==================== int_ctrl
[src/rtl/int_ctrl.sv]
// int_ctrl: device interrupt controller feeding CP0 HWINT[7:2].
// Synchronizes sources, latches edge/level pending bits, tracks one in-service source.
module int_ctrl #(
    parameter int unsigned NSRC    = 6,
    parameter logic [2:0]  NONE_ID = 3'd7
) (
    input  logic            clk,
    input  logic            reset,
    input  logic [NSRC-1:0] irq_src,
    input  logic            sel,
    input  logic            we,
    input  logic [1:0]      addr,
    input  logic [31:0]     wdata,
    output logic [31:0]     rdata,
    input  logic [1:0]      exl_op,
    output logic [NSRC-1:0] hwint,
    output logic [2:0]      cur_id
);

    typedef enum logic [1:0] {
        IDLE    = 2'd0,
        SERVICE = 2'd1,
        EXCEPT  = 2'd2
    } state_e;

    localparam logic [1:0] ADDR_PEND   = 2'd0;
    localparam logic [1:0] ADDR_ENABLE = 2'd1;
    localparam logic [1:0] ADDR_MODE   = 2'd2;
    localparam logic [1:0] ADDR_STATUS = 2'd3;

    localparam logic [1:0] EXL_ENTRY = 2'd1;
    localparam logic [1:0] EXL_ERET  = 2'd2;

    localparam logic [NSRC-1:0] ENABLE_RST = '1;

    logic [NSRC-1:0] s1_q, s1_d;
    logic [NSRC-1:0] s2_q, s2_d;
    logic [NSRC-1:0] s3_q, s3_d;
    logic [NSRC-1:0] pend_q, pend_d;
    logic [NSRC-1:0] enable_q, enable_d;
    logic [NSRC-1:0] mode_q, mode_d;
    state_e          state_q, state_d;
    logic [2:0]      cur_id_q, cur_id_d;

    logic            wr_pend;
    logic            wr_enable;
    logic            wr_mode;
    logic [NSRC-1:0] wr_bits;
    logic [NSRC-1:0] rise;
    logic [NSRC-1:0] clr_mask;
    logic [NSRC-1:0] mode_chg;
    logic [NSRC-1:0] req;
    logic [NSRC-1:0] lower_mask;
    logic [2:0]      req_id;
    logic            unused_wdata;

    assign wr_bits      = wdata[NSRC-1:0];
    assign unused_wdata = ^wdata[31:NSRC];
    assign cur_id       = cur_id_q;
    assign req          = pend_q & enable_q;

    // Decode bus writes; STATUS is read-only so it has no strobe.
    always_comb begin
        wr_pend   = 1'b0;
        wr_enable = 1'b0;
        wr_mode   = 1'b0;
        if (sel && we) begin
            unique case (addr)
                ADDR_PEND:   wr_pend   = 1'b1;
                ADDR_ENABLE: wr_enable = 1'b1;
                ADDR_MODE:   wr_mode   = 1'b1;
                default:     ;
            endcase
        end
    end

    // Synchronizer chain; s3 keeps the previous s2 for edge detection.
    always_comb begin
        s1_d = irq_src;
        s2_d = s1_q;
        s3_d = s2_q;
    end

    // Pending bits: edge bits latch until cleared, level bits track s2.
    // A fresh edge beats a same-cycle software clear; a mode change clears.
    always_comb begin
        rise     = s2_q & ~s3_q;
        clr_mask = wr_pend ? wr_bits : '0;
        mode_chg = wr_mode ? (wr_bits ^ mode_q) : '0;
        pend_d   = (mode_q & (rise | (pend_q & ~clr_mask)))
                 | (~mode_q & s2_q);
        pend_d   = pend_d & ~mode_chg;
    end

    // Enable and mode registers load straight from the bus.
    always_comb begin
        enable_d = wr_enable ? wr_bits : enable_q;
        mode_d   = wr_mode ? wr_bits : mode_q;
    end

    // Fixed priority: the lowest set index wins.
    always_comb begin
        req_id = NONE_ID;
        for (int i = NSRC - 1; i >= 0; i--) begin
            if (req[i]) begin
                req_id = 3'(i);
            end
        end
    end

    // Sources strictly higher in priority than the one in service.
    always_comb begin
        lower_mask = '0;
        for (int i = 0; i < NSRC; i++) begin
            lower_mask[i] = (3'(i) < cur_id_q);
        end
    end

    // Service tracking: one level only, ENTRY is ignored while busy.
    always_comb begin
        state_d  = state_q;
        cur_id_d = cur_id_q;
        hwint    = '0;
        unique case (state_q)
            IDLE: begin
                hwint = req;
                if (exl_op == EXL_ENTRY) begin
                    if (|req) begin
                        state_d  = SERVICE;
                        cur_id_d = req_id;
                    end else begin
                        state_d  = EXCEPT;
                        cur_id_d = NONE_ID;
                    end
                end
            end
            SERVICE: begin
                hwint = req & lower_mask;
                if (exl_op == EXL_ERET) begin
                    state_d  = IDLE;
                    cur_id_d = NONE_ID;
                end
            end
            EXCEPT: begin
                if (exl_op == EXL_ERET) begin
                    state_d  = IDLE;
                    cur_id_d = NONE_ID;
                end
            end
            default: begin
                state_d  = IDLE;
                cur_id_d = NONE_ID;
            end
        endcase
    end

    // Combinational register read-back; idle bus reads as zero.
    always_comb begin
        rdata = '0;
        if (sel) begin
            unique case (addr)
                ADDR_PEND:   rdata = {{(32-NSRC){1'b0}}, pend_q};
                ADDR_ENABLE: rdata = {{(32-NSRC){1'b0}}, enable_q};
                ADDR_MODE:   rdata = {{(32-NSRC){1'b0}}, mode_q};
                ADDR_STATUS: rdata = {24'b0, state_q, 3'b0, cur_id_q};
                default:     rdata = '0;
            endcase
        end
    end

    // Synchronizer flops.
    always_ff @(posedge clk or negedge reset) begin
        if (!reset) begin
            s1_q <= '0;
            s2_q <= '0;
            s3_q <= '0;
        end else begin
            s1_q <= s1_d;
            s2_q <= s2_d;
            s3_q <= s3_d;
        end
    end

    // Software-visible registers.
    always_ff @(posedge clk or negedge reset) begin
        if (!reset) begin
            pend_q   <= '0;
            enable_q <= ENABLE_RST;
            mode_q   <= '0;
        end else begin
            pend_q   <= pend_d;
            enable_q <= enable_d;
            mode_q   <= mode_d;
        end
    end

    // Service state; reset drops any service in progress.
    always_ff @(posedge clk or negedge reset) begin
        if (!reset) begin
            state_q  <= IDLE;
            cur_id_q <= NONE_ID;
        end else begin
            state_q  <= state_d;
            cur_id_q <= cur_id_d;
        end
    end

endmodule

[config.mk]
export PLATFORM = sky130hd
export DESIGN_NAME = int_ctrl
export DESIGN_NICKNAME = d
export VERILOG_FILES = /design/src/rtl/int_ctrl.sv
export SDC_FILE = /design/constraint.sdc
export NUM_CORES = 1
export LEC_CHECK = 0
export CAP_MARGIN = 10
export CORE_MARGIN = 2
export CORE_UTILIZATION = 45
export CTS_BUF_LIST = sky130_fd_sc_hd__clkbuf_4 sky130_fd_sc_hd__clkbuf_8
export DETAILED_ROUTE_END_ITERATION = 8
export GPL_TIMING_DRIVEN = 0
export PLACE_DENSITY = 0.83
export SLEW_MARGIN = 30
export SYNTH_ARGS = -nofsm -noshare
export SYNTH_HDL_FRONTEND = slang
export SYNTH_SLANG_ARGS = --single-unit
[constraint.sdc]
create_clock -name clk -period 3.2 [get_ports clk]
set_clock_uncertainty 0.2 [all_clocks]
set_input_delay 0.48 -clock clk [delete_from_list [all_inputs] [get_ports clk]]
set_output_delay 0.48 -clock clk [all_outputs]
set_load 0.005 [all_outputs]
==================== scan_tester
### src/rtl/scan_tester.sv
`default_nettype none
// ============================================================================
// Module   : scan_tester
// Brief    : Shifts a stimulus into a scan chain, pulses one capture cycle,
//            shifts the response out and scores it against a masked expectation.
// Revision : 1.0 - initial release
// ============================================================================
module scan_tester #(
    parameter int CHAIN_LEN = 2,
    parameter int CNT_W     = 8
) (
    input  logic                 clk,
    input  logic                 n_rst,
    input  logic                 start,
    input  logic [CHAIN_LEN-1:0] pattern,
    input  logic [CHAIN_LEN-1:0] expected,
    input  logic [CHAIN_LEN-1:0] mask,
    output logic                 mode,
    output logic                 SDI,
    input  logic                 SDO,
    output logic                 busy,
    output logic                 done,
    output logic [CHAIN_LEN-1:0] resp,
    output logic                 pass,
    output logic [CNT_W-1:0]     test_cnt,
    output logic [CNT_W-1:0]     fail_cnt
);

    localparam int                c_CW   = (CHAIN_LEN > 1) ? $clog2(CHAIN_LEN) : 1;
    localparam logic [c_CW-1:0]   c_LAST = c_CW'(CHAIN_LEN - 1);

    typedef enum logic [2:0] {
        S_IDLE      = 3'd0,
        S_SHIFT_IN  = 3'd1,
        S_CAPTURE   = 3'd2,
        S_SHIFT_OUT = 3'd3,
        S_DONE      = 3'd4
    } state_t;

    state_t                 r_state;
    state_t                 w_state_nxt;
    logic [c_CW-1:0]        r_cnt;
    logic [c_CW-1:0]        w_cnt_nxt;
    logic                   w_latch;
    logic [CHAIN_LEN-1:0]   r_pattern;
    logic [CHAIN_LEN-1:0]   r_expected;
    logic [CHAIN_LEN-1:0]   r_mask;
    logic [CHAIN_LEN-1:0]   w_pat_src;
    logic                   w_sdi_nxt;
    logic [CHAIN_LEN-1:0]   w_resp_nxt;
    logic                   w_pass_nxt;
    logic                   r_mode;
    logic                   r_sdi;
    logic                   r_busy;
    logic                   r_done;
    logic [CHAIN_LEN-1:0]   r_resp;
    logic                   r_pass;
    logic [CNT_W-1:0]       r_test_cnt;
    logic [CNT_W-1:0]       r_fail_cnt;

    always_comb begin
        w_state_nxt = r_state;
        w_cnt_nxt   = '0;
        w_latch     = 1'b0;
        case (r_state)
            S_IDLE: begin
                if (start) begin
                    w_latch     = 1'b1;
                    w_state_nxt = S_SHIFT_IN;
                end
            end
            S_SHIFT_IN: begin
                if (r_cnt == c_LAST) w_state_nxt = S_CAPTURE;
                else                 w_cnt_nxt   = r_cnt + c_CW'(1);
            end
            S_CAPTURE:  w_state_nxt = S_SHIFT_OUT;
            S_SHIFT_OUT: begin
                if (r_cnt == c_LAST) w_state_nxt = S_DONE;
                else                 w_cnt_nxt   = r_cnt + c_CW'(1);
            end
            S_DONE:     w_state_nxt = S_IDLE;
            default:    w_state_nxt = S_IDLE;
        endcase
    end

    // Outputs are registered from the next state, so the first shift bit must
    // come straight from the input pattern on the accepting edge.
    always_comb begin
        w_pat_src  = w_latch ? pattern : r_pattern;
        w_sdi_nxt  = (w_state_nxt == S_SHIFT_IN) ? w_pat_src[w_cnt_nxt] : 1'b0;
        w_resp_nxt = r_resp;
        w_resp_nxt[r_cnt] = SDO;
        w_pass_nxt = ((w_resp_nxt ^ r_expected) & r_mask) == '0;
    end

    always_ff @(posedge clk or negedge n_rst) begin
        if (!n_rst) begin
            r_state    <= S_IDLE;
            r_cnt      <= '0;
            r_pattern  <= '0;
            r_expected <= '0;
            r_mask     <= '0;
            r_mode     <= 1'b0;
            r_sdi      <= 1'b0;
            r_busy     <= 1'b0;
            r_done     <= 1'b0;
            r_resp     <= '0;
            r_pass     <= 1'b0;
            r_test_cnt <= '0;
            r_fail_cnt <= '0;
        end else begin
            r_state <= w_state_nxt;
            r_cnt   <= w_cnt_nxt;
            if (w_latch) begin
                r_pattern  <= pattern;
                r_expected <= expected;
                r_mask     <= mask;
            end
            r_mode <= (w_state_nxt == S_SHIFT_IN) || (w_state_nxt == S_SHIFT_OUT);
            r_sdi  <= w_sdi_nxt;
            r_busy <= (w_state_nxt != S_IDLE);
            r_done <= (w_state_nxt == S_DONE);
            if (r_state == S_SHIFT_OUT) r_resp <= w_resp_nxt;
            // Score on the edge that samples the last response bit.
            if (r_state == S_SHIFT_OUT && w_state_nxt == S_DONE) begin
                r_pass <= w_pass_nxt;
                if (r_test_cnt != '1) r_test_cnt <= r_test_cnt + CNT_W'(1);
                if (!w_pass_nxt && r_fail_cnt != '1) r_fail_cnt <= r_fail_cnt + CNT_W'(1);
            end
        end
    end

    assign mode     = r_mode;
    assign SDI      = r_sdi;
    assign busy     = r_busy;
    assign done     = r_done;
    assign resp     = r_resp;
    assign pass     = r_pass;
    assign test_cnt = r_test_cnt;
    assign fail_cnt = r_fail_cnt;

endmodule
`default_nettype wire

### config.mk
export PLATFORM = sky130hd
export DESIGN_NAME = scan_tester
export DESIGN_NICKNAME = d
export VERILOG_FILES = /design/src/rtl/scan_tester.sv
export SDC_FILE = /design/constraint.sdc
export NUM_CORES = 1
export LEC_CHECK = 0
export CAP_MARGIN = 10
export CELL_PAD_IN_SITES_DETAIL_PLACEMENT = 0
export CELL_PAD_IN_SITES_GLOBAL_PLACEMENT = 1
export CORE_ASPECT_RATIO = 2
export CORE_MARGIN = 8
export CORE_UTILIZATION = 41
export CTS_CLUSTER_SIZE = 20
export DETAILED_ROUTE_END_ITERATION = 16
export GPL_TIMING_DRIVEN = 0
export MAX_ROUTING_LAYER = met4
export PLACE_DENSITY = 0.79
export SYNTH_ARGS = -nofsm -noshare
export SYNTH_HDL_FRONTEND = slang
export SYNTH_SLANG_ARGS = --single-unit
### constraint.sdc
create_clock -name clk -period 5.08 [get_ports clk]
set_input_delay 1.016 -clock clk [delete_from_list [all_inputs] [get_ports clk]]
set_output_delay 1.016 -clock clk [all_outputs]
set_load 0.05 [all_outputs]
Figure 1. The metal 2 layer (int_ctrl).
Scale: 6 px per um.
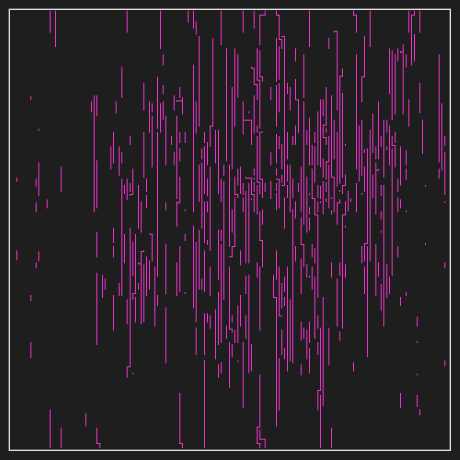
longest straight run: 25.5 um
nets with wire on the layer: 237
wire length on this layer: 2170 um
share of all routed wire: 48%

Figure 2. Metal 3 (int_ctrl).
Scale: 8 px per um.
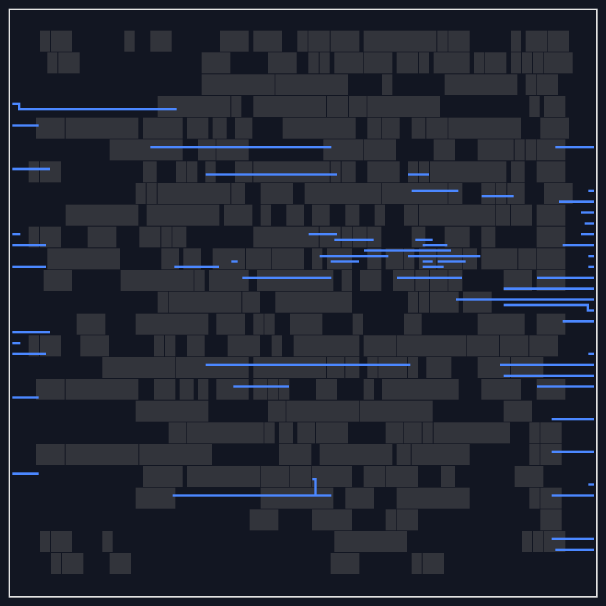
share of all routed wire: 7.8%
main direction: horizontal
longest straight run: 25.3 um
wire length on this layer: 351 um

==> CHANGELOG.md, int_ctrl <==
## Implementation

- Largest area contributor in the synthesized netlist: sky130_fd_sc_hd__dfrtp_1
- GR Layer Usage met3: 4.94%
- WS Path Type: primary input to primary output
- Logic depth of the worst register-to-register path: 5
- Sequential cell area: a little over 1000 um2
- Max Slew Vio Count: 0
- Combinational share of cell area: about a third
- Cell row count: 25
- Remaining number of nets flagged by the antenna check after routing: 0
- Count of H-tree levels built during CTS: 2
- Count leader, synth: sky130_fd_sc_hd__dfrtp_1
- Highest cell delay on the worst timing path: ~0.51 ns
- XOR Share, Synth: 0%
- DRC errors left: 0
- Commonest register cell after synthesis: sky130_fd_sc_hd__dfrtp_1
- Avg WL per Cell: around 14 um
- Actual transition at the worst max-transition pin: between 0.5 and 0.6 ns
- HPWL after detailed placement: between 3000 and 4000 um
- Post-route design area: roughly 2800 um2
- Largest contributor to cell area by class: registers
- Critical path buffer and inverter count: 3
- Number of standard cells after synthesis: 202
- Sw power: 474 uW
- Share of final layout cell area taken by clock buffers and inverters: 3.62%
- Clock buffer cells: 7
- Most frequently placed logic cell in the final layout: sky130_fd_sc_hd__clkdlybuf4s50_1
- Worst vdd rail ir drop: between 200 and 300 uV
- Total internal power: approximately 1.1 mW
- Simple-Gate Area Share: between 10% and 20%
- Outcome: complete, no violations
- Latency at later pin: approximately 0.30 ns
- Number of clock sinks: slightly above 40
Figure 3. Clock distribution (scan_tester).
Scale: 4 px per um.
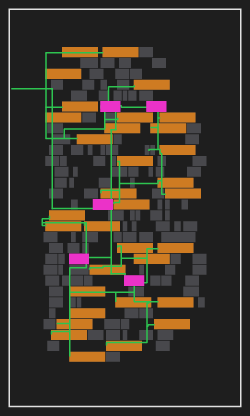
legend:
  green:
    item: clock wires
    length: 417 um
  orange:
    item: flip-flops
    count: 33
  magenta:
    item: clock drivers
    count: 5
routed clock nets: 6
clock skew: 0.00342 ns
clock network power: 195 uW
Latency at later pin: 0.28 ns

Figure 4. Metal 3 (scan_tester).
Scale: 8 px per um.
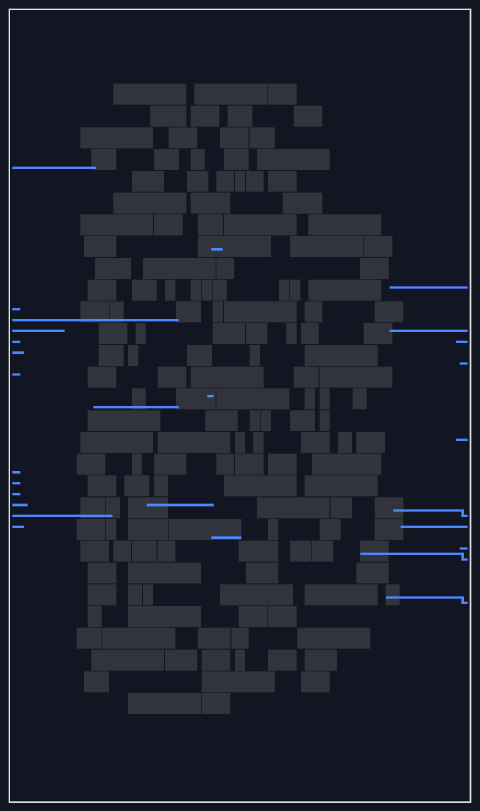
longest straight run: 20.5 um
main direction: horizontal
share of all routed wire: 4.9%
wire length on this layer: 145 um
GR Layer Usage met3: 3.52%
total detailed-routing wirelength: 2960 um
count of vias placed by the detailed router: 997

==> CHANGELOG.md, scan_tester <==
## Implementation

- Beginning of the worst register-to-register path: r_cnt
- Top Layer Used: met4
- Largest area contributor in the synthesized netlist: sky130_fd_sc_hd__dfrtp_1
- Outcome: complete, no violations
- Sw power: about 470 uW
- Fillcell total: between 300 and 400
- Root buffer cell: sky130_fd_sc_hd__clkbuf_8
- Total Routing Usage GR: about 11%
- Clock buffer cells: 7
- Max Slew Vio Count: 0
- Worst Setup End Kind: flip-flop
- Portion of total power attributed to combinational logic: about 45%
- Met2 Routed Length: approximately 1600 um
- Grt total ovfl: 0
- Sequential cell count: 33
- Worst vdd rail ir drop: 307 uV
- Endpoint of the most critical register-to-register path: fail_cnt[5]
- Number of distinct standard cells referenced by the synthesized netlist: 26
- GR met1 Demand/Resource: roughly 11%
- Top cells by count: sky130_fd_sc_hd__dfrtp_1 (33), sky130_fd_sc_hd__nand2_1 (13), sky130_fd_sc_hd__mux2_2 (9)
- Worst path most repeated cell: sky130_fd_sc_hd__mux2i_1
- Number of enable flip-flop cells: 0
- Post-Place Worst Slack: about 2.1 ns
- Global-route wire length before repair: around 4800 um
- Chip Footprint: 5690 um2
- Finished Core Util: approximately 55%
- Leading power group: combinational cells
- Inverters: 3
- Width of the die: 57.5 um
- Avg WL per Cell: ~16 um
- Number of buffers between clock root and the deepest sink: 2
- DRC errors left: 0
- Most frequently placed logic cells in the final layout: sky130_fd_sc_hd__dfrtp_1 (33), sky130_fd_sc_hd__clkdlybuf4s50_1 (31), sky130_fd_sc_hd__nand2_1 (13), sky130_fd_sc_hd__mux2_2 (9), sky130_fd_sc_hd__xnor2_1 (8)
- Placeable core region: between 3000 and 4000 um2
- Number of top-level pins: 33
- Pre-antenna DRT Iters: 4
- Count of H-tree levels built during CTS: 2
- Seq/total area: approximately 45%
- Total number of cells along the worst setup path: 6
- Total internal power: roughly 660 uW
- Avg Cell Area, Syn: 12.4 um2
- Tally of OpenROAD warnings: 26
- Final hold violation count: 0
- Final count of negative-setup-slack endpoints: 0
- Largest contributor to cell area by class: registers
- Count leader, synth: sky130_fd_sc_hd__dfrtp_1
- Ys cells: around 110
- Cell row count: 30
- Total standard cell area after synthesis: around 1400 um2
- Class of the tightest hold or removal check: flip-flop to flip-flop
- Standard cell with the maximum stage delay on the critical path: sky130_fd_sc_hd__clkdlybuf4s50_1
- FFs w/ async S/R, synth: 100%
- Final period util: 52.3%
- Worst-path maximum fanout: 8
- Share of power burned in registers: 38.1%
- Maximum number of pins on one net before global-route repair: 34
- Number of setup buffers added after CTS: 0
- Final worst hold slack: between 0.4 and 0.5 ns
- Sum of negative setup slack: 0 ns
- Crit path cell chain: clkdlybuf4s50_1 > mux2i_1 > mux2i_1 > o221a_2 > or3b_1 > xnor2_1

==================== tx_burst_serializer
Figure 5. The metal 4 layer (tx_burst_serializer).
Scale: 3 px per um. Supply wires on this layer in gray.
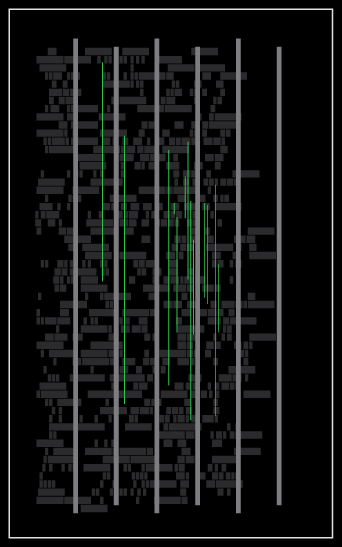

--- config.mk ---
export PLATFORM = sky130hd
export DESIGN_NAME = tx_burst_serializer
export DESIGN_NICKNAME = d
export VERILOG_FILES = /design/src/rtl/tx_pkg.sv /design/src/rtl/tx_bit_tick.sv /design/src/rtl/tx_burst_serializer.sv
export SDC_FILE = /design/constraint.sdc
export NUM_CORES = 1
export LEC_CHECK = 0
export CELL_PAD_IN_SITES_DETAIL_PLACEMENT = 0
export CELL_PAD_IN_SITES_GLOBAL_PLACEMENT = 1
export CORE_ASPECT_RATIO = 1.75
export CORE_MARGIN = 8
export CORE_UTILIZATION = 35
export DETAILED_ROUTE_END_ITERATION = 10
export DONT_BUFFER_PORTS = 1
export PLACE_DENSITY_LB_ADDON = 0.2
export SYNTH_ARGS = -nofsm -noshare
export SYNTH_HDL_FRONTEND = slang
export SYNTH_SLANG_ARGS = --single-unit
--- constraint.sdc ---
create_clock -name clk -period 9.2 [get_ports clk]
set_input_delay 1.84 -clock clk [delete_from_list [all_inputs] [get_ports clk]]
set_output_delay 1.84 -clock clk [all_outputs]
set_load 0.01 [all_outputs]
--- src/rtl/tx_pkg.sv ---
// Shared types and widths for the burst serializer.
// TX_PARITY_EN adds the PARITY state to the encoding.
package tx_pkg;

    localparam int BYTE_W = 8;
    localparam int CNT_W  = 32;

    typedef enum logic [1:0] {
        ST_IDLE,
        ST_SHIFT,
`ifdef TX_PARITY_EN
        ST_PARITY,
`endif
        ST_DONE
    } tx_state_e;

endpackage

--- src/rtl/tx_bit_tick.sv ---
// Bit-period divider: counts 0..CLK_DIV-1, tick_o high on the last count.
// Latency 0 (tick is decoded from the count); clr_i forces the count back to 0.
module tx_bit_tick #(
    parameter int CLK_DIV = 1
) (
    input  logic clk_i,
    input  logic rst_i,
    input  logic clr_i,
    output logic tick_o
);

    localparam logic [7:0] LAST = 8'(CLK_DIV - 1);

    logic [7:0] cnt_q, cnt_d;

    assign tick_o = (cnt_q == LAST);

    always_comb begin
        cnt_d = cnt_q + 8'd1;
        if (clr_i || tick_o) begin
            cnt_d = '0;
        end
    end

    always_ff @(posedge clk_i or posedge rst_i) begin
        if (rst_i) begin
            cnt_q <= '0;
        end else begin
            cnt_q <= cnt_d;
        end
    end

endmodule

--- src/rtl/tx_burst_serializer.sv ---
// Repeats a latched byte pattern serially for cfg_count bytes (0 = forever).
// First bit 1 cycle after accept; cfg_ready low while shifting or aborting. Option: TX_PARITY_EN.
module tx_burst_serializer
    import tx_pkg::*;
#(
    parameter int CLK_DIV   = 1,
    parameter int MSB_FIRST = 1
) (
    input  logic              clk,
    input  logic              rst,
    input  logic [BYTE_W-1:0] cfg_data,
    input  logic [CNT_W-1:0]  cfg_count,
    input  logic              cfg_valid,
    output logic              cfg_ready,
    input  logic              abort,
    output logic              tx_bit_data,
    output logic              tx_active,
    output logic              max_tx_flag
);

    tx_state_e         state_q, state_d;
    logic [BYTE_W-1:0] data_q, data_d;
    logic [CNT_W-1:0]  count_q, count_d;
    logic [CNT_W-1:0]  byte_cnt_q, byte_cnt_d;
    logic [2:0]        bit_idx_q, bit_idx_d;
    logic              flag_q, flag_d;
    logic              tick;
    logic              byte_done;
    logic [2:0]        bit_sel;

`ifdef TX_PARITY_EN
    assign tx_active = (state_q == ST_SHIFT) || (state_q == ST_PARITY);
`else
    assign tx_active = (state_q == ST_SHIFT);
`endif

    assign cfg_ready   = ((state_q == ST_IDLE) || (state_q == ST_DONE)) && !abort && !rst;
    assign max_tx_flag = flag_q;
    assign bit_sel     = (MSB_FIRST != 0) ? ~bit_idx_q : bit_idx_q;

    // Divider runs only while a bit is on the line, so every burst starts on a fresh period.
    tx_bit_tick #(
        .CLK_DIV(CLK_DIV)
    ) u_tick (
        .clk_i (clk),
        .rst_i (rst),
        .clr_i (!tx_active || abort),
        .tick_o(tick)
    );

    always_comb begin
        tx_bit_data = 1'b0;
        case (state_q)
            ST_SHIFT:  tx_bit_data = data_q[bit_sel];
`ifdef TX_PARITY_EN
            ST_PARITY: tx_bit_data = ^data_q;
`endif
            default:   tx_bit_data = 1'b0;
        endcase
    end

    always_comb begin
        state_d    = state_q;
        data_d     = data_q;
        count_d    = count_q;
        byte_cnt_d = byte_cnt_q;
        bit_idx_d  = bit_idx_q;
        flag_d     = flag_q;
        byte_done  = 1'b0;
        if (abort) begin
            state_d = ST_IDLE;
            flag_d  = 1'b0;
        end else if (cfg_valid && cfg_ready) begin
            data_d     = cfg_data;
            count_d    = cfg_count;
            byte_cnt_d = '0;
            bit_idx_d  = '0;
            flag_d     = 1'b0;
            state_d    = ST_SHIFT;
        end else begin
            case (state_q)
                ST_SHIFT: begin
                    if (tick) begin
                        bit_idx_d = bit_idx_q + 3'd1;
                        if (bit_idx_q == 3'd7) begin
`ifdef TX_PARITY_EN
                            state_d = ST_PARITY;
`else
                            byte_done = 1'b1;
`endif
                        end
                    end
                end
`ifdef TX_PARITY_EN
                ST_PARITY: byte_done = tick;
`endif
                default: ;
            endcase
            if (byte_done) begin
                byte_cnt_d = byte_cnt_q + 1'b1;
                if ((count_q != '0) && (byte_cnt_d == count_q)) begin
                    state_d = ST_DONE;
                    flag_d  = 1'b1;
                end else begin
                    state_d = ST_SHIFT;
                end
            end
        end
    end

    always_ff @(posedge clk or posedge rst) begin
        if (rst) begin
            state_q    <= ST_IDLE;
            data_q     <= '0;
            count_q    <= '0;
            byte_cnt_q <= '0;
            bit_idx_q  <= '0;
            flag_q     <= 1'b0;
        end else begin
            state_q    <= state_d;
            data_q     <= data_d;
            count_q    <= count_d;
            byte_cnt_q <= byte_cnt_d;
            bit_idx_q  <= bit_idx_d;
            flag_q     <= flag_d;
        end
    end

endmodule

==================== fetch_pc_unit
$ cat config.mk
export PLATFORM = sky130hd
export DESIGN_NAME = fetch_pc_unit
export DESIGN_NICKNAME = d
export VERILOG_FILES = /design/src/rtl/fetch_pc_unit.sv
export SDC_FILE = /design/constraint.sdc
export NUM_CORES = 1
export LEC_CHECK = 0
export CORE_UTILIZATION = 43
export CTS_CLUSTER_SIZE = 28
export DETAILED_ROUTE_END_ITERATION = 16
export GPL_TIMING_DRIVEN = 0
export PLACE_DENSITY = 0.77
export SLEW_MARGIN = 20
export SYNTH_ARGS = -nofsm -noshare
export SYNTH_HDL_FRONTEND = slang
export SYNTH_SLANG_ARGS = --single-unit
$ cat constraint.sdc
create_clock -name clk -period 1.9 [get_ports clk]
set_input_delay 0.38 -clock clk [delete_from_list [all_inputs] [get_ports clk]]
set_output_delay 0.38 -clock clk [all_outputs]
set_load 0.02 [all_outputs]
$ cat src/rtl/fetch_pc_unit.sv
// IF stage of the rv32i_seg pipeline: owns the PC, runs the IMEM
// req/ready handshake and loads the IF/ID pipeline register.
module fetch_pc_unit #(
    parameter int unsigned     XLEN     = 32,
    parameter logic [XLEN-1:0] RESET_PC = 32'h0000_0000
) (
    input  logic            clk,
    input  logic            rst,
    input  logic            Stall,
    input  logic            Redirect,
    input  logic [XLEN-1:0] RedirectPC,
    output logic [XLEN-1:0] PCOutput,
    input  logic [XLEN-1:0] AdderOutput,
    output logic            IMemReq,
    output logic [XLEN-1:0] IMemAddr,
    input  logic            IMemReady,
    input  logic [XLEN-1:0] IMemData,
    output logic            IFID_Valid,
    output logic [XLEN-1:0] IFID_PC,
    output logic [XLEN-1:0] IFID_PCPlus4,
    output logic [XLEN-1:0] IFID_Instr
);

    typedef enum logic [1:0] {
        IDLE   = 2'd0,
        REQ    = 2'd1,
        HOLD   = 2'd2,
        SQUASH = 2'd3
    } state_t;

    state_t          state_q;
    logic [XLEN-1:0] pc_q;
    logic [XLEN-1:0] addr_q;
    logic            req_q;
    logic [XLEN-1:0] buf_q;
    logic            valid_q;
    logic [XLEN-1:0] ifid_pc_q;
    logic [XLEN-1:0] ifid_pc4_q;
    logic [XLEN-1:0] ifid_instr_q;

    logic [XLEN-1:0] redirect_pc;
    logic            deliver_req;
    logic            deliver_hold;

    // Redirect targets are always word aligned.
    assign redirect_pc  = RedirectPC & ~XLEN'(3);

    // An instruction reaches IF/ID only when neither redirect nor stall is active.
    assign deliver_req  = (state_q == REQ)  && IMemReady && !Redirect && !Stall;
    assign deliver_hold = (state_q == HOLD) && !Redirect && !Stall;

    // Fetch FSM: PC, request address/valid and the stall hold buffer.
    always_ff @(posedge clk) begin
        if (rst) begin
            state_q <= IDLE;
            pc_q    <= RESET_PC;
            addr_q  <= RESET_PC;
            req_q   <= 1'b0;
            buf_q   <= '0;
        end else begin
            case (state_q)
                IDLE: begin
                    if (Redirect) begin
                        pc_q <= redirect_pc;
                    end
                    if (!Stall) begin
                        state_q <= REQ;
                        req_q   <= 1'b1;
                        addr_q  <= Redirect ? redirect_pc : pc_q;
                    end
                end
                REQ: begin
                    if (Redirect) begin
                        pc_q <= redirect_pc;
                        if (IMemReady) begin
                            state_q <= IDLE;
                            req_q   <= 1'b0;
                        end else begin
                            // Request must stay up at the old address until accepted.
                            state_q <= SQUASH;
                        end
                    end else if (IMemReady) begin
                        if (Stall) begin
                            buf_q   <= IMemData;
                            state_q <= HOLD;
                            req_q   <= 1'b0;
                        end else begin
                            pc_q   <= AdderOutput;
                            addr_q <= AdderOutput;
                        end
                    end
                end
                HOLD: begin
                    if (Redirect) begin
                        pc_q    <= redirect_pc;
                        buf_q   <= '0;
                        state_q <= IDLE;
                    end else if (!Stall) begin
                        pc_q    <= AdderOutput;
                        addr_q  <= AdderOutput;
                        state_q <= REQ;
                        req_q   <= 1'b1;
                    end
                end
                SQUASH: begin
                    if (Redirect) begin
                        pc_q <= redirect_pc;
                    end
                    if (IMemReady) begin
                        state_q <= IDLE;
                        req_q   <= 1'b0;
                    end
                end
                default: begin
                    state_q <= IDLE;
                    req_q   <= 1'b0;
                end
            endcase
        end
    end

    // IF/ID register: redirect bubbles, stall holds, else load or bubble.
    always_ff @(posedge clk) begin
        if (rst) begin
            valid_q      <= 1'b0;
            ifid_pc_q    <= '0;
            ifid_pc4_q   <= '0;
            ifid_instr_q <= '0;
        end else if (deliver_req) begin
            valid_q      <= 1'b1;
            ifid_pc_q    <= addr_q;
            ifid_pc4_q   <= AdderOutput;
            ifid_instr_q <= IMemData;
        end else if (deliver_hold) begin
            valid_q      <= 1'b1;
            ifid_pc_q    <= pc_q;
            ifid_pc4_q   <= AdderOutput;
            ifid_instr_q <= buf_q;
        end else if (Redirect || !Stall) begin
            valid_q <= 1'b0;
        end
    end

    assign PCOutput     = pc_q;
    assign IMemReq      = req_q;
    assign IMemAddr     = addr_q;
    assign IFID_Valid   = valid_q;
    assign IFID_PC      = ifid_pc_q;
    assign IFID_PCPlus4 = ifid_pc4_q;
    assign IFID_Instr   = ifid_instr_q;

endmodule
==================== pipe_hazard_ctrl
### config.mk
export PLATFORM = sky130hd
export DESIGN_NAME = pipe_hazard_ctrl
export DESIGN_NICKNAME = d
export VERILOG_FILES = /design/src/rtl/pipe_hazard_ctrl.sv
export SDC_FILE = /design/constraint.sdc
export NUM_CORES = 1
export LEC_CHECK = 0
export CAP_MARGIN = 20
export CORE_ASPECT_RATIO = 0.75
export CORE_MARGIN = 10
export CORE_UTILIZATION = 30
export CTS_CLUSTER_DIAMETER = 50
export CTS_CLUSTER_SIZE = 25
export DETAILED_ROUTE_END_ITERATION = 12
export GPL_ROUTABILITY_DRIVEN = 0
export GPL_TIMING_DRIVEN = 0
export PLACE_DENSITY_LB_ADDON = 0.1
export SYNTH_ARGS = -nofsm -noshare
export SYNTH_HDL_FRONTEND = slang
export SYNTH_SLANG_ARGS = --single-unit
### constraint.sdc
create_clock -name clk -period 5.9 [get_ports clk]
set_input_delay 1.18 -clock clk [delete_from_list [all_inputs] [get_ports clk]]
set_output_delay 1.18 -clock clk [all_outputs]
set_load 0.1 [all_outputs]
### src/rtl/pipe_hazard_ctrl.sv
// Hazard and sequencing control for a 5-stage MIPS pipeline.
// Shadows EX/MEM/WB control state to drive stalls, flushes and forwarding.
module pipe_hazard_ctrl #(
    parameter int CNT_W  = 16,
    parameter int REG_AW = 5
) (
    input  logic              clk,
    input  logic              rst,
    input  logic              id_valid,
    input  logic [REG_AW-1:0] id_rs,
    input  logic [REG_AW-1:0] id_rt,
    input  logic              id_use_rs,
    input  logic              id_use_rt,
    input  logic              id_regw,
    input  logic [REG_AW-1:0] id_dst,
    input  logic              id_memr,
    input  logic              id_branch,
    input  logic              id_jump,
    input  logic              ex_taken,
    input  logic              mem_busy,
    output logic              stall_pc,
    output logic              bubble_ex,
    output logic              flush_ifid,
    output logic              freeze,
    output logic [1:0]        fwd_a,
    output logic [1:0]        fwd_b,
    output logic [CNT_W-1:0]  stall_cnt,
    output logic [CNT_W-1:0]  flush_cnt
);

    typedef struct packed {
        logic              valid;
        logic              regw;
        logic [REG_AW-1:0] dst;
        logic              memr;
        logic              branch;
        logic [REG_AW-1:0] rs;
        logic [REG_AW-1:0] rt;
        logic              use_rs;
        logic              use_rt;
    } ex_rec_t;

    typedef struct packed {
        logic              valid;
        logic              regw;
        logic [REG_AW-1:0] dst;
    } wr_rec_t;

    typedef enum logic [2:0] {
        M_NONE,
        M_BUSY,
        M_TAKEN,
        M_LOAD,
        M_JUMP
    } mode_e;

    ex_rec_t          ex_q, ex_d;
    wr_rec_t          mem_q, mem_d;
    wr_rec_t          wb_q, wb_d;
    logic [CNT_W-1:0] stall_cnt_q, stall_cnt_d;
    logic [CNT_W-1:0] flush_cnt_q, flush_cnt_d;

    logic  haz_t;
    logic  haz_l;
    logic  haz_j;
    logic  ld_hit;
    mode_e mode;

    assign haz_t  = ex_q.valid & ex_q.branch & ex_taken;
    assign ld_hit = (id_use_rs && (id_rs == ex_q.dst)) ||
                    (id_use_rt && (id_rt == ex_q.dst));
    assign haz_l  = id_valid & ex_q.valid & ex_q.memr & ex_q.regw &
                    (ex_q.dst != '0) & ld_hit;
    assign haz_j  = id_valid & id_jump;

    // One case wins per cycle; reset masks every control output.
    always_comb begin
        mode = M_NONE;
        if (rst)           mode = M_NONE;
        else if (mem_busy) mode = M_BUSY;
        else if (haz_t)    mode = M_TAKEN;
        else if (haz_l)    mode = M_LOAD;
        else if (haz_j)    mode = M_JUMP;
    end

    always_comb begin
        stall_pc   = 1'b0;
        bubble_ex  = 1'b0;
        flush_ifid = 1'b0;
        freeze     = 1'b0;
        unique case (mode)
            M_BUSY: begin
                freeze   = 1'b1;
                stall_pc = 1'b1;
            end
            M_TAKEN: begin
                flush_ifid = 1'b1;
                bubble_ex  = 1'b1;
            end
            M_LOAD: begin
                stall_pc  = 1'b1;
                bubble_ex = 1'b1;
            end
            M_JUMP: begin
                flush_ifid = 1'b1;
            end
            default: ;
        endcase
    end

    function automatic logic [1:0] fwd_sel(
        input logic [REG_AW-1:0] src,
        input logic              used,
        input logic              ex_v,
        input wr_rec_t           m,
        input wr_rec_t           w
    );
        fwd_sel = 2'b00;
        if (ex_v && used && (src != '0)) begin
            if (m.valid && m.regw && (m.dst == src))
                fwd_sel = 2'b01;
            else if (w.valid && w.regw && (w.dst == src))
                fwd_sel = 2'b10;
        end
    endfunction

    assign fwd_a = rst ? 2'b00 :
        fwd_sel(ex_q.rs, ex_q.use_rs, ex_q.valid, mem_q, wb_q);
    assign fwd_b = rst ? 2'b00 :
        fwd_sel(ex_q.rt, ex_q.use_rt, ex_q.valid, mem_q, wb_q);

    always_comb begin
        ex_d        = ex_q;
        mem_d       = mem_q;
        wb_d        = wb_q;
        stall_cnt_d = stall_cnt_q;
        flush_cnt_d = flush_cnt_q;
        if (!mem_busy) begin
            wb_d        = mem_q;
            mem_d.valid = ex_q.valid;
            mem_d.regw  = ex_q.regw;
            mem_d.dst   = ex_q.dst;
            ex_d.valid  = id_valid & ~bubble_ex;
            ex_d.regw   = id_regw;
            ex_d.dst    = id_dst;
            ex_d.memr   = id_memr;
            ex_d.branch = id_branch;
            ex_d.rs     = id_rs;
            ex_d.rt     = id_rt;
            ex_d.use_rs = id_use_rs;
            ex_d.use_rt = id_use_rt;
        end
        if ((mode == M_LOAD) && (stall_cnt_q != '1))
            stall_cnt_d = stall_cnt_q + 1'b1;
        if (((mode == M_TAKEN) || (mode == M_JUMP)) && (flush_cnt_q != '1))
            flush_cnt_d = flush_cnt_q + 1'b1;
    end

    always_ff @(posedge clk) begin
        if (rst) begin
            ex_q        <= '0;
            mem_q       <= '0;
            wb_q        <= '0;
            stall_cnt_q <= '0;
            flush_cnt_q <= '0;
        end else begin
            ex_q        <= ex_d;
            mem_q       <= mem_d;
            wb_q        <= wb_d;
            stall_cnt_q <= stall_cnt_d;
            flush_cnt_q <= flush_cnt_d;
        end
    end

    assign stall_cnt = stall_cnt_q;
    assign flush_cnt = flush_cnt_q;

endmodule

==================== uart_rx
### config.mk
export PLATFORM = sky130hd
export DESIGN_NAME = uart_rx
export DESIGN_NICKNAME = d
export VERILOG_FILES = /design/src/rtl/uart_rx.sv
export SDC_FILE = /design/constraint.sdc
export NUM_CORES = 1
export LEC_CHECK = 0
export CAP_MARGIN = 20
export CELL_PAD_IN_SITES_DETAIL_PLACEMENT = 0
export CELL_PAD_IN_SITES_GLOBAL_PLACEMENT = 1
export CORE_ASPECT_RATIO = 2
export CORE_MARGIN = 2
export CORE_UTILIZATION = 48
export DETAILED_ROUTE_END_ITERATION = 12
export PLACE_DENSITY_LB_ADDON = 0.1
export RECOVER_POWER = 50
export SYNTH_ARGS = -nofsm -noshare
export SYNTH_HDL_FRONTEND = slang
export SYNTH_SLANG_ARGS = --single-unit
### constraint.sdc
create_clock -name clk -period 3.5 [get_ports clk]
set_input_delay 0.7 -clock clk [delete_from_list [all_inputs] [get_ports clk]]
set_output_delay 0.7 -clock clk [all_outputs]
set_load 0.1 [all_outputs]
### src/rtl/uart_rx.sv
// 8N1 UART receiver: two-flop synchroniser, mid-bit sampling, one-cycle data_valid strobe.
// Optional even-parity checking is enabled by defining UART_RX_PARITY_EN.
module uart_rx #(
   parameter int unsigned CLK_FREQ  = 100_000_000,
   parameter int unsigned BAUD_RATE = 115200
) (
   input  logic       clk,
   input  logic       rst,
   input  logic       rx,
   output logic [7:0] data_out,
   output logic       data_valid,
   output logic       busy,
   output logic       frame_err,
   output logic       parity_err
);

   localparam int unsigned CLKS_PER_BIT = CLK_FREQ / BAUD_RATE;
   localparam int unsigned CW           = $clog2(CLKS_PER_BIT);
   localparam logic [CW-1:0] CNT_LAST   = CW'(CLKS_PER_BIT - 1);
   localparam logic [CW-1:0] CNT_HALF   = CW'(CLKS_PER_BIT / 2 - 1);

`ifdef UART_RX_PARITY_EN
   typedef enum logic [2:0] {IDLE, START, DATA, PARITY, STOP, WAIT_HIGH} state_t;
`else
   typedef enum logic [2:0] {IDLE, START, DATA, STOP, WAIT_HIGH} state_t;
`endif

   state_t        state_q, state_d;
   logic          rx_meta_q, rx_s_q;
   logic [CW-1:0] cnt_q, cnt_d;
   logic [2:0]    bit_idx_q, bit_idx_d;
   logic [7:0]    shift_q, shift_d;
   logic [7:0]    dout_q, dout_d;
   logic          dv_q, dv_d;
   logic          busy_q, busy_d;
   logic          ferr_q, ferr_d;
   logic          perr_q, perr_d;
   logic          par_q, par_d;

   always_ff @(posedge clk or negedge rst) begin
      if (!rst) begin
         state_q   <= IDLE;
         rx_meta_q <= 1'b1;
         rx_s_q    <= 1'b1;
         cnt_q     <= '0;
         bit_idx_q <= '0;
         shift_q   <= '0;
         dout_q    <= '0;
         dv_q      <= 1'b0;
         busy_q    <= 1'b0;
         ferr_q    <= 1'b0;
         perr_q    <= 1'b0;
         par_q     <= 1'b0;
      end else begin
         state_q   <= state_d;
         rx_meta_q <= rx;
         rx_s_q    <= rx_meta_q;
         cnt_q     <= cnt_d;
         bit_idx_q <= bit_idx_d;
         shift_q   <= shift_d;
         dout_q    <= dout_d;
         dv_q      <= dv_d;
         busy_q    <= busy_d;
         ferr_q    <= ferr_d;
         perr_q    <= perr_d;
         par_q     <= par_d;
      end
   end

   always_comb begin
      state_d   = state_q;
      cnt_d     = cnt_q;
      bit_idx_d = bit_idx_q;
      shift_d   = shift_q;
      par_d     = par_q;
      case (state_q)
         IDLE: begin
            if (!rx_s_q) begin
               state_d = START;
               cnt_d   = '0;
            end
         end
         START: begin
            if (cnt_q == CNT_HALF) begin
               cnt_d     = '0;
               bit_idx_d = '0;
               state_d   = rx_s_q ? IDLE : DATA;
            end else begin
               cnt_d = cnt_q + 1'b1;
            end
         end
         DATA: begin
            if (cnt_q == CNT_LAST) begin
               cnt_d     = '0;
               shift_d   = {rx_s_q, shift_q[7:1]};
               bit_idx_d = bit_idx_q + 3'd1;
               if (bit_idx_q == 3'd7) begin
`ifdef UART_RX_PARITY_EN
                  state_d = PARITY;
`else
                  state_d = STOP;
`endif
               end
            end else begin
               cnt_d = cnt_q + 1'b1;
            end
         end
`ifdef UART_RX_PARITY_EN
         PARITY: begin
            if (cnt_q == CNT_LAST) begin
               cnt_d   = '0;
               par_d   = rx_s_q;
               state_d = STOP;
            end else begin
               cnt_d = cnt_q + 1'b1;
            end
         end
`endif
         STOP: begin
            if (cnt_q == CNT_LAST) begin
               cnt_d   = '0;
               state_d = rx_s_q ? IDLE : WAIT_HIGH;
            end else begin
               cnt_d = cnt_q + 1'b1;
            end
         end
         WAIT_HIGH: begin
            if (rx_s_q) state_d = IDLE;
         end
         default: state_d = IDLE;
      endcase
   end

   // Frame results are registered on the stop-sample edge, so busy falls as data_valid rises.
   always_comb begin
      dout_d = dout_q;
      dv_d   = 1'b0;
      ferr_d = ferr_q;
      perr_d = perr_q;
      busy_d = (state_d != IDLE);
      if (state_q == STOP && cnt_q == CNT_LAST) begin
         if (rx_s_q) begin
            dout_d = shift_q;
            dv_d   = 1'b1;
            ferr_d = 1'b0;
            perr_d = ^{shift_q, par_q};
         end else begin
            ferr_d = 1'b1;
         end
      end
   end

   assign data_out   = dout_q;
   assign data_valid = dv_q;
   assign busy       = busy_q;
   assign frame_err  = ferr_q;
`ifdef UART_RX_PARITY_EN
   assign parity_err = perr_q;
`else
   assign parity_err = 1'b0;
`endif

endmodule

==================== mlu_serial
--- src/rtl/mlu_serial.sv ---
// mlu_serial: slice-serial MLU between register file and writeback.
//   ADD/SUB run one SLICE_W slice per clock with a registered carry.
//   AND/OR/XOR/NOT/NOP finish in one cycle (LOGIC_ONE_CYCLE=1) or run serially.
//   A DONE-state hold buffer keeps OUT and its flags stable under backpressure.
// Ports:
//   CLK, RST              clock, synchronous active-high reset
//   IN_VALID/IN_READY     operand handshake (IN_READY high only in IDLE)
//   A, B, OP, C_IN        operands, common::MLU_* opcode, carry into slice 0
//   OUT_VALID/OUT_READY   result handshake (OUT_VALID high only in DONE)
//   OUT, C_OUT, ZERO,     result, final carry, zero/negative/signed-overflow flags
//   NEG, OVF

package common;
    typedef enum logic [2:0] {
        MLU_ADD  = 3'd0,
        MLU_SUB  = 3'd1,
        MLU_AND  = 3'd2,
        MLU_OR   = 3'd3,
        MLU_XOR  = 3'd4,
        MLU_NOT  = 3'd5,
        MLU_NOP0 = 3'd6,
        MLU_NOP1 = 3'd7
    } mlu_op_e;
endpackage

module mlu_serial #(
    parameter int WIDTH           = 16,
    parameter int SLICE_W         = 4,
    parameter int LOGIC_ONE_CYCLE = 1
) (
    input  logic             CLK,
    input  logic             RST,
    input  logic             IN_VALID,
    output logic             IN_READY,
    input  logic [WIDTH-1:0] A,
    input  logic [WIDTH-1:0] B,
    input  logic [2:0]       OP,
    input  logic             C_IN,
    output logic             OUT_VALID,
    input  logic             OUT_READY,
    output logic [WIDTH-1:0] OUT,
    output logic             C_OUT,
    output logic             ZERO,
    output logic             NEG,
    output logic             OVF
);
    import common::*;

    localparam int NSLICES = WIDTH / SLICE_W;
    localparam int IDX_W   = (NSLICES > 1) ? $clog2(NSLICES) : 1;

    if ((SLICE_W < 1) || (WIDTH % SLICE_W != 0)) begin : g_bad_width
        $error("mlu_serial: WIDTH must be a positive multiple of SLICE_W");
    end

    typedef enum logic [1:0] {S_IDLE, S_RUN, S_DONE} state_e;

    state_e             state_q;
    logic               in_ready_q, out_valid_q;
    logic [WIDTH-1:0]   a_q, b_q, res_q;
    mlu_op_e            op_q;
    logic               carry_q;
    logic [IDX_W-1:0]   idx_q;
    logic               c_out_q, zero_q, neg_q, ovf_q;

    logic               is_arith, fast_logic, last_d;
    logic [WIDTH-1:0]   b_eff, logic_word, res_d;
    logic [SLICE_W-1:0] a_s, b_s;
    logic [SLICE_W:0]   sum;
    logic               carry_d, c_out_d, zero_d, neg_d, ovf_d;

    always_comb begin
        is_arith   = (op_q == MLU_ADD) || (op_q == MLU_SUB);
        fast_logic = (LOGIC_ONE_CYCLE != 0) && !is_arith;
        b_eff      = (op_q == MLU_SUB) ? ~b_q : b_q;

        a_s = a_q[idx_q*SLICE_W +: SLICE_W];
        b_s = b_eff[idx_q*SLICE_W +: SLICE_W];
        sum = {1'b0, a_s} + {1'b0, b_s} + {{SLICE_W{1'b0}}, carry_q};

        logic_word = '0;
        case (op_q)
            MLU_AND: logic_word = a_q & b_q;
            MLU_OR:  logic_word = a_q | b_q;
            MLU_XOR: logic_word = a_q ^ b_q;
            MLU_NOT: logic_word = ~a_q;
            default: logic_word = '0;   // NOP0/NOP1 and arithmetic
        endcase

        res_d = res_q;
        if (fast_logic) begin
            res_d = logic_word;
        end else if (is_arith) begin
            res_d[idx_q*SLICE_W +: SLICE_W] = sum[SLICE_W-1:0];
        end else begin
            res_d[idx_q*SLICE_W +: SLICE_W] = logic_word[idx_q*SLICE_W +: SLICE_W];
        end

        // Serial logic ops keep the carry at zero so C_OUT reads 0.
        carry_d = is_arith ? sum[SLICE_W] : 1'b0;
        last_d  = fast_logic || (idx_q == IDX_W'(NSLICES - 1));

        // Flags describe the word as it will look after this edge.
        c_out_d = carry_d;
        zero_d  = (res_d == '0);
        neg_d   = res_d[WIDTH-1];
        ovf_d   = is_arith && (a_q[WIDTH-1] == b_eff[WIDTH-1])
                           && (res_d[WIDTH-1] != a_q[WIDTH-1]);
    end

    always_ff @(posedge CLK) begin
        if (RST) begin
            state_q     <= S_IDLE;
            in_ready_q  <= 1'b1;
            out_valid_q <= 1'b0;
            a_q         <= '0;
            b_q         <= '0;
            op_q        <= MLU_ADD;
            carry_q     <= 1'b0;
            idx_q       <= '0;
            res_q       <= '0;
            c_out_q     <= 1'b0;
            zero_q      <= 1'b0;
            neg_q       <= 1'b0;
            ovf_q       <= 1'b0;
        end else begin
            case (state_q)
                S_IDLE: begin
                    if (IN_VALID) begin
                        a_q        <= A;
                        b_q        <= B;
                        op_q       <= mlu_op_e'(OP);
                        carry_q    <= C_IN;
                        idx_q      <= '0;
                        in_ready_q <= 1'b0;
                        state_q    <= S_RUN;
                    end
                end
                S_RUN: begin
                    res_q   <= res_d;
                    carry_q <= carry_d;
                    if (last_d) begin
                        c_out_q     <= c_out_d;
                        zero_q      <= zero_d;
                        neg_q       <= neg_d;
                        ovf_q       <= ovf_d;
                        out_valid_q <= 1'b1;
                        state_q     <= S_DONE;
                    end else begin
                        idx_q <= idx_q + 1'b1;
                    end
                end
                S_DONE: begin
                    if (OUT_READY) begin
                        out_valid_q <= 1'b0;
                        in_ready_q  <= 1'b1;
                        state_q     <= S_IDLE;
                    end
                end
                default: begin
                    out_valid_q <= 1'b0;
                    in_ready_q  <= 1'b1;
                    state_q     <= S_IDLE;
                end
            endcase
        end
    end

    assign IN_READY  = in_ready_q;
    assign OUT_VALID = out_valid_q;
    assign OUT       = res_q;
    assign C_OUT     = c_out_q;
    assign ZERO      = zero_q;
    assign NEG       = neg_q;
    assign OVF       = ovf_q;

endmodule

--- config.mk ---
export PLATFORM = sky130hd
export DESIGN_NAME = mlu_serial
export DESIGN_NICKNAME = d
export VERILOG_FILES = /design/src/rtl/mlu_serial.sv
export SDC_FILE = /design/constraint.sdc
export NUM_CORES = 1
export LEC_CHECK = 0
export CAP_MARGIN = 20
export CORE_UTILIZATION = 25
export DETAILED_ROUTE_END_ITERATION = 8
export SLEW_MARGIN = 20
export SYNTH_ARGS = -nofsm -noshare
export SYNTH_HDL_FRONTEND = slang
export SYNTH_SLANG_ARGS = --single-unit
--- constraint.sdc ---
create_clock -name CLK -period 5.3 [get_ports CLK]
set_clock_uncertainty 0.2 [all_clocks]
set_input_delay 0.795 -clock CLK [delete_from_list [all_inputs] [get_ports CLK]]
set_output_delay 0.795 -clock CLK [all_outputs]
set_load 0.01 [all_outputs]

==> screenshots <==
The metal 2 layer.
picture 1
Scale: 3 px per um.
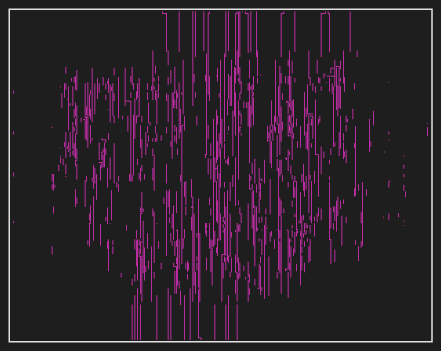
picture 2
Scale: 4 px per um.
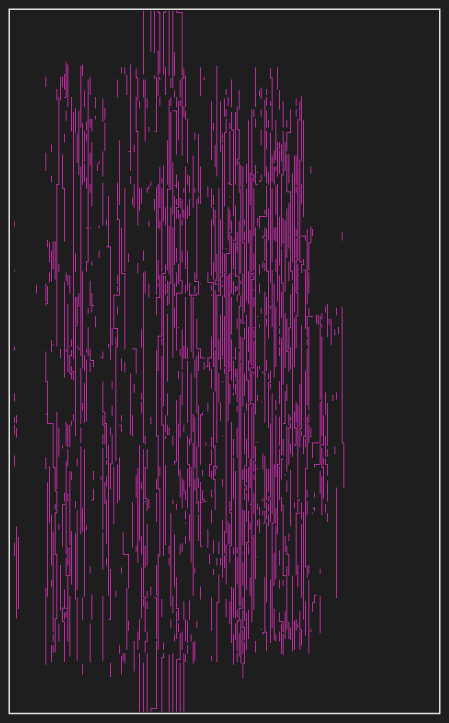
picture 3
Scale: 6 px per um.
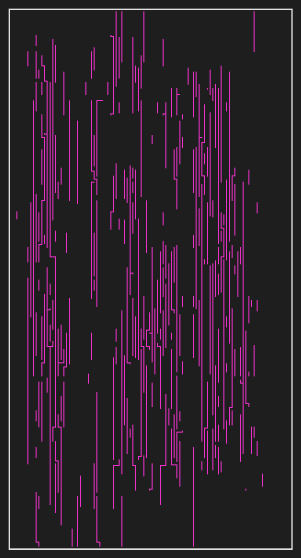
picture 4
Scale: 4 px per um.
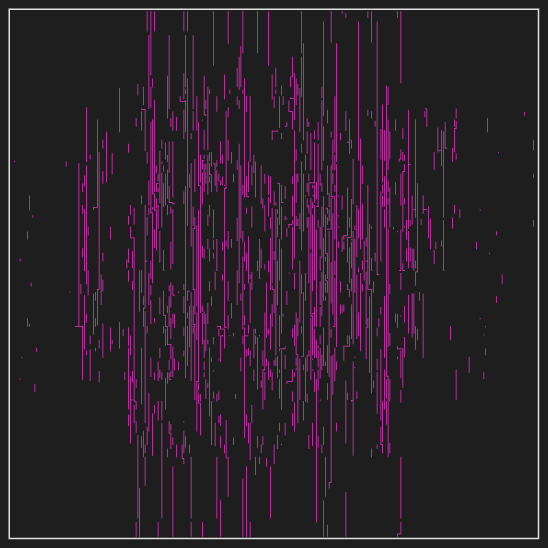
picture 5
Scale: 3 px per um.
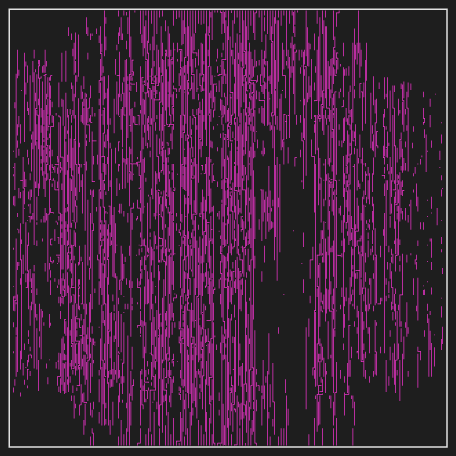
| picture | from |
|---|---|
| picture 4 | mlu_serial |
| picture 3 | uart_rx |
| picture 5 | fetch_pc_unit |
| picture 1 | pipe_hazard_ctrl |
| picture 2 | tx_burst_serializer |

Key to picture 2:
nets with wire on the layer: 519
share of all routed wire: 53%
wire length on this layer: 8020 um

Figure 6. Routing congestion map (uart_rx).
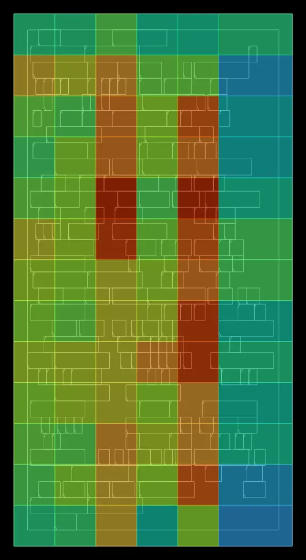
Avg WL per Cell: 15.3 um
most used routing layer in global routing: met2
Finished Core Util: 55.7%
met2 Use GR: 33.0%
Total Routing Usage GR: 19.9%

==> CHANGELOG.md, uart_rx <==
## Implementation

- Outcome: complete, no violations
- Largest area contributor in the synthesized netlist: sky130_fd_sc_hd__dfrtp_1
- Max-cap violations: 0
- Min Clock Period, post-route: about 2.5 ns
- Final worst hold slack: roughly 0.36 ns
- Top logic family: simple AND/OR/NAND/NOR gates
- Final hold violation count: 0
- Root buffer cell: sky130_fd_sc_hd__clkbuf_8
- Placed insts: ~220
- Beginning of the worst register-to-register path: cnt_q[3]
- Number of buffers between clock root and the deepest sink: 2
- Total power divided by cell area: around 380 nW/um2
- Pre-antenna DRT Iters: 4
- Clock skew: slightly below 0.005 ns
- Sequential power: about 430 uW
- Endpoint of the most critical register-to-register path: busy
- Antenna Cells: 0
- Arrival @ worst endpoint: roughly 1.8 ns
- Comb_multi_in: 117
- Global-route wire length before repair: 6110 um
- Inverters: 4
- Sum of negative setup slack: 0 ns
- Pre-placement core utilization: roughly half
- Share of layout cells above drive strength 1: around 13%
- Chip Footprint: about 4200 um2
- Latency at later pin: between 0.2 and 0.3 ns
- Critical path buffer and inverter count: 1
- Vias in the first global route: 1304
- Cell row count: 31
- Highest attainable clock frequency: between 400 and 500 MHz
- Count of H-tree levels built during CTS: 2
- Summed standard-cell area reported by yosys: between 1500 and 2000 um2
- DRC errors left: 0
- Data required time at the worst endpoint: approximately 2.8 ns
- Worst-path maximum fanout: 2
- Registers, synthesis: 37
- Initial antenna violation count: 0
- Logic depth of the worst register-to-register path: 5
- Instance area after placement: roughly 1900 um2
- Actual transition at the worst max-transition pin: about 1.0 ns
- Register with the most flip-flops: cnt_q
- Setup WS post-layout: about 1 ns
- Top cells by count: sky130_fd_sc_hd__dfrtp_1 (35), sky130_fd_sc_hd__nand2_1 (33), sky130_fd_sc_hd__mux2_2 (9)
- Commonest register cell after synthesis: sky130_fd_sc_hd__dfrtp_1
- Max Slew Vio Count: 0
- Final net count: 186
- Leakage power summed over all cells: approximately 0.98 nW
- Class of the tightest hold or removal check: flip-flop to flip-flop
- Post-synthesis compound-gate area fraction: between 10% and 20%
- Proportion of total power due to net switching: roughly 21%
- Cell family with most CP delay: buffers and inverters
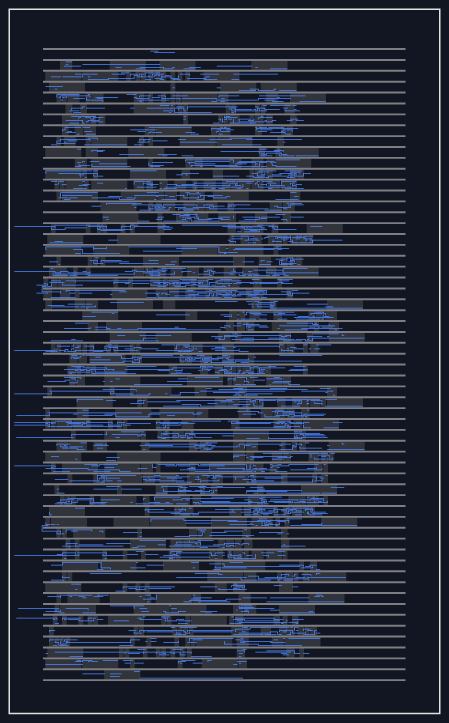
Figure 7: tx_burst_serializer, the metal 1 layer.
Scale: 4 px per um. Supply wires on this layer in gray.
wire length on this layer: 5990 um
nets with wire on the layer: 577
share of all routed wire: 39%

Figure 8. Metal 3 (tx_burst_serializer).
Scale: 4 px per um.
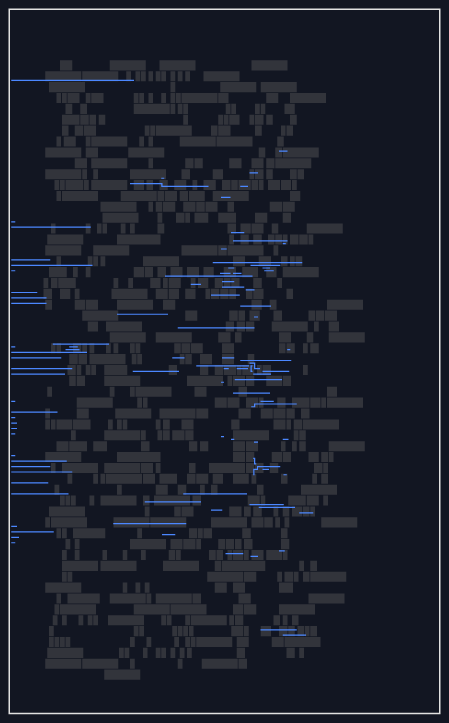
wire length on this layer: 643 um
share of all routed wire: 4.2%
main direction: horizontal
total detailed-routing wirelength: 15300 um
count of vias placed by the detailed router: 4430
GR Layer Usage met3: 2.97%

About Figure 5:
share of all routed wire: 4.0%
longest straight run: 89.1 um

==> CHANGELOG.md, tx_burst_serializer <==
## Implementation

- Chip Footprint: between 15000 and 20000 um2
- Antenna Cells: 0
- Number of buffers between clock root and the deepest sink: 2
- Grt total ovfl: 0
- Sum of negative setup slack: 0 ns
- Placed insts: 757
- FFs w/ async S/R, synth: 100%
- Sw power: between 300 and 400 uW
- Total power divided by cell area: a little under 200 nW/um2
- Min Clock Period, post-route: ~4.1 ns
- Final hold violation count: 0
- Met3 WL: approximately 640 um
- Die span in y: 176 um
- Total of plain and repair buffers excluding clock buffers: 3
- Number of top-level pins: roughly 48
- Placeable core region: ~14000 um2
- Largest area contributor in the synthesized netlist: sky130_fd_sc_hd__dfrtp_1
- Ys Warns: 0
- Sequential power: 502 uW
- Clock skew: around 0.0081 ns
- Final worst hold slack: around 0.47 ns
- Net Count, Synth: 660
- Hold_sp: data_q[2]
- Outcome: complete, no violations
- Sequential cell area: roughly 2200 um2
- Total combinational power: about 180 uW
- Pre-placement core utilization: ~36%
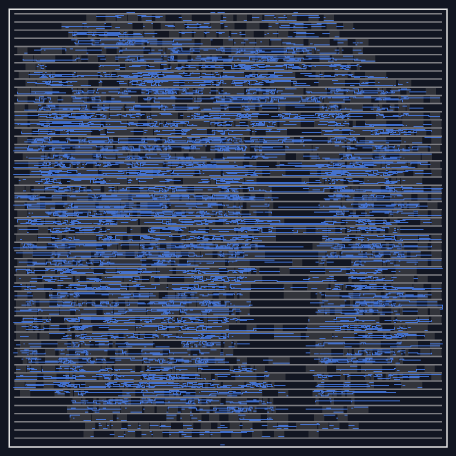
Figure 9: fetch_pc_unit, the metal 1 layer.
Scale: 3 px per um. Supply wires on this layer in gray.
main direction: horizontal
longest straight run: 51.1 um
share of all routed wire: 40%
total detailed-routing wirelength: 31500 um
GR met1 Demand/Resource: 35.8%
count of vias placed by the detailed router: 9265

==> CHANGELOG.md, fetch_pc_unit <==
## Implementation

- Total internal power: ~7.6 mW
- Simple-Gate Area Share: a little under a fifth
- Ys Warns: 0
- Outcome: finished, violations left
- Top logic family: AND-OR/OR-AND gates
- Failing checks: setup timing
- Number of enable flip-flop cells: 0
- Routability congestion estimate from global placement: approximately 0.93
- Number of clock sinks: ~200
- Beginning of the worst register-to-register path: state_q[0]
- Largest area contributor in the synthesized netlist: sky130_fd_sc_hd__dfxtp_1
- Final count of negative-setup-slack endpoints: 31
- XOR Share, Synth: 0%
- Net Count, Synth: between 1k and 1.5k
- Setup WS post-layout: -0.107 ns
- First DRT Iteration DRCs: between 500 and 600
- Met2 Routed Length: 15000 um
- Vias per Instance: around 5.5
- Worst vdd rail ir drop: 666 uV
- Pre-placement core utilization: ~44%
- Number of setup buffers added after CTS: 5
- Worst Setup End Kind: flip-flop
- Count of input and output buffers: about 260
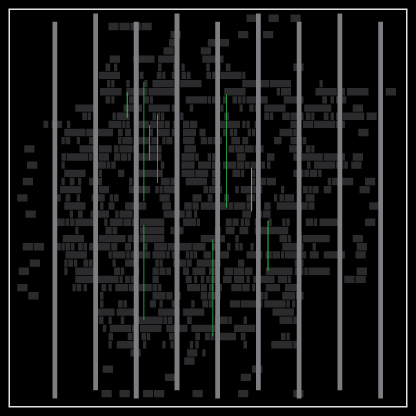
Figure 10: mlu_serial, the metal 4 layer.
Scale: 3 px per um. Supply wires on this layer in gray.
longest straight run: 39.4 um
share of all routed wire: 1.8%
total detailed-routing wirelength: 12100 um
count of vias placed by the detailed router: 3778

Figure 11. Routing congestion map (mlu_serial).
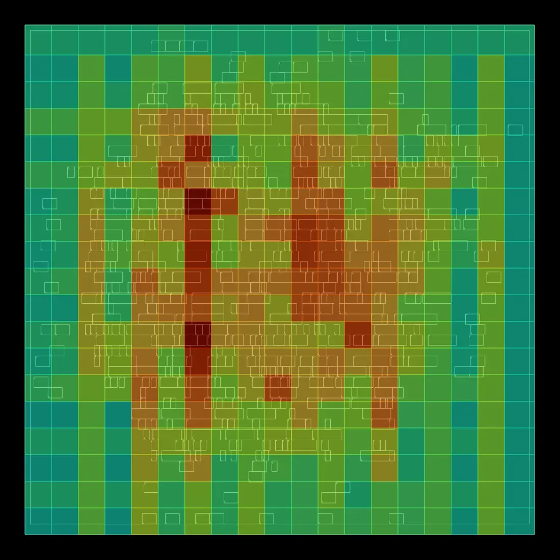
Finished Core Util: 31.8%
met2 Use GR: 23.2%

==> CHANGELOG.md, mlu_serial <==
## Implementation

- Antenna Cells: 0
- Proportion of total power due to net switching: between 20 and 30%
- Max-cap violations: 0
- Clock network power: between 500 and 600 uW
- Simple-Gate Area Share: about 22%
- WS Path Type: flip-flop to flip-flop
- Number of buffers between clock root and the deepest sink: 2
- Total standard cell area after synthesis: 4220 um2
- Min Clock Period, post-route: approximately 4 ns
- Worst reg2reg setup slack: between 1 and 1.5 ns
- Vias per Instance: around 4.7
- Count of H-tree levels built during CTS: 3
- First DRT Iteration DRCs: between 200 and 300
- Global-route wire length before repair: just under 20000 um
- Sequential area share after synthesis: between 20% and 30%
- Synth area leaders: sky130_fd_sc_hd__dfxtp_1 (29%), sky130_fd_sc_hd__ha_1 (12%), sky130_fd_sc_hd__nand2_1 (8.5%)
- Ys Warns: 0
- Maximum number of pins on one net before global-route repair: 54
- Cell family with most CP delay: adder cells
- Class of the tightest hold or removal check: flip-flop to flip-flop
- Cell row count: between 40 and 50
- Summed standard-cell area reported by yosys: ~4200 um2
- Total power after layout: around 1.4 mW
- Cell depth of the worst hold path: 2
- Count leader, synth: sky130_fd_sc_hd__nand2_1
- Most used routing layer in global routing: met2
- Outcome: complete, no violations
- HPWL after detailed placement: between 9000 and 10000 um
- Logic depth of the worst register-to-register path: 10
- Max Slew Vio Count: 0
- Total power divided by cell area: 268 nW/um2
- Initial antenna violation count: 0
- Share of power burned in registers: approximately two fifths
- Worst Setup EP: ZERO
- Met3 WL: a little over 700 um
- Leakage power summed over all cells: between 1.5 and 2 nW
- Adder-cell share of the synthesized area: 13.4%
- Mux area share: under 10%
- Pre-placement core utilization: 25.6%
- DRC errors left: 0
- GR Layer Usage met3: 4.50%
Figure 12. Metal 3 (pipe_hazard_ctrl).
Scale: 4 px per um.
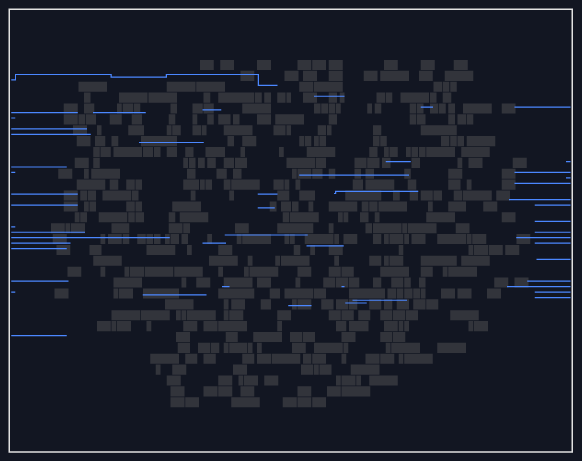
share of all routed wire: 6.5%
main direction: horizontal
nets with wire on the layer: 42

==> CHANGELOG.md, pipe_hazard_ctrl <==
## Implementation

- Outcome: complete, no violations
- Width of the die: roughly 140 um
- Number of cells in the finished layout apart from fillers: around 590
- DRC errors left: 0
- Critical path buffer and inverter count: 5
- Post-synthesis compound-gate area fraction: between 10 and 15%
- Mux area share: 11.4%
- GR Layer Usage met3: 4.53%
- Pre-placement core utilization: between 30% and 40%
- Sequential cell area: 1340 um2
- Finished Core Util: between 40% and 50%
- Final net count: around 480
- Inverters: 6
- Vias in the first global route: around 2.9k
- Worst-path maximum fanout: 10
- Number of enable flip-flop cells: 0
- Clock network power: between 400 and 500 uW
- Largest contributor to cell area by class: combinational gates
- Remaining number of nets flagged by the antenna check after routing: 0
- Final worst hold slack: roughly 0.50 ns
- Number of well taps: roughly 140
- Number of clock sinks: around 67
- Post-cts gate resize count: 0
- Synth area leaders: sky130_fd_sc_hd__dfxtp_1 (41%), sky130_fd_sc_hd__mux2i_1 (11%), sky130_fd_sc_hd__nor2_1 (5.6%)
- Post-route design area: 4340 um2
- Sum of negative setup slack: 0 ns
- Count of input and output buffers: 65
- Final period util: roughly nine tenths
- Adder-cell share of the synthesized area: less than 1%

==================== ws2812_frame_sched
File: src/rtl/ws2812_pkg.sv
// ws2812_pkg: shared FSM states, GRB byte-slot indices, timing defaults and byte-packing helper
package ws2812_pkg;
  typedef enum logic [2:0] {IDLE, FETCH, CAPTURE, SEND, LATCH, GAP} state_t;
  localparam logic [1:0] SLOT_G = 2'd0;
  localparam logic [1:0] SLOT_R = 2'd1;
  localparam logic [1:0] SLOT_B = 2'd2;
  localparam int DEF_RESET_CYCLES = 14000;
  localparam int DEF_DELAY_UNIT = 50000;
  function automatic logic [23:0] put_byte(input logic [23:0] w, input logic [1:0] slot, input logic [7:0] b);
    return slot == SLOT_G ? {b, w[15:0]} : slot == SLOT_R ? {w[23:16], b, w[7:0]} : {w[23:8], b};
  endfunction
endpackage

File: src/rtl/ws2812_delay_timer.sv
// ws2812_delay_timer: loadable down-counter, optionally prescaled by UNIT; o_done marks the last counted cycle
module ws2812_delay_timer #(
  parameter int UNIT = 50000
) (
  input  logic        clk,
  input  logic        reset,
  input  logic        i_load,
  input  logic        i_prescale,
  input  logic [15:0] i_count,
  output logic        o_done
);
  localparam int PW = $clog2(UNIT + 1);
  logic [15:0]   r_cnt;
  logic [PW-1:0] r_pre;
  logic          r_scale;
  logic [PW-1:0] w_reload;
  assign w_reload = r_scale ? PW'(UNIT - 1) : '0;
  assign o_done = (r_cnt == 16'd1) && (r_pre == '0);
  // prescaler ticks down first, then one count is consumed per full unit
  always_ff @(posedge clk)
    if (reset) begin
      r_cnt <= '0;
      r_pre <= '0;
      r_scale <= 1'b0;
    end else if (i_load) begin
      r_cnt <= i_count;
      r_pre <= i_prescale ? PW'(UNIT - 1) : '0;
      r_scale <= i_prescale;
    end else if (r_cnt != '0) begin
      if (r_pre == '0) begin
        r_cnt <= r_cnt - 16'd1;
        r_pre <= w_reload;
      end else r_pre <= r_pre - PW'(1);
    end
endmodule

File: src/rtl/ws2812_frame_sched.sv
// ws2812_frame_sched: pops GRB bytes, hands packed words to the serializer, then runs latch gap and inter-frame delay
// Optional: define WS2812_UNDERRUN_FILL_EN to substitute 0x00 for missing bytes instead of stalling.
module ws2812_frame_sched
  import ws2812_pkg::*;
#(
  parameter int RESET_CYCLES = DEF_RESET_CYCLES,
  parameter int DELAY_UNIT   = DEF_DELAY_UNIT,
  parameter int CNT_W        = 16
) (
  input  logic             clk,
  input  logic             reset,
  input  logic             enable,
  input  logic             cfg_write,
  input  logic [15:0]      cfg_num_leds,
  input  logic [15:0]      cfg_data_delay,
  input  logic             pix_empty,
  input  logic [7:0]       pix_rd_data,
  output logic             pix_rd_en,
  output logic [23:0]      px_data,
  output logic             px_valid,
  input  logic             px_ready,
  output logic             latch,
  output logic             busy,
  output logic             frame_done,
  output logic [CNT_W-1:0] frame_cnt,
  output logic [CNT_W-1:0] underrun_cnt
);
  state_t           r_state, w_next;
  logic [15:0]      r_sh_leds, r_sh_delay, r_leds, r_delay, r_led_cnt;
  logic [1:0]       r_idx;
  logic [23:0]      r_word;
  logic [CNT_W-1:0] r_frame_cnt;
  logic [15:0]      w_new_leds, w_new_delay, w_tmr_val;
  logic [7:0]       w_byte;
  logic             w_can_start, w_start, w_fill, w_take, w_last, w_tmr_load, w_tmr_pre, w_tmr_done;
  // a strobe in the same cycle as a frame start must be seen by that start
  assign w_new_leds = cfg_write ? cfg_num_leds : r_sh_leds;
  assign w_new_delay = cfg_write ? cfg_data_delay : r_sh_delay;
  assign w_can_start = enable && (w_new_leds != 16'd0);
  assign w_start = (w_next == FETCH) && (r_state inside {IDLE, LATCH, GAP});
  assign w_take = (r_state == CAPTURE) || w_fill;
  assign w_byte = w_fill ? 8'h00 : pix_rd_data;
  assign w_last = r_led_cnt == r_leds - 16'd1;
  assign pix_rd_en = (r_state == FETCH) && !pix_empty;
  assign px_valid = r_state == SEND;
  assign px_data = r_word;
  assign latch = r_state == LATCH;
  assign busy = r_state != IDLE;
  assign frame_done = (r_state == LATCH) && w_tmr_done;
  assign frame_cnt = r_frame_cnt;
`ifdef WS2812_UNDERRUN_FILL_EN
  logic [CNT_W-1:0] r_underrun;
  assign w_fill = (r_state == FETCH) && pix_empty;
  assign underrun_cnt = r_underrun;
  // one count per substituted byte
  always_ff @(posedge clk)
    if (reset) r_underrun <= '0;
    else if (w_fill) r_underrun <= r_underrun + CNT_W'(1);
`else
  assign w_fill = 1'b0;
  assign underrun_cnt = '0;
`endif
  // next state and timer loads: latch gap on the last handshake, delay gap when the latch ends
  always_comb begin
    w_next = r_state;
    w_tmr_load = 1'b0;
    w_tmr_pre = 1'b0;
    w_tmr_val = 16'(RESET_CYCLES);
    case (r_state)
      IDLE:    w_next = w_can_start ? FETCH : IDLE;
      FETCH:   w_next = w_fill ? (r_idx == SLOT_B ? SEND : FETCH) : (pix_empty ? FETCH : CAPTURE);
      CAPTURE: w_next = r_idx == SLOT_B ? SEND : FETCH;
      SEND: if (px_ready) begin
        w_next = w_last ? LATCH : FETCH;
        w_tmr_load = w_last;
      end
      LATCH: if (w_tmr_done) begin
        w_next = r_delay != 16'd0 ? GAP : (w_can_start ? FETCH : IDLE);
        w_tmr_load = r_delay != 16'd0;
        w_tmr_pre = 1'b1;
        w_tmr_val = r_delay;
      end
      GAP:     w_next = w_tmr_done ? (w_can_start ? FETCH : IDLE) : GAP;
      default: w_next = IDLE;
    endcase
  end
  // shadow config follows every strobe; active copy only changes at a frame start
  always_ff @(posedge clk)
    if (reset) begin
      r_sh_leds <= '0;
      r_sh_delay <= '0;
      r_leds <= '0;
      r_delay <= '0;
    end else begin
      r_sh_leds <= w_new_leds;
      r_sh_delay <= w_new_delay;
      if (w_start) begin
        r_leds <= w_new_leds;
        r_delay <= w_new_delay;
      end
    end
  // state, byte slot, LED index, packed word and completed-frame count
  always_ff @(posedge clk)
    if (reset) begin
      r_state <= IDLE;
      r_idx <= SLOT_G;
      r_led_cnt <= '0;
      r_word <= '0;
      r_frame_cnt <= '0;
    end else begin
      r_state <= w_next;
      if (w_start) begin
        r_idx <= SLOT_G;
        r_led_cnt <= '0;
      end else begin
        if (w_take) r_idx <= r_idx == SLOT_B ? SLOT_G : r_idx + 2'd1;
        if (r_state == SEND && px_ready) r_led_cnt <= r_led_cnt + 16'd1;
      end
      if (w_take) r_word <= put_byte(r_word, r_idx, w_byte);
      if (frame_done) r_frame_cnt <= r_frame_cnt + CNT_W'(1);
    end
  ws2812_delay_timer #(.UNIT(DELAY_UNIT)) u_tmr (
    .clk(clk),
    .reset(reset),
    .i_load(w_tmr_load),
    .i_prescale(w_tmr_pre),
    .i_count(w_tmr_val),
    .o_done(w_tmr_done)
  );
endmodule

File: config.mk
export PLATFORM = sky130hd
export DESIGN_NAME = ws2812_frame_sched
export DESIGN_NICKNAME = d
export VERILOG_FILES = /design/src/rtl/ws2812_pkg.sv /design/src/rtl/ws2812_delay_timer.sv /design/src/rtl/ws2812_frame_sched.sv
export SDC_FILE = /design/constraint.sdc
export NUM_CORES = 1
export LEC_CHECK = 0
export CORE_ASPECT_RATIO = 0.7
export CORE_MARGIN = 2
export CORE_UTILIZATION = 31
export CTS_CLUSTER_DIAMETER = 100
export DETAILED_ROUTE_END_ITERATION = 10
export SLEW_MARGIN = 10
export SYNTH_ARGS = -nofsm -noshare
export SYNTH_HDL_FRONTEND = slang
export SYNTH_SLANG_ARGS = --single-unit
File: constraint.sdc
create_clock -name clk -period 6.57 [get_ports clk]
set_input_delay 0.657 -clock clk [delete_from_list [all_inputs] [get_ports clk]]
set_output_delay 0.657 -clock clk [all_outputs]
set_load 0.05 [all_outputs]
==================== reset_seq
**src/rtl/reset_seq_pkg.sv**
```systemverilog
// Shared definitions for the reset sequencer: state codes, default parameters
// and the counter-width helper.
package reset_seq_pkg;

    localparam int unsigned DEF_NUM_REQ        = 2;
    localparam int unsigned DEF_NUM_OUT        = 4;
    localparam int unsigned DEF_STRETCH_CYCLES = 16;
    localparam int unsigned DEF_STAGGER_CYCLES = 8;

    localparam int unsigned STATE_W = 2;

    localparam logic [STATE_W-1:0] ST_ASSERT  = 2'd0;
    localparam logic [STATE_W-1:0] ST_STRETCH = 2'd1;
    localparam logic [STATE_W-1:0] ST_RELEASE = 2'd2;
    localparam logic [STATE_W-1:0] ST_RUN     = 2'd3;

    function automatic int unsigned max_u(input int unsigned a, input int unsigned b);
        return (a > b) ? a : b;
    endfunction

    // Wide enough to hold both the stretch and stagger terminal counts.
    function automatic int unsigned cnt_width(input int unsigned stretch, input int unsigned stagger);
        return $clog2(max_u(stretch, stagger) + 1);
    endfunction

endpackage

```
**src/rtl/reset_seq_timer.sv**
```systemverilog
// Up-counter with synchronous clear that saturates at a run-time limit;
// hit flags that the count has reached the limit.
module reset_seq_timer #(
    parameter int unsigned WIDTH = 4
) (
    input  logic             clk_i,
    input  logic             rst_i,
    input  logic             clr,
    input  logic             inc,
    input  logic [WIDTH-1:0] limit,
    output logic             hit
);

    logic [WIDTH-1:0] count_q;

    always_ff @(posedge clk_i) begin
        if (rst_i) begin
            count_q <= '0;
        end else if (clr) begin
            count_q <= '0;
        end else if (inc && (count_q != limit)) begin
            count_q <= count_q + WIDTH'(1);
        end
    end

    assign hit = (count_q == limit);

endmodule

```
**src/rtl/reset_seq.sv**
```systemverilog
// Reset sequencer: merges reset requests, stretches the hold, then releases the
// active-low outputs one by one in index order. Define RESET_SEQ_ACK_EN to
// gate each release step on the matching ack_i bit.
module reset_seq
    import reset_seq_pkg::*;
#(
    parameter int unsigned NUM_REQ        = DEF_NUM_REQ,
    parameter int unsigned NUM_OUT        = DEF_NUM_OUT,
    parameter int unsigned STRETCH_CYCLES = DEF_STRETCH_CYCLES,
    parameter int unsigned STAGGER_CYCLES = DEF_STAGGER_CYCLES
) (
    input  logic               clk_i,
    input  logic               rst_i,
    input  logic [NUM_REQ-1:0] req_i,
    input  logic [NUM_OUT-1:0] ack_i,
    output logic [NUM_OUT-1:0] rstn_o,
    output logic               done_o,
    output logic [NUM_REQ-1:0] cause_o
);

    localparam int unsigned CW = cnt_width(STRETCH_CYCLES, STAGGER_CYCLES);
    localparam int unsigned KW = (NUM_OUT > 1) ? $clog2(NUM_OUT) : 1;

    localparam logic [CW-1:0]      STRETCH_LAST = CW'(STRETCH_CYCLES - 1);
    localparam logic [CW-1:0]      STAGGER_LAST = CW'(STAGGER_CYCLES - 1);
    localparam logic [KW-1:0]      K_LAST       = KW'(NUM_OUT - 1);
    localparam logic [NUM_OUT-1:0] FIRST_OUT    = NUM_OUT'(1);

    logic [STATE_W-1:0] state_q, state_d;
    logic [KW-1:0]      k_q, k_d;
    logic [NUM_OUT-1:0] rstn_q, rstn_d;
    logic               done_q, done_d;
    logic [NUM_REQ-1:0] cause_q, cause_d;

    logic               tmr_clr;
    logic               tmr_inc;
    logic [CW-1:0]      tmr_limit;
    logic               tmr_hit;
    logic               ack_ok_c;

`ifdef RESET_SEQ_ACK_EN
    assign ack_ok_c = |(ack_i & (FIRST_OUT << k_q));
`else
    logic unused_ack;
    assign unused_ack = ^ack_i;
    assign ack_ok_c   = 1'b1;
`endif

    reset_seq_timer #(
        .WIDTH (CW)
    ) u_timer (
        .clk_i (clk_i),
        .rst_i (rst_i),
        .clr   (tmr_clr),
        .inc   (tmr_inc),
        .limit (tmr_limit),
        .hit   (tmr_hit)
    );

    always_ff @(posedge clk_i) begin
        if (rst_i) begin
            state_q <= ST_ASSERT;
            k_q     <= '0;
            rstn_q  <= '0;
            done_q  <= 1'b0;
            cause_q <= '0;
        end else begin
            state_q <= state_d;
            k_q     <= k_d;
            rstn_q  <= rstn_d;
            done_q  <= done_d;
            cause_q <= cause_d;
        end
    end

    // Next-state and next-output logic; any request overrides the sequence.
    always_comb begin
        state_d   = state_q;
        k_d       = k_q;
        rstn_d    = rstn_q;
        done_d    = done_q;
        cause_d   = cause_q;
        tmr_clr   = 1'b0;
        tmr_inc   = 1'b0;
        tmr_limit = STAGGER_LAST;

        if (|req_i) begin
            state_d = ST_ASSERT;
            k_d     = '0;
            rstn_d  = '0;
            done_d  = 1'b0;
            tmr_clr = 1'b1;
            cause_d = (state_q == ST_ASSERT) ? (cause_q | req_i) : req_i;
        end else begin
            case (state_q)
                ST_ASSERT: begin
                    state_d = ST_STRETCH;
                    rstn_d  = '0;
                    done_d  = 1'b0;
                    tmr_clr = 1'b1;
                end
                ST_STRETCH: begin
                    tmr_limit = STRETCH_LAST;
                    if (tmr_hit) begin
                        state_d = ST_RELEASE;
                        k_d     = '0;
                        rstn_d  = FIRST_OUT;
                        tmr_clr = 1'b1;
                    end else begin
                        tmr_inc = 1'b1;
                    end
                end
                ST_RELEASE: begin
                    tmr_inc = 1'b1;
                    if (tmr_hit && ack_ok_c) begin
                        tmr_clr = 1'b1;
                        if (k_q == K_LAST) begin
                            state_d = ST_RUN;
                            done_d  = 1'b1;
                        end else begin
                            // Released bits are always a contiguous run from bit 0.
                            rstn_d = (rstn_q << 1) | FIRST_OUT;
                            k_d    = k_q + KW'(1);
                        end
                    end
                end
                ST_RUN: begin
                    done_d = 1'b1;
                end
                default: begin
                    state_d = ST_ASSERT;
                end
            endcase
        end
    end

    assign rstn_o  = rstn_q;
    assign done_o  = done_q;
    assign cause_o = cause_q;

endmodule

```
**config.mk**
```make
export PLATFORM = sky130hd
export DESIGN_NAME = reset_seq
export DESIGN_NICKNAME = d
export VERILOG_FILES = /design/src/rtl/reset_seq_pkg.sv /design/src/rtl/reset_seq_timer.sv /design/src/rtl/reset_seq.sv
export SDC_FILE = /design/constraint.sdc
export NUM_CORES = 1
export LEC_CHECK = 0
export ABC_AREA = 1
export ABC_CLOCK_PERIOD_IN_PS = 2850
export CAP_MARGIN = 30
export CELL_PAD_IN_SITES_DETAIL_PLACEMENT = 1
export CELL_PAD_IN_SITES_GLOBAL_PLACEMENT = 1
export CORE_MARGIN = 5
export CORE_UTILIZATION = 40
export DETAILED_ROUTE_END_ITERATION = 10
export GPL_ROUTABILITY_DRIVEN = 0
export GPL_TIMING_DRIVEN = 0
export HOLD_SLACK_MARGIN = 0.15
export PLACE_DENSITY_LB_ADDON = 0.1
export SLEW_MARGIN = 20
export SYNTH_ARGS = -nofsm -noshare
export SYNTH_HDL_FRONTEND = slang
export SYNTH_SLANG_ARGS = --single-unit
```
**constraint.sdc**
```tcl
create_clock -name clk_i -period 2.85 [get_ports clk_i]
set_input_delay 0.4275 -clock clk_i [delete_from_list [all_inputs] [get_ports clk_i]]
set_output_delay 0.4275 -clock clk_i [all_outputs]
set_load 0.02 [all_outputs]
```
==================== pipe_stage_reg
[src/rtl/pipe_pkg.sv]
// -----------------------------------------------------------------------------
// pipe_pkg
//   Shared types for the generic pipeline stage register (pipe_stage_reg).
//   - stage_state_e    : occupancy state of a stage (empty / one entry / two).
//   - wb_src_e, mem_op_e : control-type enums reused by the per-stage bundles.
//   - *_ctrl_t         : packed control bundles for each stage boundary,
//                        all 8 bits wide so they fit the default CTRL_W.
//   - *_CTRL_NOP       : bubble encodings for each bundle; feed these to the
//                        CTRL_NOP parameter of the matching stage instance.
//   - STAT_*_W         : widths of the optional saturating statistics counters.
// -----------------------------------------------------------------------------
package pipe_pkg;

    // Stage occupancy. ST_SKID is only reachable in the two-entry build.
    typedef enum logic [1:0] {
        ST_EMPTY = 2'd0,
        ST_FULL  = 2'd1,
        ST_SKID  = 2'd2
    } stage_state_e;

    // Write-back source select.
    typedef enum logic [1:0] {
        WB_ALU = 2'd0,
        WB_MEM = 2'd1,
        WB_PC4 = 2'd2,
        WB_IMM = 2'd3
    } wb_src_e;

    // Memory operation.
    typedef enum logic [2:0] {
        MEM_NONE = 3'd0,
        MEM_LB   = 3'd1,
        MEM_LH   = 3'd2,
        MEM_LW   = 3'd3,
        MEM_LBU  = 3'd4,
        MEM_LHU  = 3'd5,
        MEM_SB   = 3'd6,
        MEM_SW   = 3'd7
    } mem_op_e;

    // IF/ID: fetch-side hints only.
    typedef struct packed {
        logic       pred_taken;
        logic       fetch_fault;
        logic [5:0] rsvd;
    } if_id_ctrl_t;

    // ID/EX: full decoded control.
    typedef struct packed {
        logic    reg_write;
        wb_src_e wb_src;
        mem_op_e mem_op;
        logic    branch;
        logic    jump;
    } id_ex_ctrl_t;

    // EX/MEM: branch resolution is done, memory and write-back remain.
    typedef struct packed {
        logic       reg_write;
        wb_src_e    wb_src;
        mem_op_e    mem_op;
        logic [1:0] rsvd;
    } ex_mem_ctrl_t;

    // MEM/WB: write-back only.
    typedef struct packed {
        logic       reg_write;
        wb_src_e    wb_src;
        logic [4:0] rsvd;
    } mem_wb_ctrl_t;

    // A bubble must never write the register file or touch memory.
    localparam if_id_ctrl_t IF_ID_CTRL_NOP = '{
        pred_taken: 1'b0, fetch_fault: 1'b0, rsvd: 6'd0};
    localparam id_ex_ctrl_t ID_EX_CTRL_NOP = '{
        reg_write: 1'b0, wb_src: WB_ALU, mem_op: MEM_NONE, branch: 1'b0, jump: 1'b0};
    localparam ex_mem_ctrl_t EX_MEM_CTRL_NOP = '{
        reg_write: 1'b0, wb_src: WB_ALU, mem_op: MEM_NONE, rsvd: 2'd0};
    localparam mem_wb_ctrl_t MEM_WB_CTRL_NOP = '{
        reg_write: 1'b0, wb_src: WB_ALU, rsvd: 5'd0};

    localparam int STAGE_CTRL_W = $bits(id_ex_ctrl_t);

    // Statistics counter widths.
    localparam int STAT_CNT_W   = 32;
    localparam int STAT_FLUSH_W = 16;

endpackage

[src/rtl/pipe_stage_reg_sat_counter.sv]
// -----------------------------------------------------------------------------
// sat_counter
//   Event counter that sticks at all-ones instead of wrapping.
//   Ports:
//     clk    in   clock
//     rst    in   synchronous active-high reset, clears the count
//     inc_i  in   count one event on this edge
//     cnt_o  out  current count (WIDTH bits)
// -----------------------------------------------------------------------------
module sat_counter #(
    parameter int WIDTH = 32
) (
    input  logic             clk,
    input  logic             rst,
    input  logic             inc_i,
    output logic [WIDTH-1:0] cnt_o
);

    logic [WIDTH-1:0] cnt_q;
    logic [WIDTH-1:0] cnt_d;

    function automatic logic [WIDTH-1:0] sat_inc(input logic [WIDTH-1:0] v);
        if (&v) begin
            return v;
        end
        return v + WIDTH'(1);
    endfunction

    always_comb begin
        cnt_d = cnt_q;
        if (inc_i) begin
            cnt_d = sat_inc(cnt_q);
        end
    end

    always_ff @(posedge clk) begin
        if (rst) begin
            cnt_q <= '0;
        end else begin
            cnt_q <= cnt_d;
        end
    end

    assign cnt_o = cnt_q;

endmodule

[src/rtl/pipe_stage_reg.sv]
// -----------------------------------------------------------------------------
// pipe_stage_reg
//   Generic pipeline stage register carrying a control bundle and a data
//   payload under a valid/ready handshake. Replaces the fixed IF/ID, ID/EX,
//   EX/MEM and MEM/WB registers.
//
//   SKID=1: two entries (main + skid). in_ready is a flop, so backpressure
//           never forms a combinational ready chain through the pipeline.
//   SKID=0: one entry, in_ready = !out_valid | out_ready (combinational).
//
//   Whenever out_valid=0 the outputs present CTRL_NOP / 0, so downstream
//   decode can use out_ctrl without gating on valid.
//
//   Ports:
//     clk, rst           clock, synchronous active-high reset
//     flush              discard all held entries (and any entry offered now)
//     in_valid/in_ready  upstream handshake
//     in_ctrl, in_data   upstream control bundle / payload
//     out_valid/out_ready downstream handshake
//     out_ctrl, out_data head control bundle / payload
//
//   Optional: define PIPE_STAGE_REG_STATS_EN to add saturating counters
//     stat_stall_cnt  (32) cycles with out_valid & !out_ready
//     stat_bubble_cnt (32) cycles with out_valid = 0
//     stat_flush_cnt  (16) flush pulses
//   These clear on rst only; flush leaves them alone.
// -----------------------------------------------------------------------------
module pipe_stage_reg
    import pipe_pkg::*;
#(
    parameter int                CTRL_W   = 8,
    parameter int                DATA_W   = 101,
    parameter logic [CTRL_W-1:0] CTRL_NOP = '0,
    parameter int                SKID     = 1
) (
    input  logic              clk,
    input  logic              rst,
    input  logic              flush,
    input  logic              in_valid,
    output logic              in_ready,
    input  logic [CTRL_W-1:0] in_ctrl,
    input  logic [DATA_W-1:0] in_data,
    output logic              out_valid,
    input  logic              out_ready,
    output logic [CTRL_W-1:0] out_ctrl,
    output logic [DATA_W-1:0] out_data
`ifdef PIPE_STAGE_REG_STATS_EN
    ,
    output logic [STAT_CNT_W-1:0]   stat_stall_cnt,
    output logic [STAT_CNT_W-1:0]   stat_bubble_cnt,
    output logic [STAT_FLUSH_W-1:0] stat_flush_cnt
`endif
);

    stage_state_e      state_q, state_d;
    logic              in_ready_q, in_ready_d;
    logic [CTRL_W-1:0] main_ctrl_q, main_ctrl_d;
    logic [DATA_W-1:0] main_data_q, main_data_d;
    logic [CTRL_W-1:0] skid_ctrl_q, skid_ctrl_d;
    logic [DATA_W-1:0] skid_data_q, skid_data_d;

    logic              head_vld;
    logic              in_fire;
    logic              out_fire;

    assign head_vld = (state_q != ST_EMPTY);

    // In the skid build ready comes straight from a flop; the single-entry
    // build may accept in the same cycle the head leaves.
    assign in_ready = (SKID != 0) ? in_ready_q : (!head_vld || out_ready);

    assign in_fire  = in_valid & in_ready;
    assign out_fire = head_vld & out_ready;

    // Next-state and entry steering. rst and flush both empty the stage;
    // any entry offered in that cycle is simply never captured.
    always_comb begin
        state_d     = state_q;
        main_ctrl_d = main_ctrl_q;
        main_data_d = main_data_q;
        skid_ctrl_d = skid_ctrl_q;
        skid_data_d = skid_data_q;

        if (rst || flush) begin
            state_d = ST_EMPTY;
        end else if (SKID != 0) begin
            unique case (state_q)
                ST_EMPTY: begin
                    if (in_fire) begin
                        state_d     = ST_FULL;
                        main_ctrl_d = in_ctrl;
                        main_data_d = in_data;
                    end
                end
                ST_FULL: begin
                    if (in_fire && out_fire) begin
                        main_ctrl_d = in_ctrl;
                        main_data_d = in_data;
                    end else if (in_fire) begin
                        // Head is stalled: park the newcomer behind it.
                        state_d     = ST_SKID;
                        skid_ctrl_d = in_ctrl;
                        skid_data_d = in_data;
                    end else if (out_fire) begin
                        state_d = ST_EMPTY;
                    end
                end
                ST_SKID: begin
                    if (out_fire) begin
                        state_d     = ST_FULL;
                        main_ctrl_d = skid_ctrl_q;
                        main_data_d = skid_data_q;
                    end
                end
                default: state_d = ST_EMPTY;
            endcase
        end else begin
            if (in_fire) begin
                state_d     = ST_FULL;
                main_ctrl_d = in_ctrl;
                main_data_d = in_data;
            end else if (out_fire) begin
                state_d = ST_EMPTY;
            end
        end

        // Registered ready: accept next cycle unless both slots will be used.
        in_ready_d = (state_d != ST_SKID);
    end

    // Stage register: control state (reset) and payload slots (no reset;
    // a slot's contents are only visible while the state marks it valid).
    always_ff @(posedge clk) begin
        if (rst) begin
            state_q    <= ST_EMPTY;
            in_ready_q <= 1'b1;
        end else begin
            state_q    <= state_d;
            in_ready_q <= in_ready_d;
        end
    end

    always_ff @(posedge clk) begin
        main_ctrl_q <= main_ctrl_d;
        main_data_q <= main_data_d;
        skid_ctrl_q <= skid_ctrl_d;
        skid_data_q <= skid_data_d;
    end

    // Bubbles always present the NOP encoding and a zero payload.
    assign out_valid = head_vld;
    assign out_ctrl  = head_vld ? main_ctrl_q : CTRL_NOP;
    assign out_data  = head_vld ? main_data_q : '0;

`ifdef PIPE_STAGE_REG_STATS_EN
    sat_counter #(.WIDTH(STAT_CNT_W)) u_stall_cnt (
        .clk   (clk),
        .rst   (rst),
        .inc_i (head_vld & ~out_ready),
        .cnt_o (stat_stall_cnt)
    );

    sat_counter #(.WIDTH(STAT_CNT_W)) u_bubble_cnt (
        .clk   (clk),
        .rst   (rst),
        .inc_i (~head_vld),
        .cnt_o (stat_bubble_cnt)
    );

    sat_counter #(.WIDTH(STAT_FLUSH_W)) u_flush_cnt (
        .clk   (clk),
        .rst   (rst),
        .inc_i (flush),
        .cnt_o (stat_flush_cnt)
    );
`endif

endmodule
[config.mk]
export PLATFORM = sky130hd
export DESIGN_NAME = pipe_stage_reg
export DESIGN_NICKNAME = d
export VERILOG_FILES = /design/src/rtl/pipe_pkg.sv /design/src/rtl/pipe_stage_reg_sat_counter.sv /design/src/rtl/pipe_stage_reg.sv
export SDC_FILE = /design/constraint.sdc
export NUM_CORES = 1
export LEC_CHECK = 0
export CORE_MARGIN = 1.5
export CORE_UTILIZATION = 45
export CTS_BUF_LIST = sky130_fd_sc_hd__clkbuf_2 sky130_fd_sc_hd__clkbuf_4 sky130_fd_sc_hd__clkbuf_8
export DETAILED_ROUTE_END_ITERATION = 16
export DONT_BUFFER_PORTS = 1
export SLEW_MARGIN = 0
export SYNTH_ARGS = -nofsm -noshare
export SYNTH_HDL_FRONTEND = slang
export SYNTH_HIERARCHICAL = 1
export SYNTH_SLANG_ARGS = --single-unit
export TNS_END_PERCENT = 100
[constraint.sdc]
create_clock -name clk -period 11.5 [get_ports clk]
set_input_delay 1.15 -clock clk [delete_from_list [all_inputs] [get_ports clk]]
set_output_delay 1.15 -clock clk [all_outputs]
set_load 0.005 [all_outputs]
Figure 13. The metal 1 layer (pipe_stage_reg).
Scale: 3 px per um. Supply wires on this layer in gray.
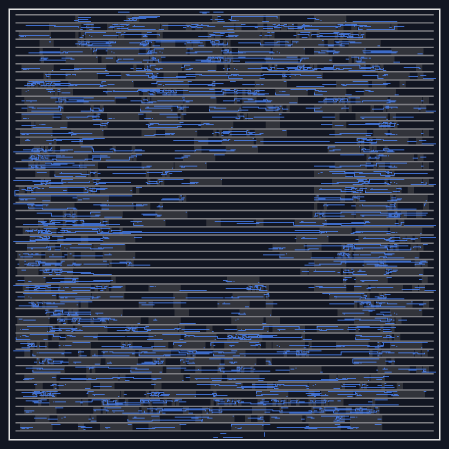
share of all routed wire: 39%
wire length on this layer: 6920 um
longest straight run: 69.0 um

Figure 14. Metal 3 (pipe_stage_reg).
Scale: 4 px per um.
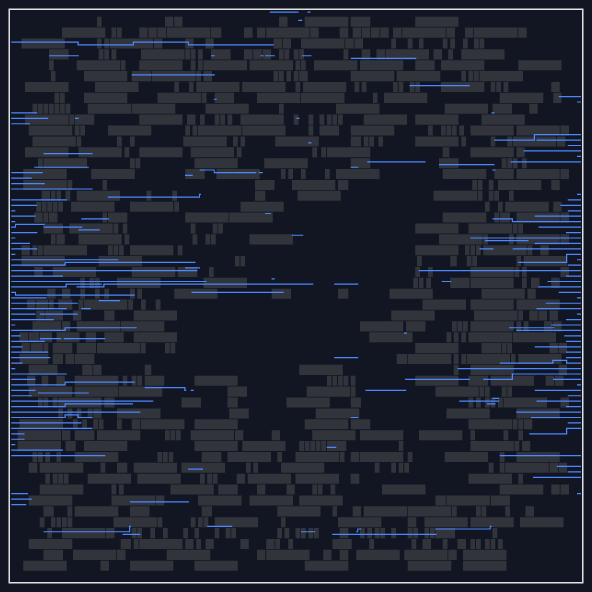
share of all routed wire: 11%
wire length on this layer: 1870 um
main direction: horizontal
longest straight run: 52.2 um
nets with wire on the layer: 138
GR Layer Usage met3: 6.57%
total detailed-routing wirelength: 17700 um
count of vias placed by the detailed router: 4968

==> CHANGELOG.md, pipe_stage_reg <==
## Implementation

- Actual transition at the worst max-transition pin: approximately 1.0 ns
- FFs w/ async S/R, synth: 0%
- Worst Setup End Kind: primary output
- Maximum number of pins on one net before global-route repair: 100
- Total internal power: around 1.3 mW
- Highest attainable clock frequency: between 200 and 300 MHz
- Met2 Use GR: a little over a quarter
- Share of layout cells above drive strength 1: between 8 and 9%
- CTS buffer count: 37
- Fillcell total: 1723
- Number of clock sinks: roughly 220
- Total Routing Usage GR: between 10% and 20%
- Arrival @ worst endpoint: ~2.5 ns
- Instance area after placement: roughly 9000 um2
- Inverters: 0
- Count of input and output buffers: 0
- Clock buffer cells: between 40 and 50
- Vias per Instance: a little under 5
- Simple-Gate Area Share: 22.5%
- Vias in the first global route: 4955
- Min Clock Period, post-route: 3.67 ns
- Number of buffers between clock root and the deepest sink: 3
- Critical path buffer and inverter count: 1
- Sum of negative setup slack: 0 ns
- Synth area leaders: sky130_fd_sc_hd__edfxtp_1 (74%), sky130_fd_sc_hd__nand2_1 (14%), sky130_fd_sc_hd__and2_1 (7.7%)
- Avg WL per Cell: 17.5 um
- Sequential cell count: around 220
- Latency at later pin: roughly 0.52 ns
- Cell family with most CP delay: simple AND/OR/NAND/NOR gates
- Number of cells in the finished layout apart from fillers: just over 1k
- Highest cell delay on the worst timing path: between 0.7 and 0.8 ns
- Portion of total power attributed to combinational logic: roughly 3.6%
- Setup WS post-layout: approximately 7.8 ns
- Class of the tightest hold or removal check: flip-flop to flip-flop
- Hold_sp: skid_data_q[81]
- Terminating pin of the worst hold path: main_data_q[81]
- Final net count: 834
- Net Count, Synth: 825
- Worst reg2reg setup slack: 8.79 ns
- Area added between synthesis and finish: 10.1%
- WS Path Type: flip-flop to primary output
- Max-cap violations: 0
- Total standard cell area after synthesis: 8820 um2
- Top logic family: simple AND/OR/NAND/NOR gates
- Sum of routed wire segments on met1: ~6900 um
- Post-route design area: approximately 9700 um2
- Cell depth of the worst hold path: 2
- Logic depth of the worst register-to-register path: 3
- Outcome: complete, no violations
- Endpoint of the most critical register-to-register path: skid_ctrl_q[3]
- Seq/total area: between 60% and 70%
- Crit path cell chain: or2_2 > buf_4 > and2_1
- Combinational share of cell area: a little over a fifth
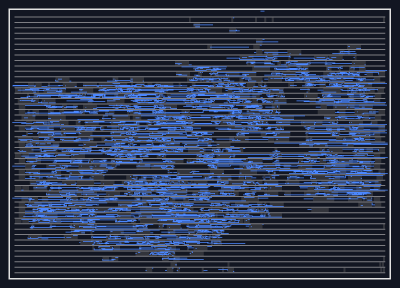
Figure 15: ws2812_frame_sched, the metal 1 layer.
Scale: 2 px per um. Supply wires on this layer in gray.
nets with wire on the layer: 888
longest straight run: 56.6 um
total detailed-routing wirelength: 18400 um
count of vias placed by the detailed router: 6244
GR met1 Demand/Resource: 23.3%

Figure 16. The metal 4 layer (ws2812_frame_sched).
Scale: 2 px per um. Supply wires on this layer in gray.
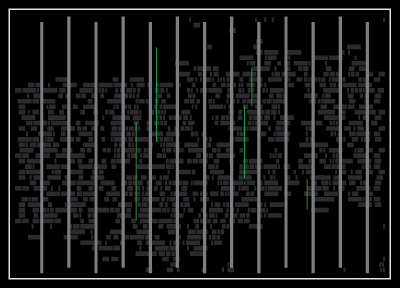
longest straight run: 49.0 um
main direction: vertical
wire length on this layer: 166 um

==> CHANGELOG.md, ws2812_frame_sched <==
## Implementation

- Outcome: complete, no violations
- Largest contributor to cell area by class: combinational gates
- Simple-Gate Area Share: 26.8%
- Sequential cell count: between 150 and 200
- Pre-antenna DRT Iters: 5
- Leading power group: combinational cells
- Sum of negative setup slack: 0 ns
- Total number of cells along the worst setup path: 5
- Standard cell with the maximum stage delay on the critical path: sky130_fd_sc_hd__clkdlybuf4s50_1
- Count of input and output buffers: ~90
- Most frequently placed logic cells in the final layout: sky130_fd_sc_hd__dfxtp_1 (158), sky130_fd_sc_hd__nor2_1 (117), sky130_fd_sc_hd__clkdlybuf4s50_1 (88), sky130_fd_sc_hd__nand2_1 (86), sky130_fd_sc_hd__mux2i_1 (51)
- Combinational share of cell area: between 40 and 50%
- Sequential cell area: 3160 um2
- Kind of start point of the critical path: flip-flop
- Top cells by count: sky130_fd_sc_hd__dfxtp_1 (158), sky130_fd_sc_hd__nor2_1 (117), sky130_fd_sc_hd__nand2_1 (86)
- Registers, synthesis: around 160
- Sequential area share after synthesis: a little over two fifths
- Met2 Routed Length: between 6000 and 7000 um
- Total Routing Usage GR: 14.7%
- HPWL after detailed placement: 13100 um
- Ys Warns: 0
- Clock skew: 0.00933 ns
- Synth area leaders: sky130_fd_sc_hd__dfxtp_1 (42%), sky130_fd_sc_hd__mux2i_1 (6.8%), sky130_fd_sc_hd__nor2_1 (5.9%)
- Hold_sp: px_data[4]
- Initial antenna violation count: 0
- Actual transition at the worst max-transition pin: roughly 0.98 ns
- Total of plain and repair buffers excluding clock buffers: between 90 and 100
Figure 17. Metal 3 (reset_seq).
Scale: 10 px per um.
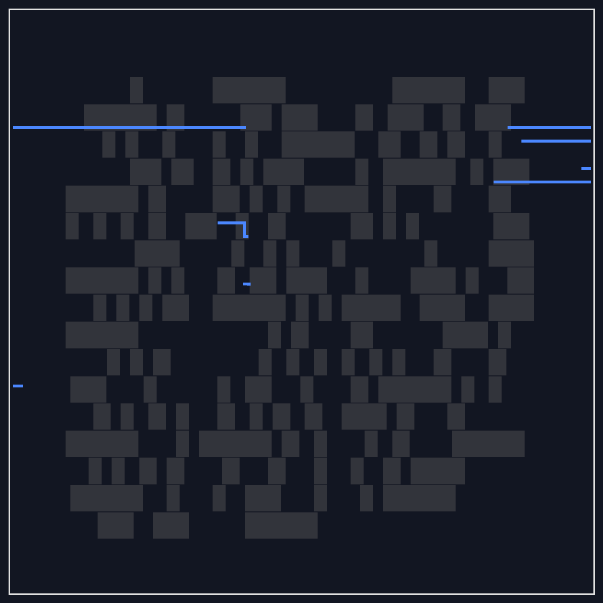
wire length on this layer: 52.8 um
main direction: horizontal
nets with wire on the layer: 7
longest straight run: 23.0 um

Figure 18. Routing congestion map (reset_seq).
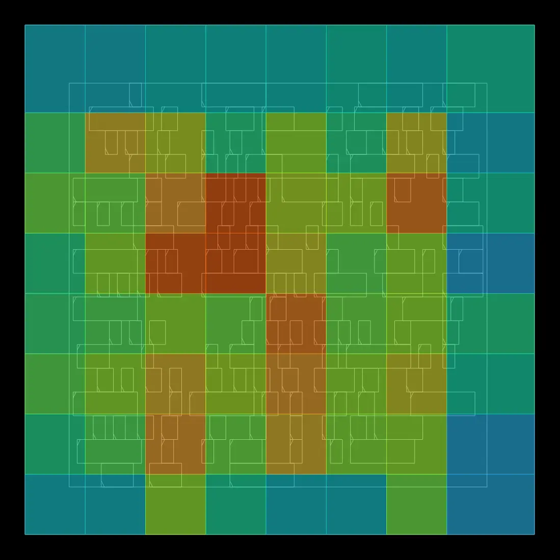
Total Routing Usage GR: 13.6%
GR Layer Usage met3: 1.97%
Avg WL per Cell: 12.3 um
GR met1 Demand/Resource: 17.8%

==> CHANGELOG.md, reset_seq <==
## Implementation

- Outcome: complete, no violations
- Post-cts gate resize count: 0
- Part of the power in the clock network: between 20 and 30%
- Adder-cell share of the synthesized area: a little under a tenth
- Hold bufs inserted after CTS: 0
- Worst-path maximum fanout: 7
- Kind of start point of the critical path: flip-flop
- Synth area leaders: sky130_fd_sc_hd__dfxtp_1 (34%), sky130_fd_sc_hd__nand2_1 (11%), sky130_fd_sc_hd__ha_1 (9.4%)
- Number of distinct standard cells referenced by the synthesized netlist: 20
- HPWL after detailed placement: between 1500 and 2000 um
- CTS tree: built
- Summed standard-cell area reported by yosys: ~930 um2
- Data required time at the worst endpoint: just over 3 ns
- Hold_sp: rstn_o[1]
- Fraction of post-synthesis cell area in the top cell type by area: 34.3%
- Number of top-level pins: 15
- Highest attainable clock frequency: about 570 MHz
- Clock network power: approximately 120 uW
- Number of setup buffers added after CTS: 0
- Root buffer cell: sky130_fd_sc_hd__clkbuf_4
- Count of H-tree levels built during CTS: 1
- Total power divided by cell area: roughly 370 nW/um2
- Max-cap violations: 0
- Worst Setup EP: u_timer.count_q[3]
- Proportion of total power due to net switching: 26.5%
- Antenna Cells: 0
- Vias in the first global route: approximately 860
- Ys Warns: 0
- Clock skew: 0.000547 ns
- Setup WS post-layout: 1.09 ns
- Met2 Routed Length: ~980 um
- Actual transition at the worst max-transition pin: between 0.5 and 0.6 ns
- Sequential cell count: 16
- Post-synthesis compound-gate area fraction: 9.64%
- Clock transition at path regs: around 0.1 ns
- Sequential area share after synthesis: 34.3%
- Total internal power: 299 uW
- WS Path Type: flip-flop to flip-flop
- Share of layout cells above drive strength 1: 9.79%
- Min Clock Period, post-route: approximately 1.8 ns
- Leakage power summed over all cells: approximately 0.48 nW
- Largest register FFs: 5
- Setup repair after global routing missed its margin: no
- Net Count, Synth: between 100 and 150
- Leading power group: sequential cells
- Final period util: between 60% and 70%
- CTS buffer count: 3
- First DRT Iteration DRCs: 14
- Total standard cell area after synthesis: 935 um2
- Count of vias placed by the detailed router: 845
- Total of plain and repair buffers excluding clock buffers: 12
- Placed insts: between 150 and 200
- Number of clock sinks: 16
- Post-route design area: 1090 um2
- Non-clock buffering overhead: 11.2%
- Die span in y: 58.3 um
- Final worst hold slack: about 0.5 ns
- Normalized max-slew margin: between 60% and 70%
- Total detailed-routing wirelength: around 2100 um
- Beginning of the worst register-to-register path: state_q[0]
- Number of well taps: 28
- Chip Footprint: roughly 3400 um2
- Register with the most flip-flops: u_timer.count_q
- MI comb area: roughly 520 um2

==> screenshots <==
The metal 2 layer.
image #1
Scale: 2 px per um.
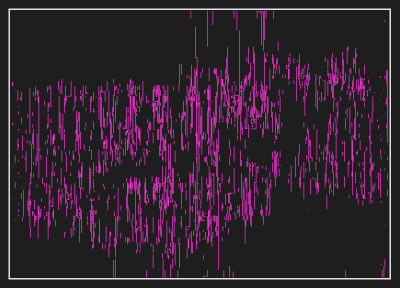
image #2
Scale: 8 px per um.
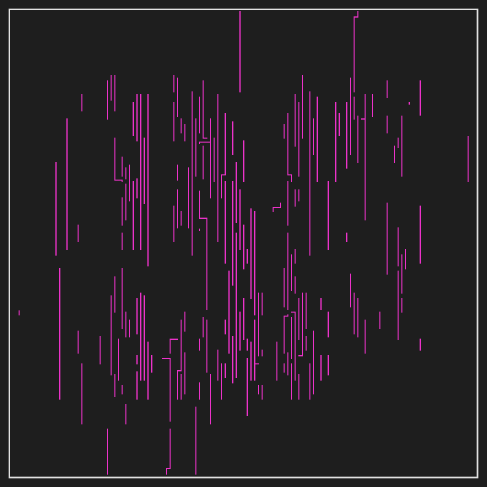
image #3
Scale: 3 px per um.
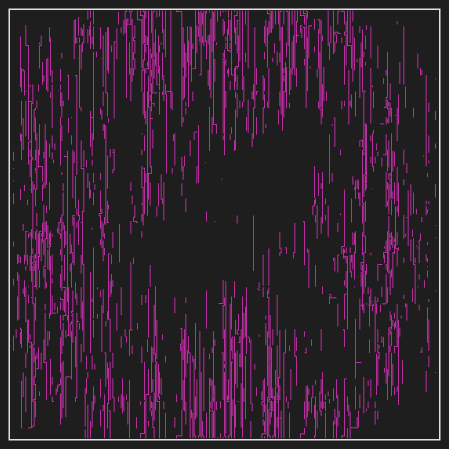
reset_seq: image #2
pipe_stage_reg: image #3
ws2812_frame_sched: image #1

Key to image #2:
wire length on this layer: 979 um
longest straight run: 21.4 um
main direction: vertical


==================== serial_sub
[src/rtl/serial_arith_pkg.sv]
// serial_arith_pkg: shared FSM encoding and sizing helper for the bit-serial arithmetic units.
package serial_arith_pkg;
    typedef enum logic [1:0] {
        IDLE = 2'd0,
        RUN  = 2'd1,
        DONE = 2'd2
    } state_t;

    function automatic int cnt_width(input int w);
        return $clog2(w);
    endfunction
endpackage

[src/rtl/one_bit_sub.sv]
// one_bit_sub: combinational full subtractor cell, e1 - e2 - bin.
module one_bit_sub (
    input  logic e1,
    input  logic e2,
    input  logic bin,
    output logic d,
    output logic bout
);
    assign d    = e1 ^ e2 ^ bin;
    assign bout = (~e1 & e2) | (~(e1 ^ e2) & bin);
endmodule

[src/rtl/serial_sub.sv]
// serial_sub: LSB-first bit-serial a - b through one full-subtractor cell, valid/ready on both sides.
// Define SERIAL_SUB_OVF_EN to add the registered signed-overflow output ovf.
module serial_sub
    import serial_arith_pkg::*;
#(
    parameter int WIDTH = 8
) (
    input  logic             clk,
    input  logic             rst_n,
    input  logic             in_valid,
    output logic             in_ready,
    input  logic [WIDTH-1:0] a,
    input  logic [WIDTH-1:0] b,
    output logic             out_valid,
    input  logic             out_ready,
    output logic [WIDTH-1:0] diff,
    output logic             bout
`ifdef SERIAL_SUB_OVF_EN
    ,
    output logic             ovf
`endif
);
    localparam int CW = cnt_width(WIDTH);

    state_t           state, next;
    logic [WIDTH-1:0] a_sr, b_sr, res;
    logic [CW-1:0]    cnt;
    logic             borrow, d, bo, last, accept;

    one_bit_sub u_cell (
        .e1  (a_sr[0]),
        .e2  (b_sr[0]),
        .bin (borrow),
        .d   (d),
        .bout(bo)
    );

    assign last   = cnt == CW'(WIDTH - 1);
    assign accept = state == IDLE && in_valid;

    always_ff @(posedge clk or negedge rst_n) begin
        if (!rst_n) state <= IDLE;
        else        state <= next;
    end

    always_comb begin
        next = state;
        case (state)
            IDLE:    next = in_valid ? RUN : IDLE;
            RUN:     next = last ? DONE : RUN;
            DONE:    next = out_ready ? IDLE : DONE;
            default: next = IDLE;
        endcase
    end

    always_comb begin
        in_ready  = state == IDLE;
        out_valid = state == DONE;
    end

    // Result bits enter at the MSB so the word is aligned after WIDTH shifts.
    always_ff @(posedge clk or negedge rst_n) begin
        if (!rst_n) begin
            a_sr   <= '0;
            b_sr   <= '0;
            res    <= '0;
            borrow <= 1'b0;
            cnt    <= '0;
        end else if (accept) begin
            a_sr   <= a;
            b_sr   <= b;
            borrow <= 1'b0;
            cnt    <= '0;
        end else if (state == RUN) begin
            a_sr   <= a_sr >> 1;
            b_sr   <= b_sr >> 1;
            res    <= {d, res[WIDTH-1:1]};
            borrow <= bo;
            cnt    <= cnt + CW'(1);
        end
    end

    assign diff = res;
    assign bout = borrow;

`ifdef SERIAL_SUB_OVF_EN
    logic a_s, b_s, ovf_r;

    always_ff @(posedge clk or negedge rst_n) begin
        if (!rst_n) begin
            a_s   <= 1'b0;
            b_s   <= 1'b0;
            ovf_r <= 1'b0;
        end else if (accept) begin
            a_s   <= a[WIDTH-1];
            b_s   <= b[WIDTH-1];
        end else if (state == RUN && last) begin
            ovf_r <= (a_s != b_s) && (d != a_s);
        end
    end

    assign ovf = ovf_r;
`endif
endmodule

[config.mk]
export PLATFORM = sky130hd
export DESIGN_NAME = serial_sub
export DESIGN_NICKNAME = d
export VERILOG_FILES = /design/src/rtl/serial_arith_pkg.sv /design/src/rtl/one_bit_sub.sv /design/src/rtl/serial_sub.sv
export SDC_FILE = /design/constraint.sdc
export NUM_CORES = 1
export LEC_CHECK = 0
export ABC_AREA = 1
export CAP_MARGIN = 30
export CORE_MARGIN = 3
export CORE_UTILIZATION = 45
export CTS_BUF_LIST = sky130_fd_sc_hd__clkbuf_16
export CTS_CLUSTER_DIAMETER = 150
export DETAILED_ROUTE_END_ITERATION = 12
export GPL_TIMING_DRIVEN = 0
export HOLD_SLACK_MARGIN = 0.1
export PLACE_DENSITY = 0.71
export RECOVER_POWER = 25
export SKIP_CTS_REPAIR_TIMING = 1
export SYNTH_ARGS = -nofsm -noshare
export SYNTH_HDL_FRONTEND = slang
export SYNTH_HIERARCHICAL = 1
export SYNTH_SLANG_ARGS = --single-unit
export TNS_END_PERCENT = 20
[constraint.sdc]
create_clock -name clk -period 1.37 [get_ports clk]
set_input_delay 0.2055 -clock clk [delete_from_list [all_inputs] [get_ports clk]]
set_output_delay 0.2055 -clock clk [all_outputs]
set_load 0.1 [all_outputs]
==> CHANGELOG.md <==
## Implementation

- Outcome: finished, violations left
- Failing checks: setup timing
- Share of power burned in registers: between 20% and 30%
- DRC errors left: 0
- Setup WS post-layout: -0.121 ns
- Total power divided by cell area: about 2600 nW/um2
- Standard cell with the maximum stage delay on the critical path: sky130_fd_sc_hd__dfrtp_1
- Die span in y: about 65 um
- Total detailed-routing wirelength: ~3300 um
- Count of H-tree levels built during CTS: 2
- Met2 Routed Length: 1630 um
- Post-route design area: roughly 2100 um2
- Final net count: between 200 and 300
- Final hold violation count: 0
- Fillcell total: between 200 and 300
- Worst path most repeated cell: sky130_fd_sc_hd__buf_6
- Sequential cell area: about 760 um2
- Largest contributor to cell area by class: registers
- Vias per Instance: between 4 and 5
- Total combinational power: 3.09 mW
- Final count of negative-setup-slack endpoints: 2
- Routability congestion estimate from global placement: ~0.8
- Tally of OpenROAD warnings: 28
- Clock skew: around 0.0017 ns
- Worst Setup EP: out_valid
- Max Slew Vio Count: 0
- Worst Setup End Kind: primary output
- Portion of total power attributed to combinational logic: approximately 55%
- Kind of start point of the critical path: flip-flop
- Share of final layout cell area taken by clock buffers and inverters: between 6 and 7%
- Logic depth of the worst register-to-register path: 7
- Min Clock Period, post-route: about 1.5 ns
- Sequential power: between 1.5 and 2 mW
- Worst Setup SP: state[0]
- Seq/total area: around a third
- Part of the power in the clock network: ~18%
Figure 19. The metal 1 layer (serial_sub).
Scale: 8 px per um. Supply wires on this layer in gray.
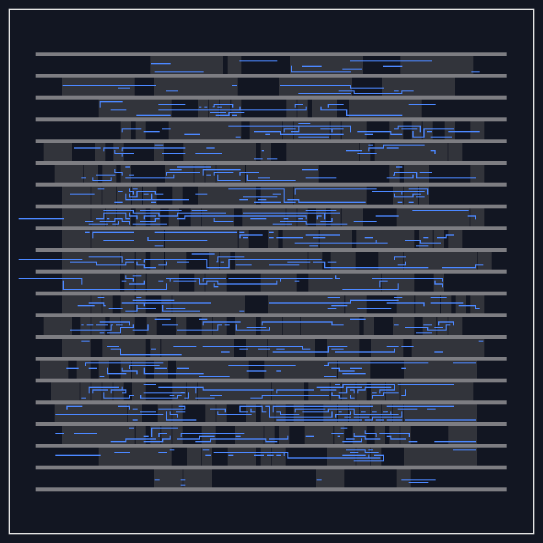
share of all routed wire: 43%
longest straight run: 18.4 um
wire length on this layer: 1410 um
main direction: horizontal
nets with wire on the layer: 209



==> notes/layouts.md <==
Pictures saved along the way, in no particular order.

Routing congestion map.
shot_01.png
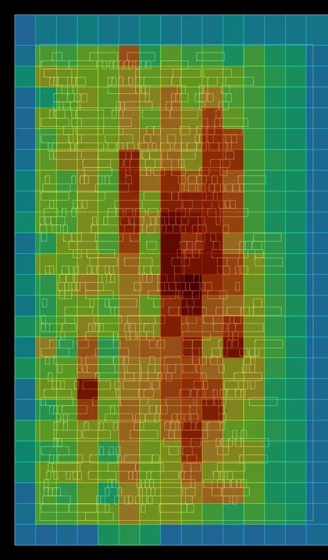
shot_02.png
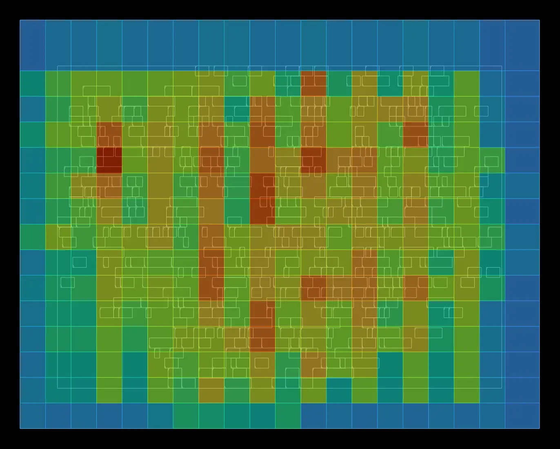
shot_03.png
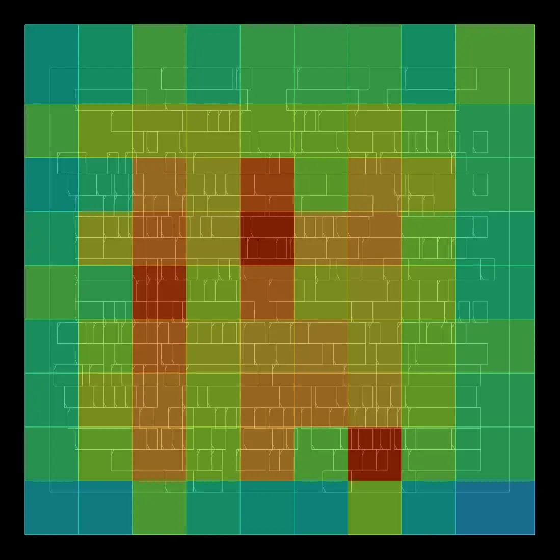
shot_04.png
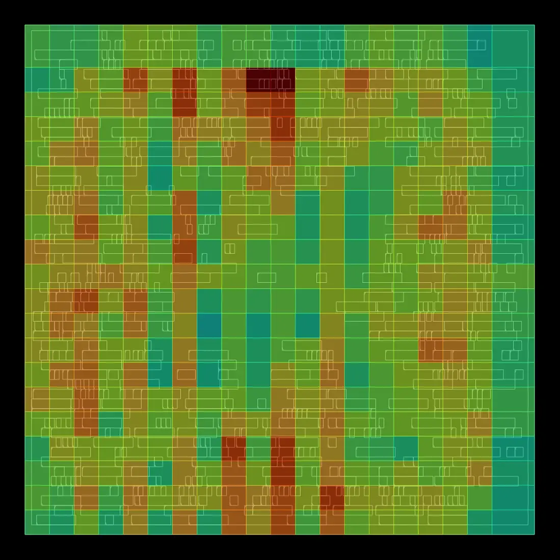
shot_05.png
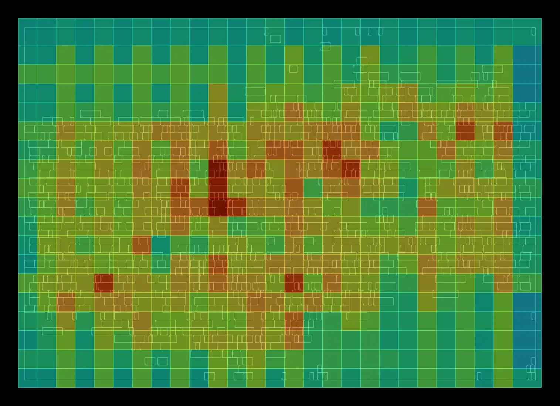
shot_06.png
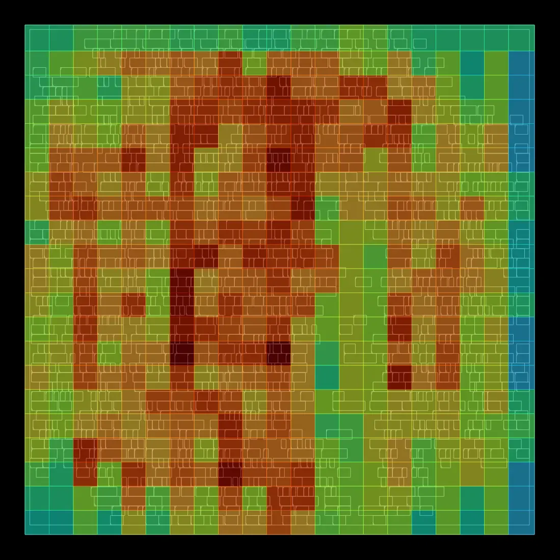
shot_01.png: tx_burst_serializer
shot_03.png: serial_sub
shot_05.png: ws2812_frame_sched
shot_02.png: pipe_hazard_ctrl
shot_04.png: pipe_stage_reg
shot_06.png: fetch_pc_unit
Of these, lowest track usage: shot_02.png
Of these, highest track usage: shot_06.png


## Gallery

Metal 3.
(a)
Scale: 4 px per um.
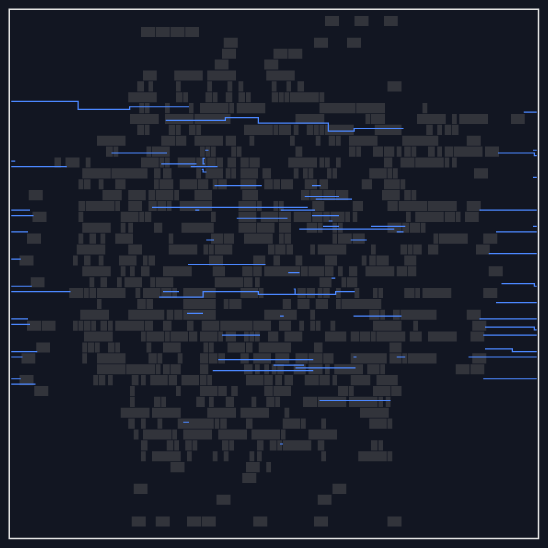
(b)
Scale: 8 px per um.
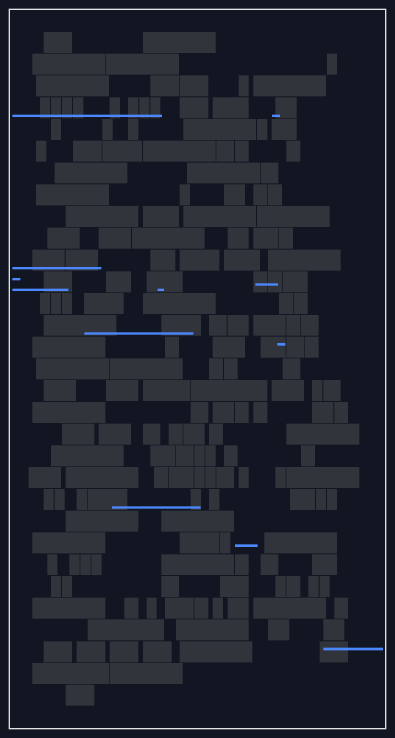
(c)
Scale: 4 px per um.
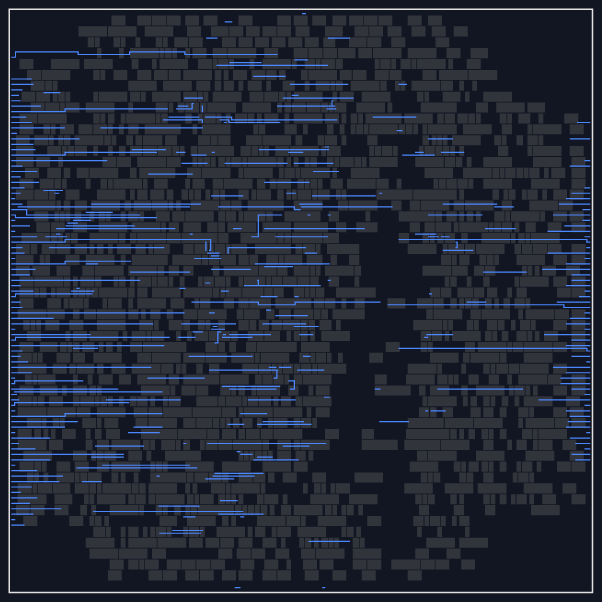
(d)
Scale: 8 px per um.
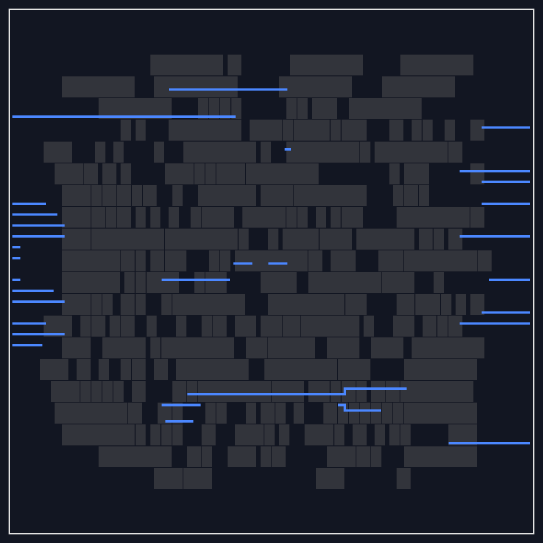
(e)
Scale: 3 px per um.
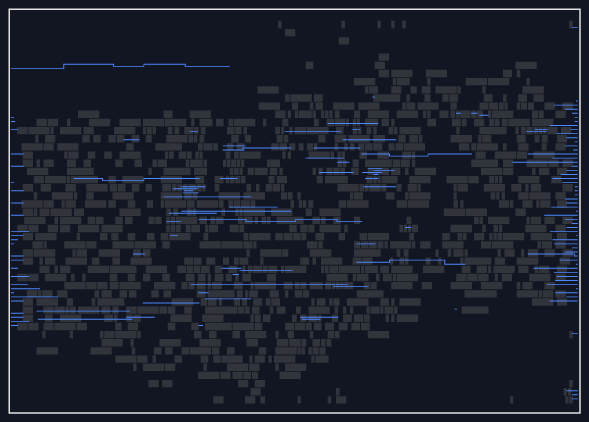
(e) is ws2812_frame_sched.
(b) is uart_rx.
(c) is fetch_pc_unit.
(a) is mlu_serial.
(d) is serial_sub.
Of these, largest die: (e)

Key to (b):
main direction: horizontal
longest straight run: 18.4 um
wire length on this layer: 74.3 um
nets with wire on the layer: 8

Power figures rest on the tool's default switching activity, not on a simulated workload.
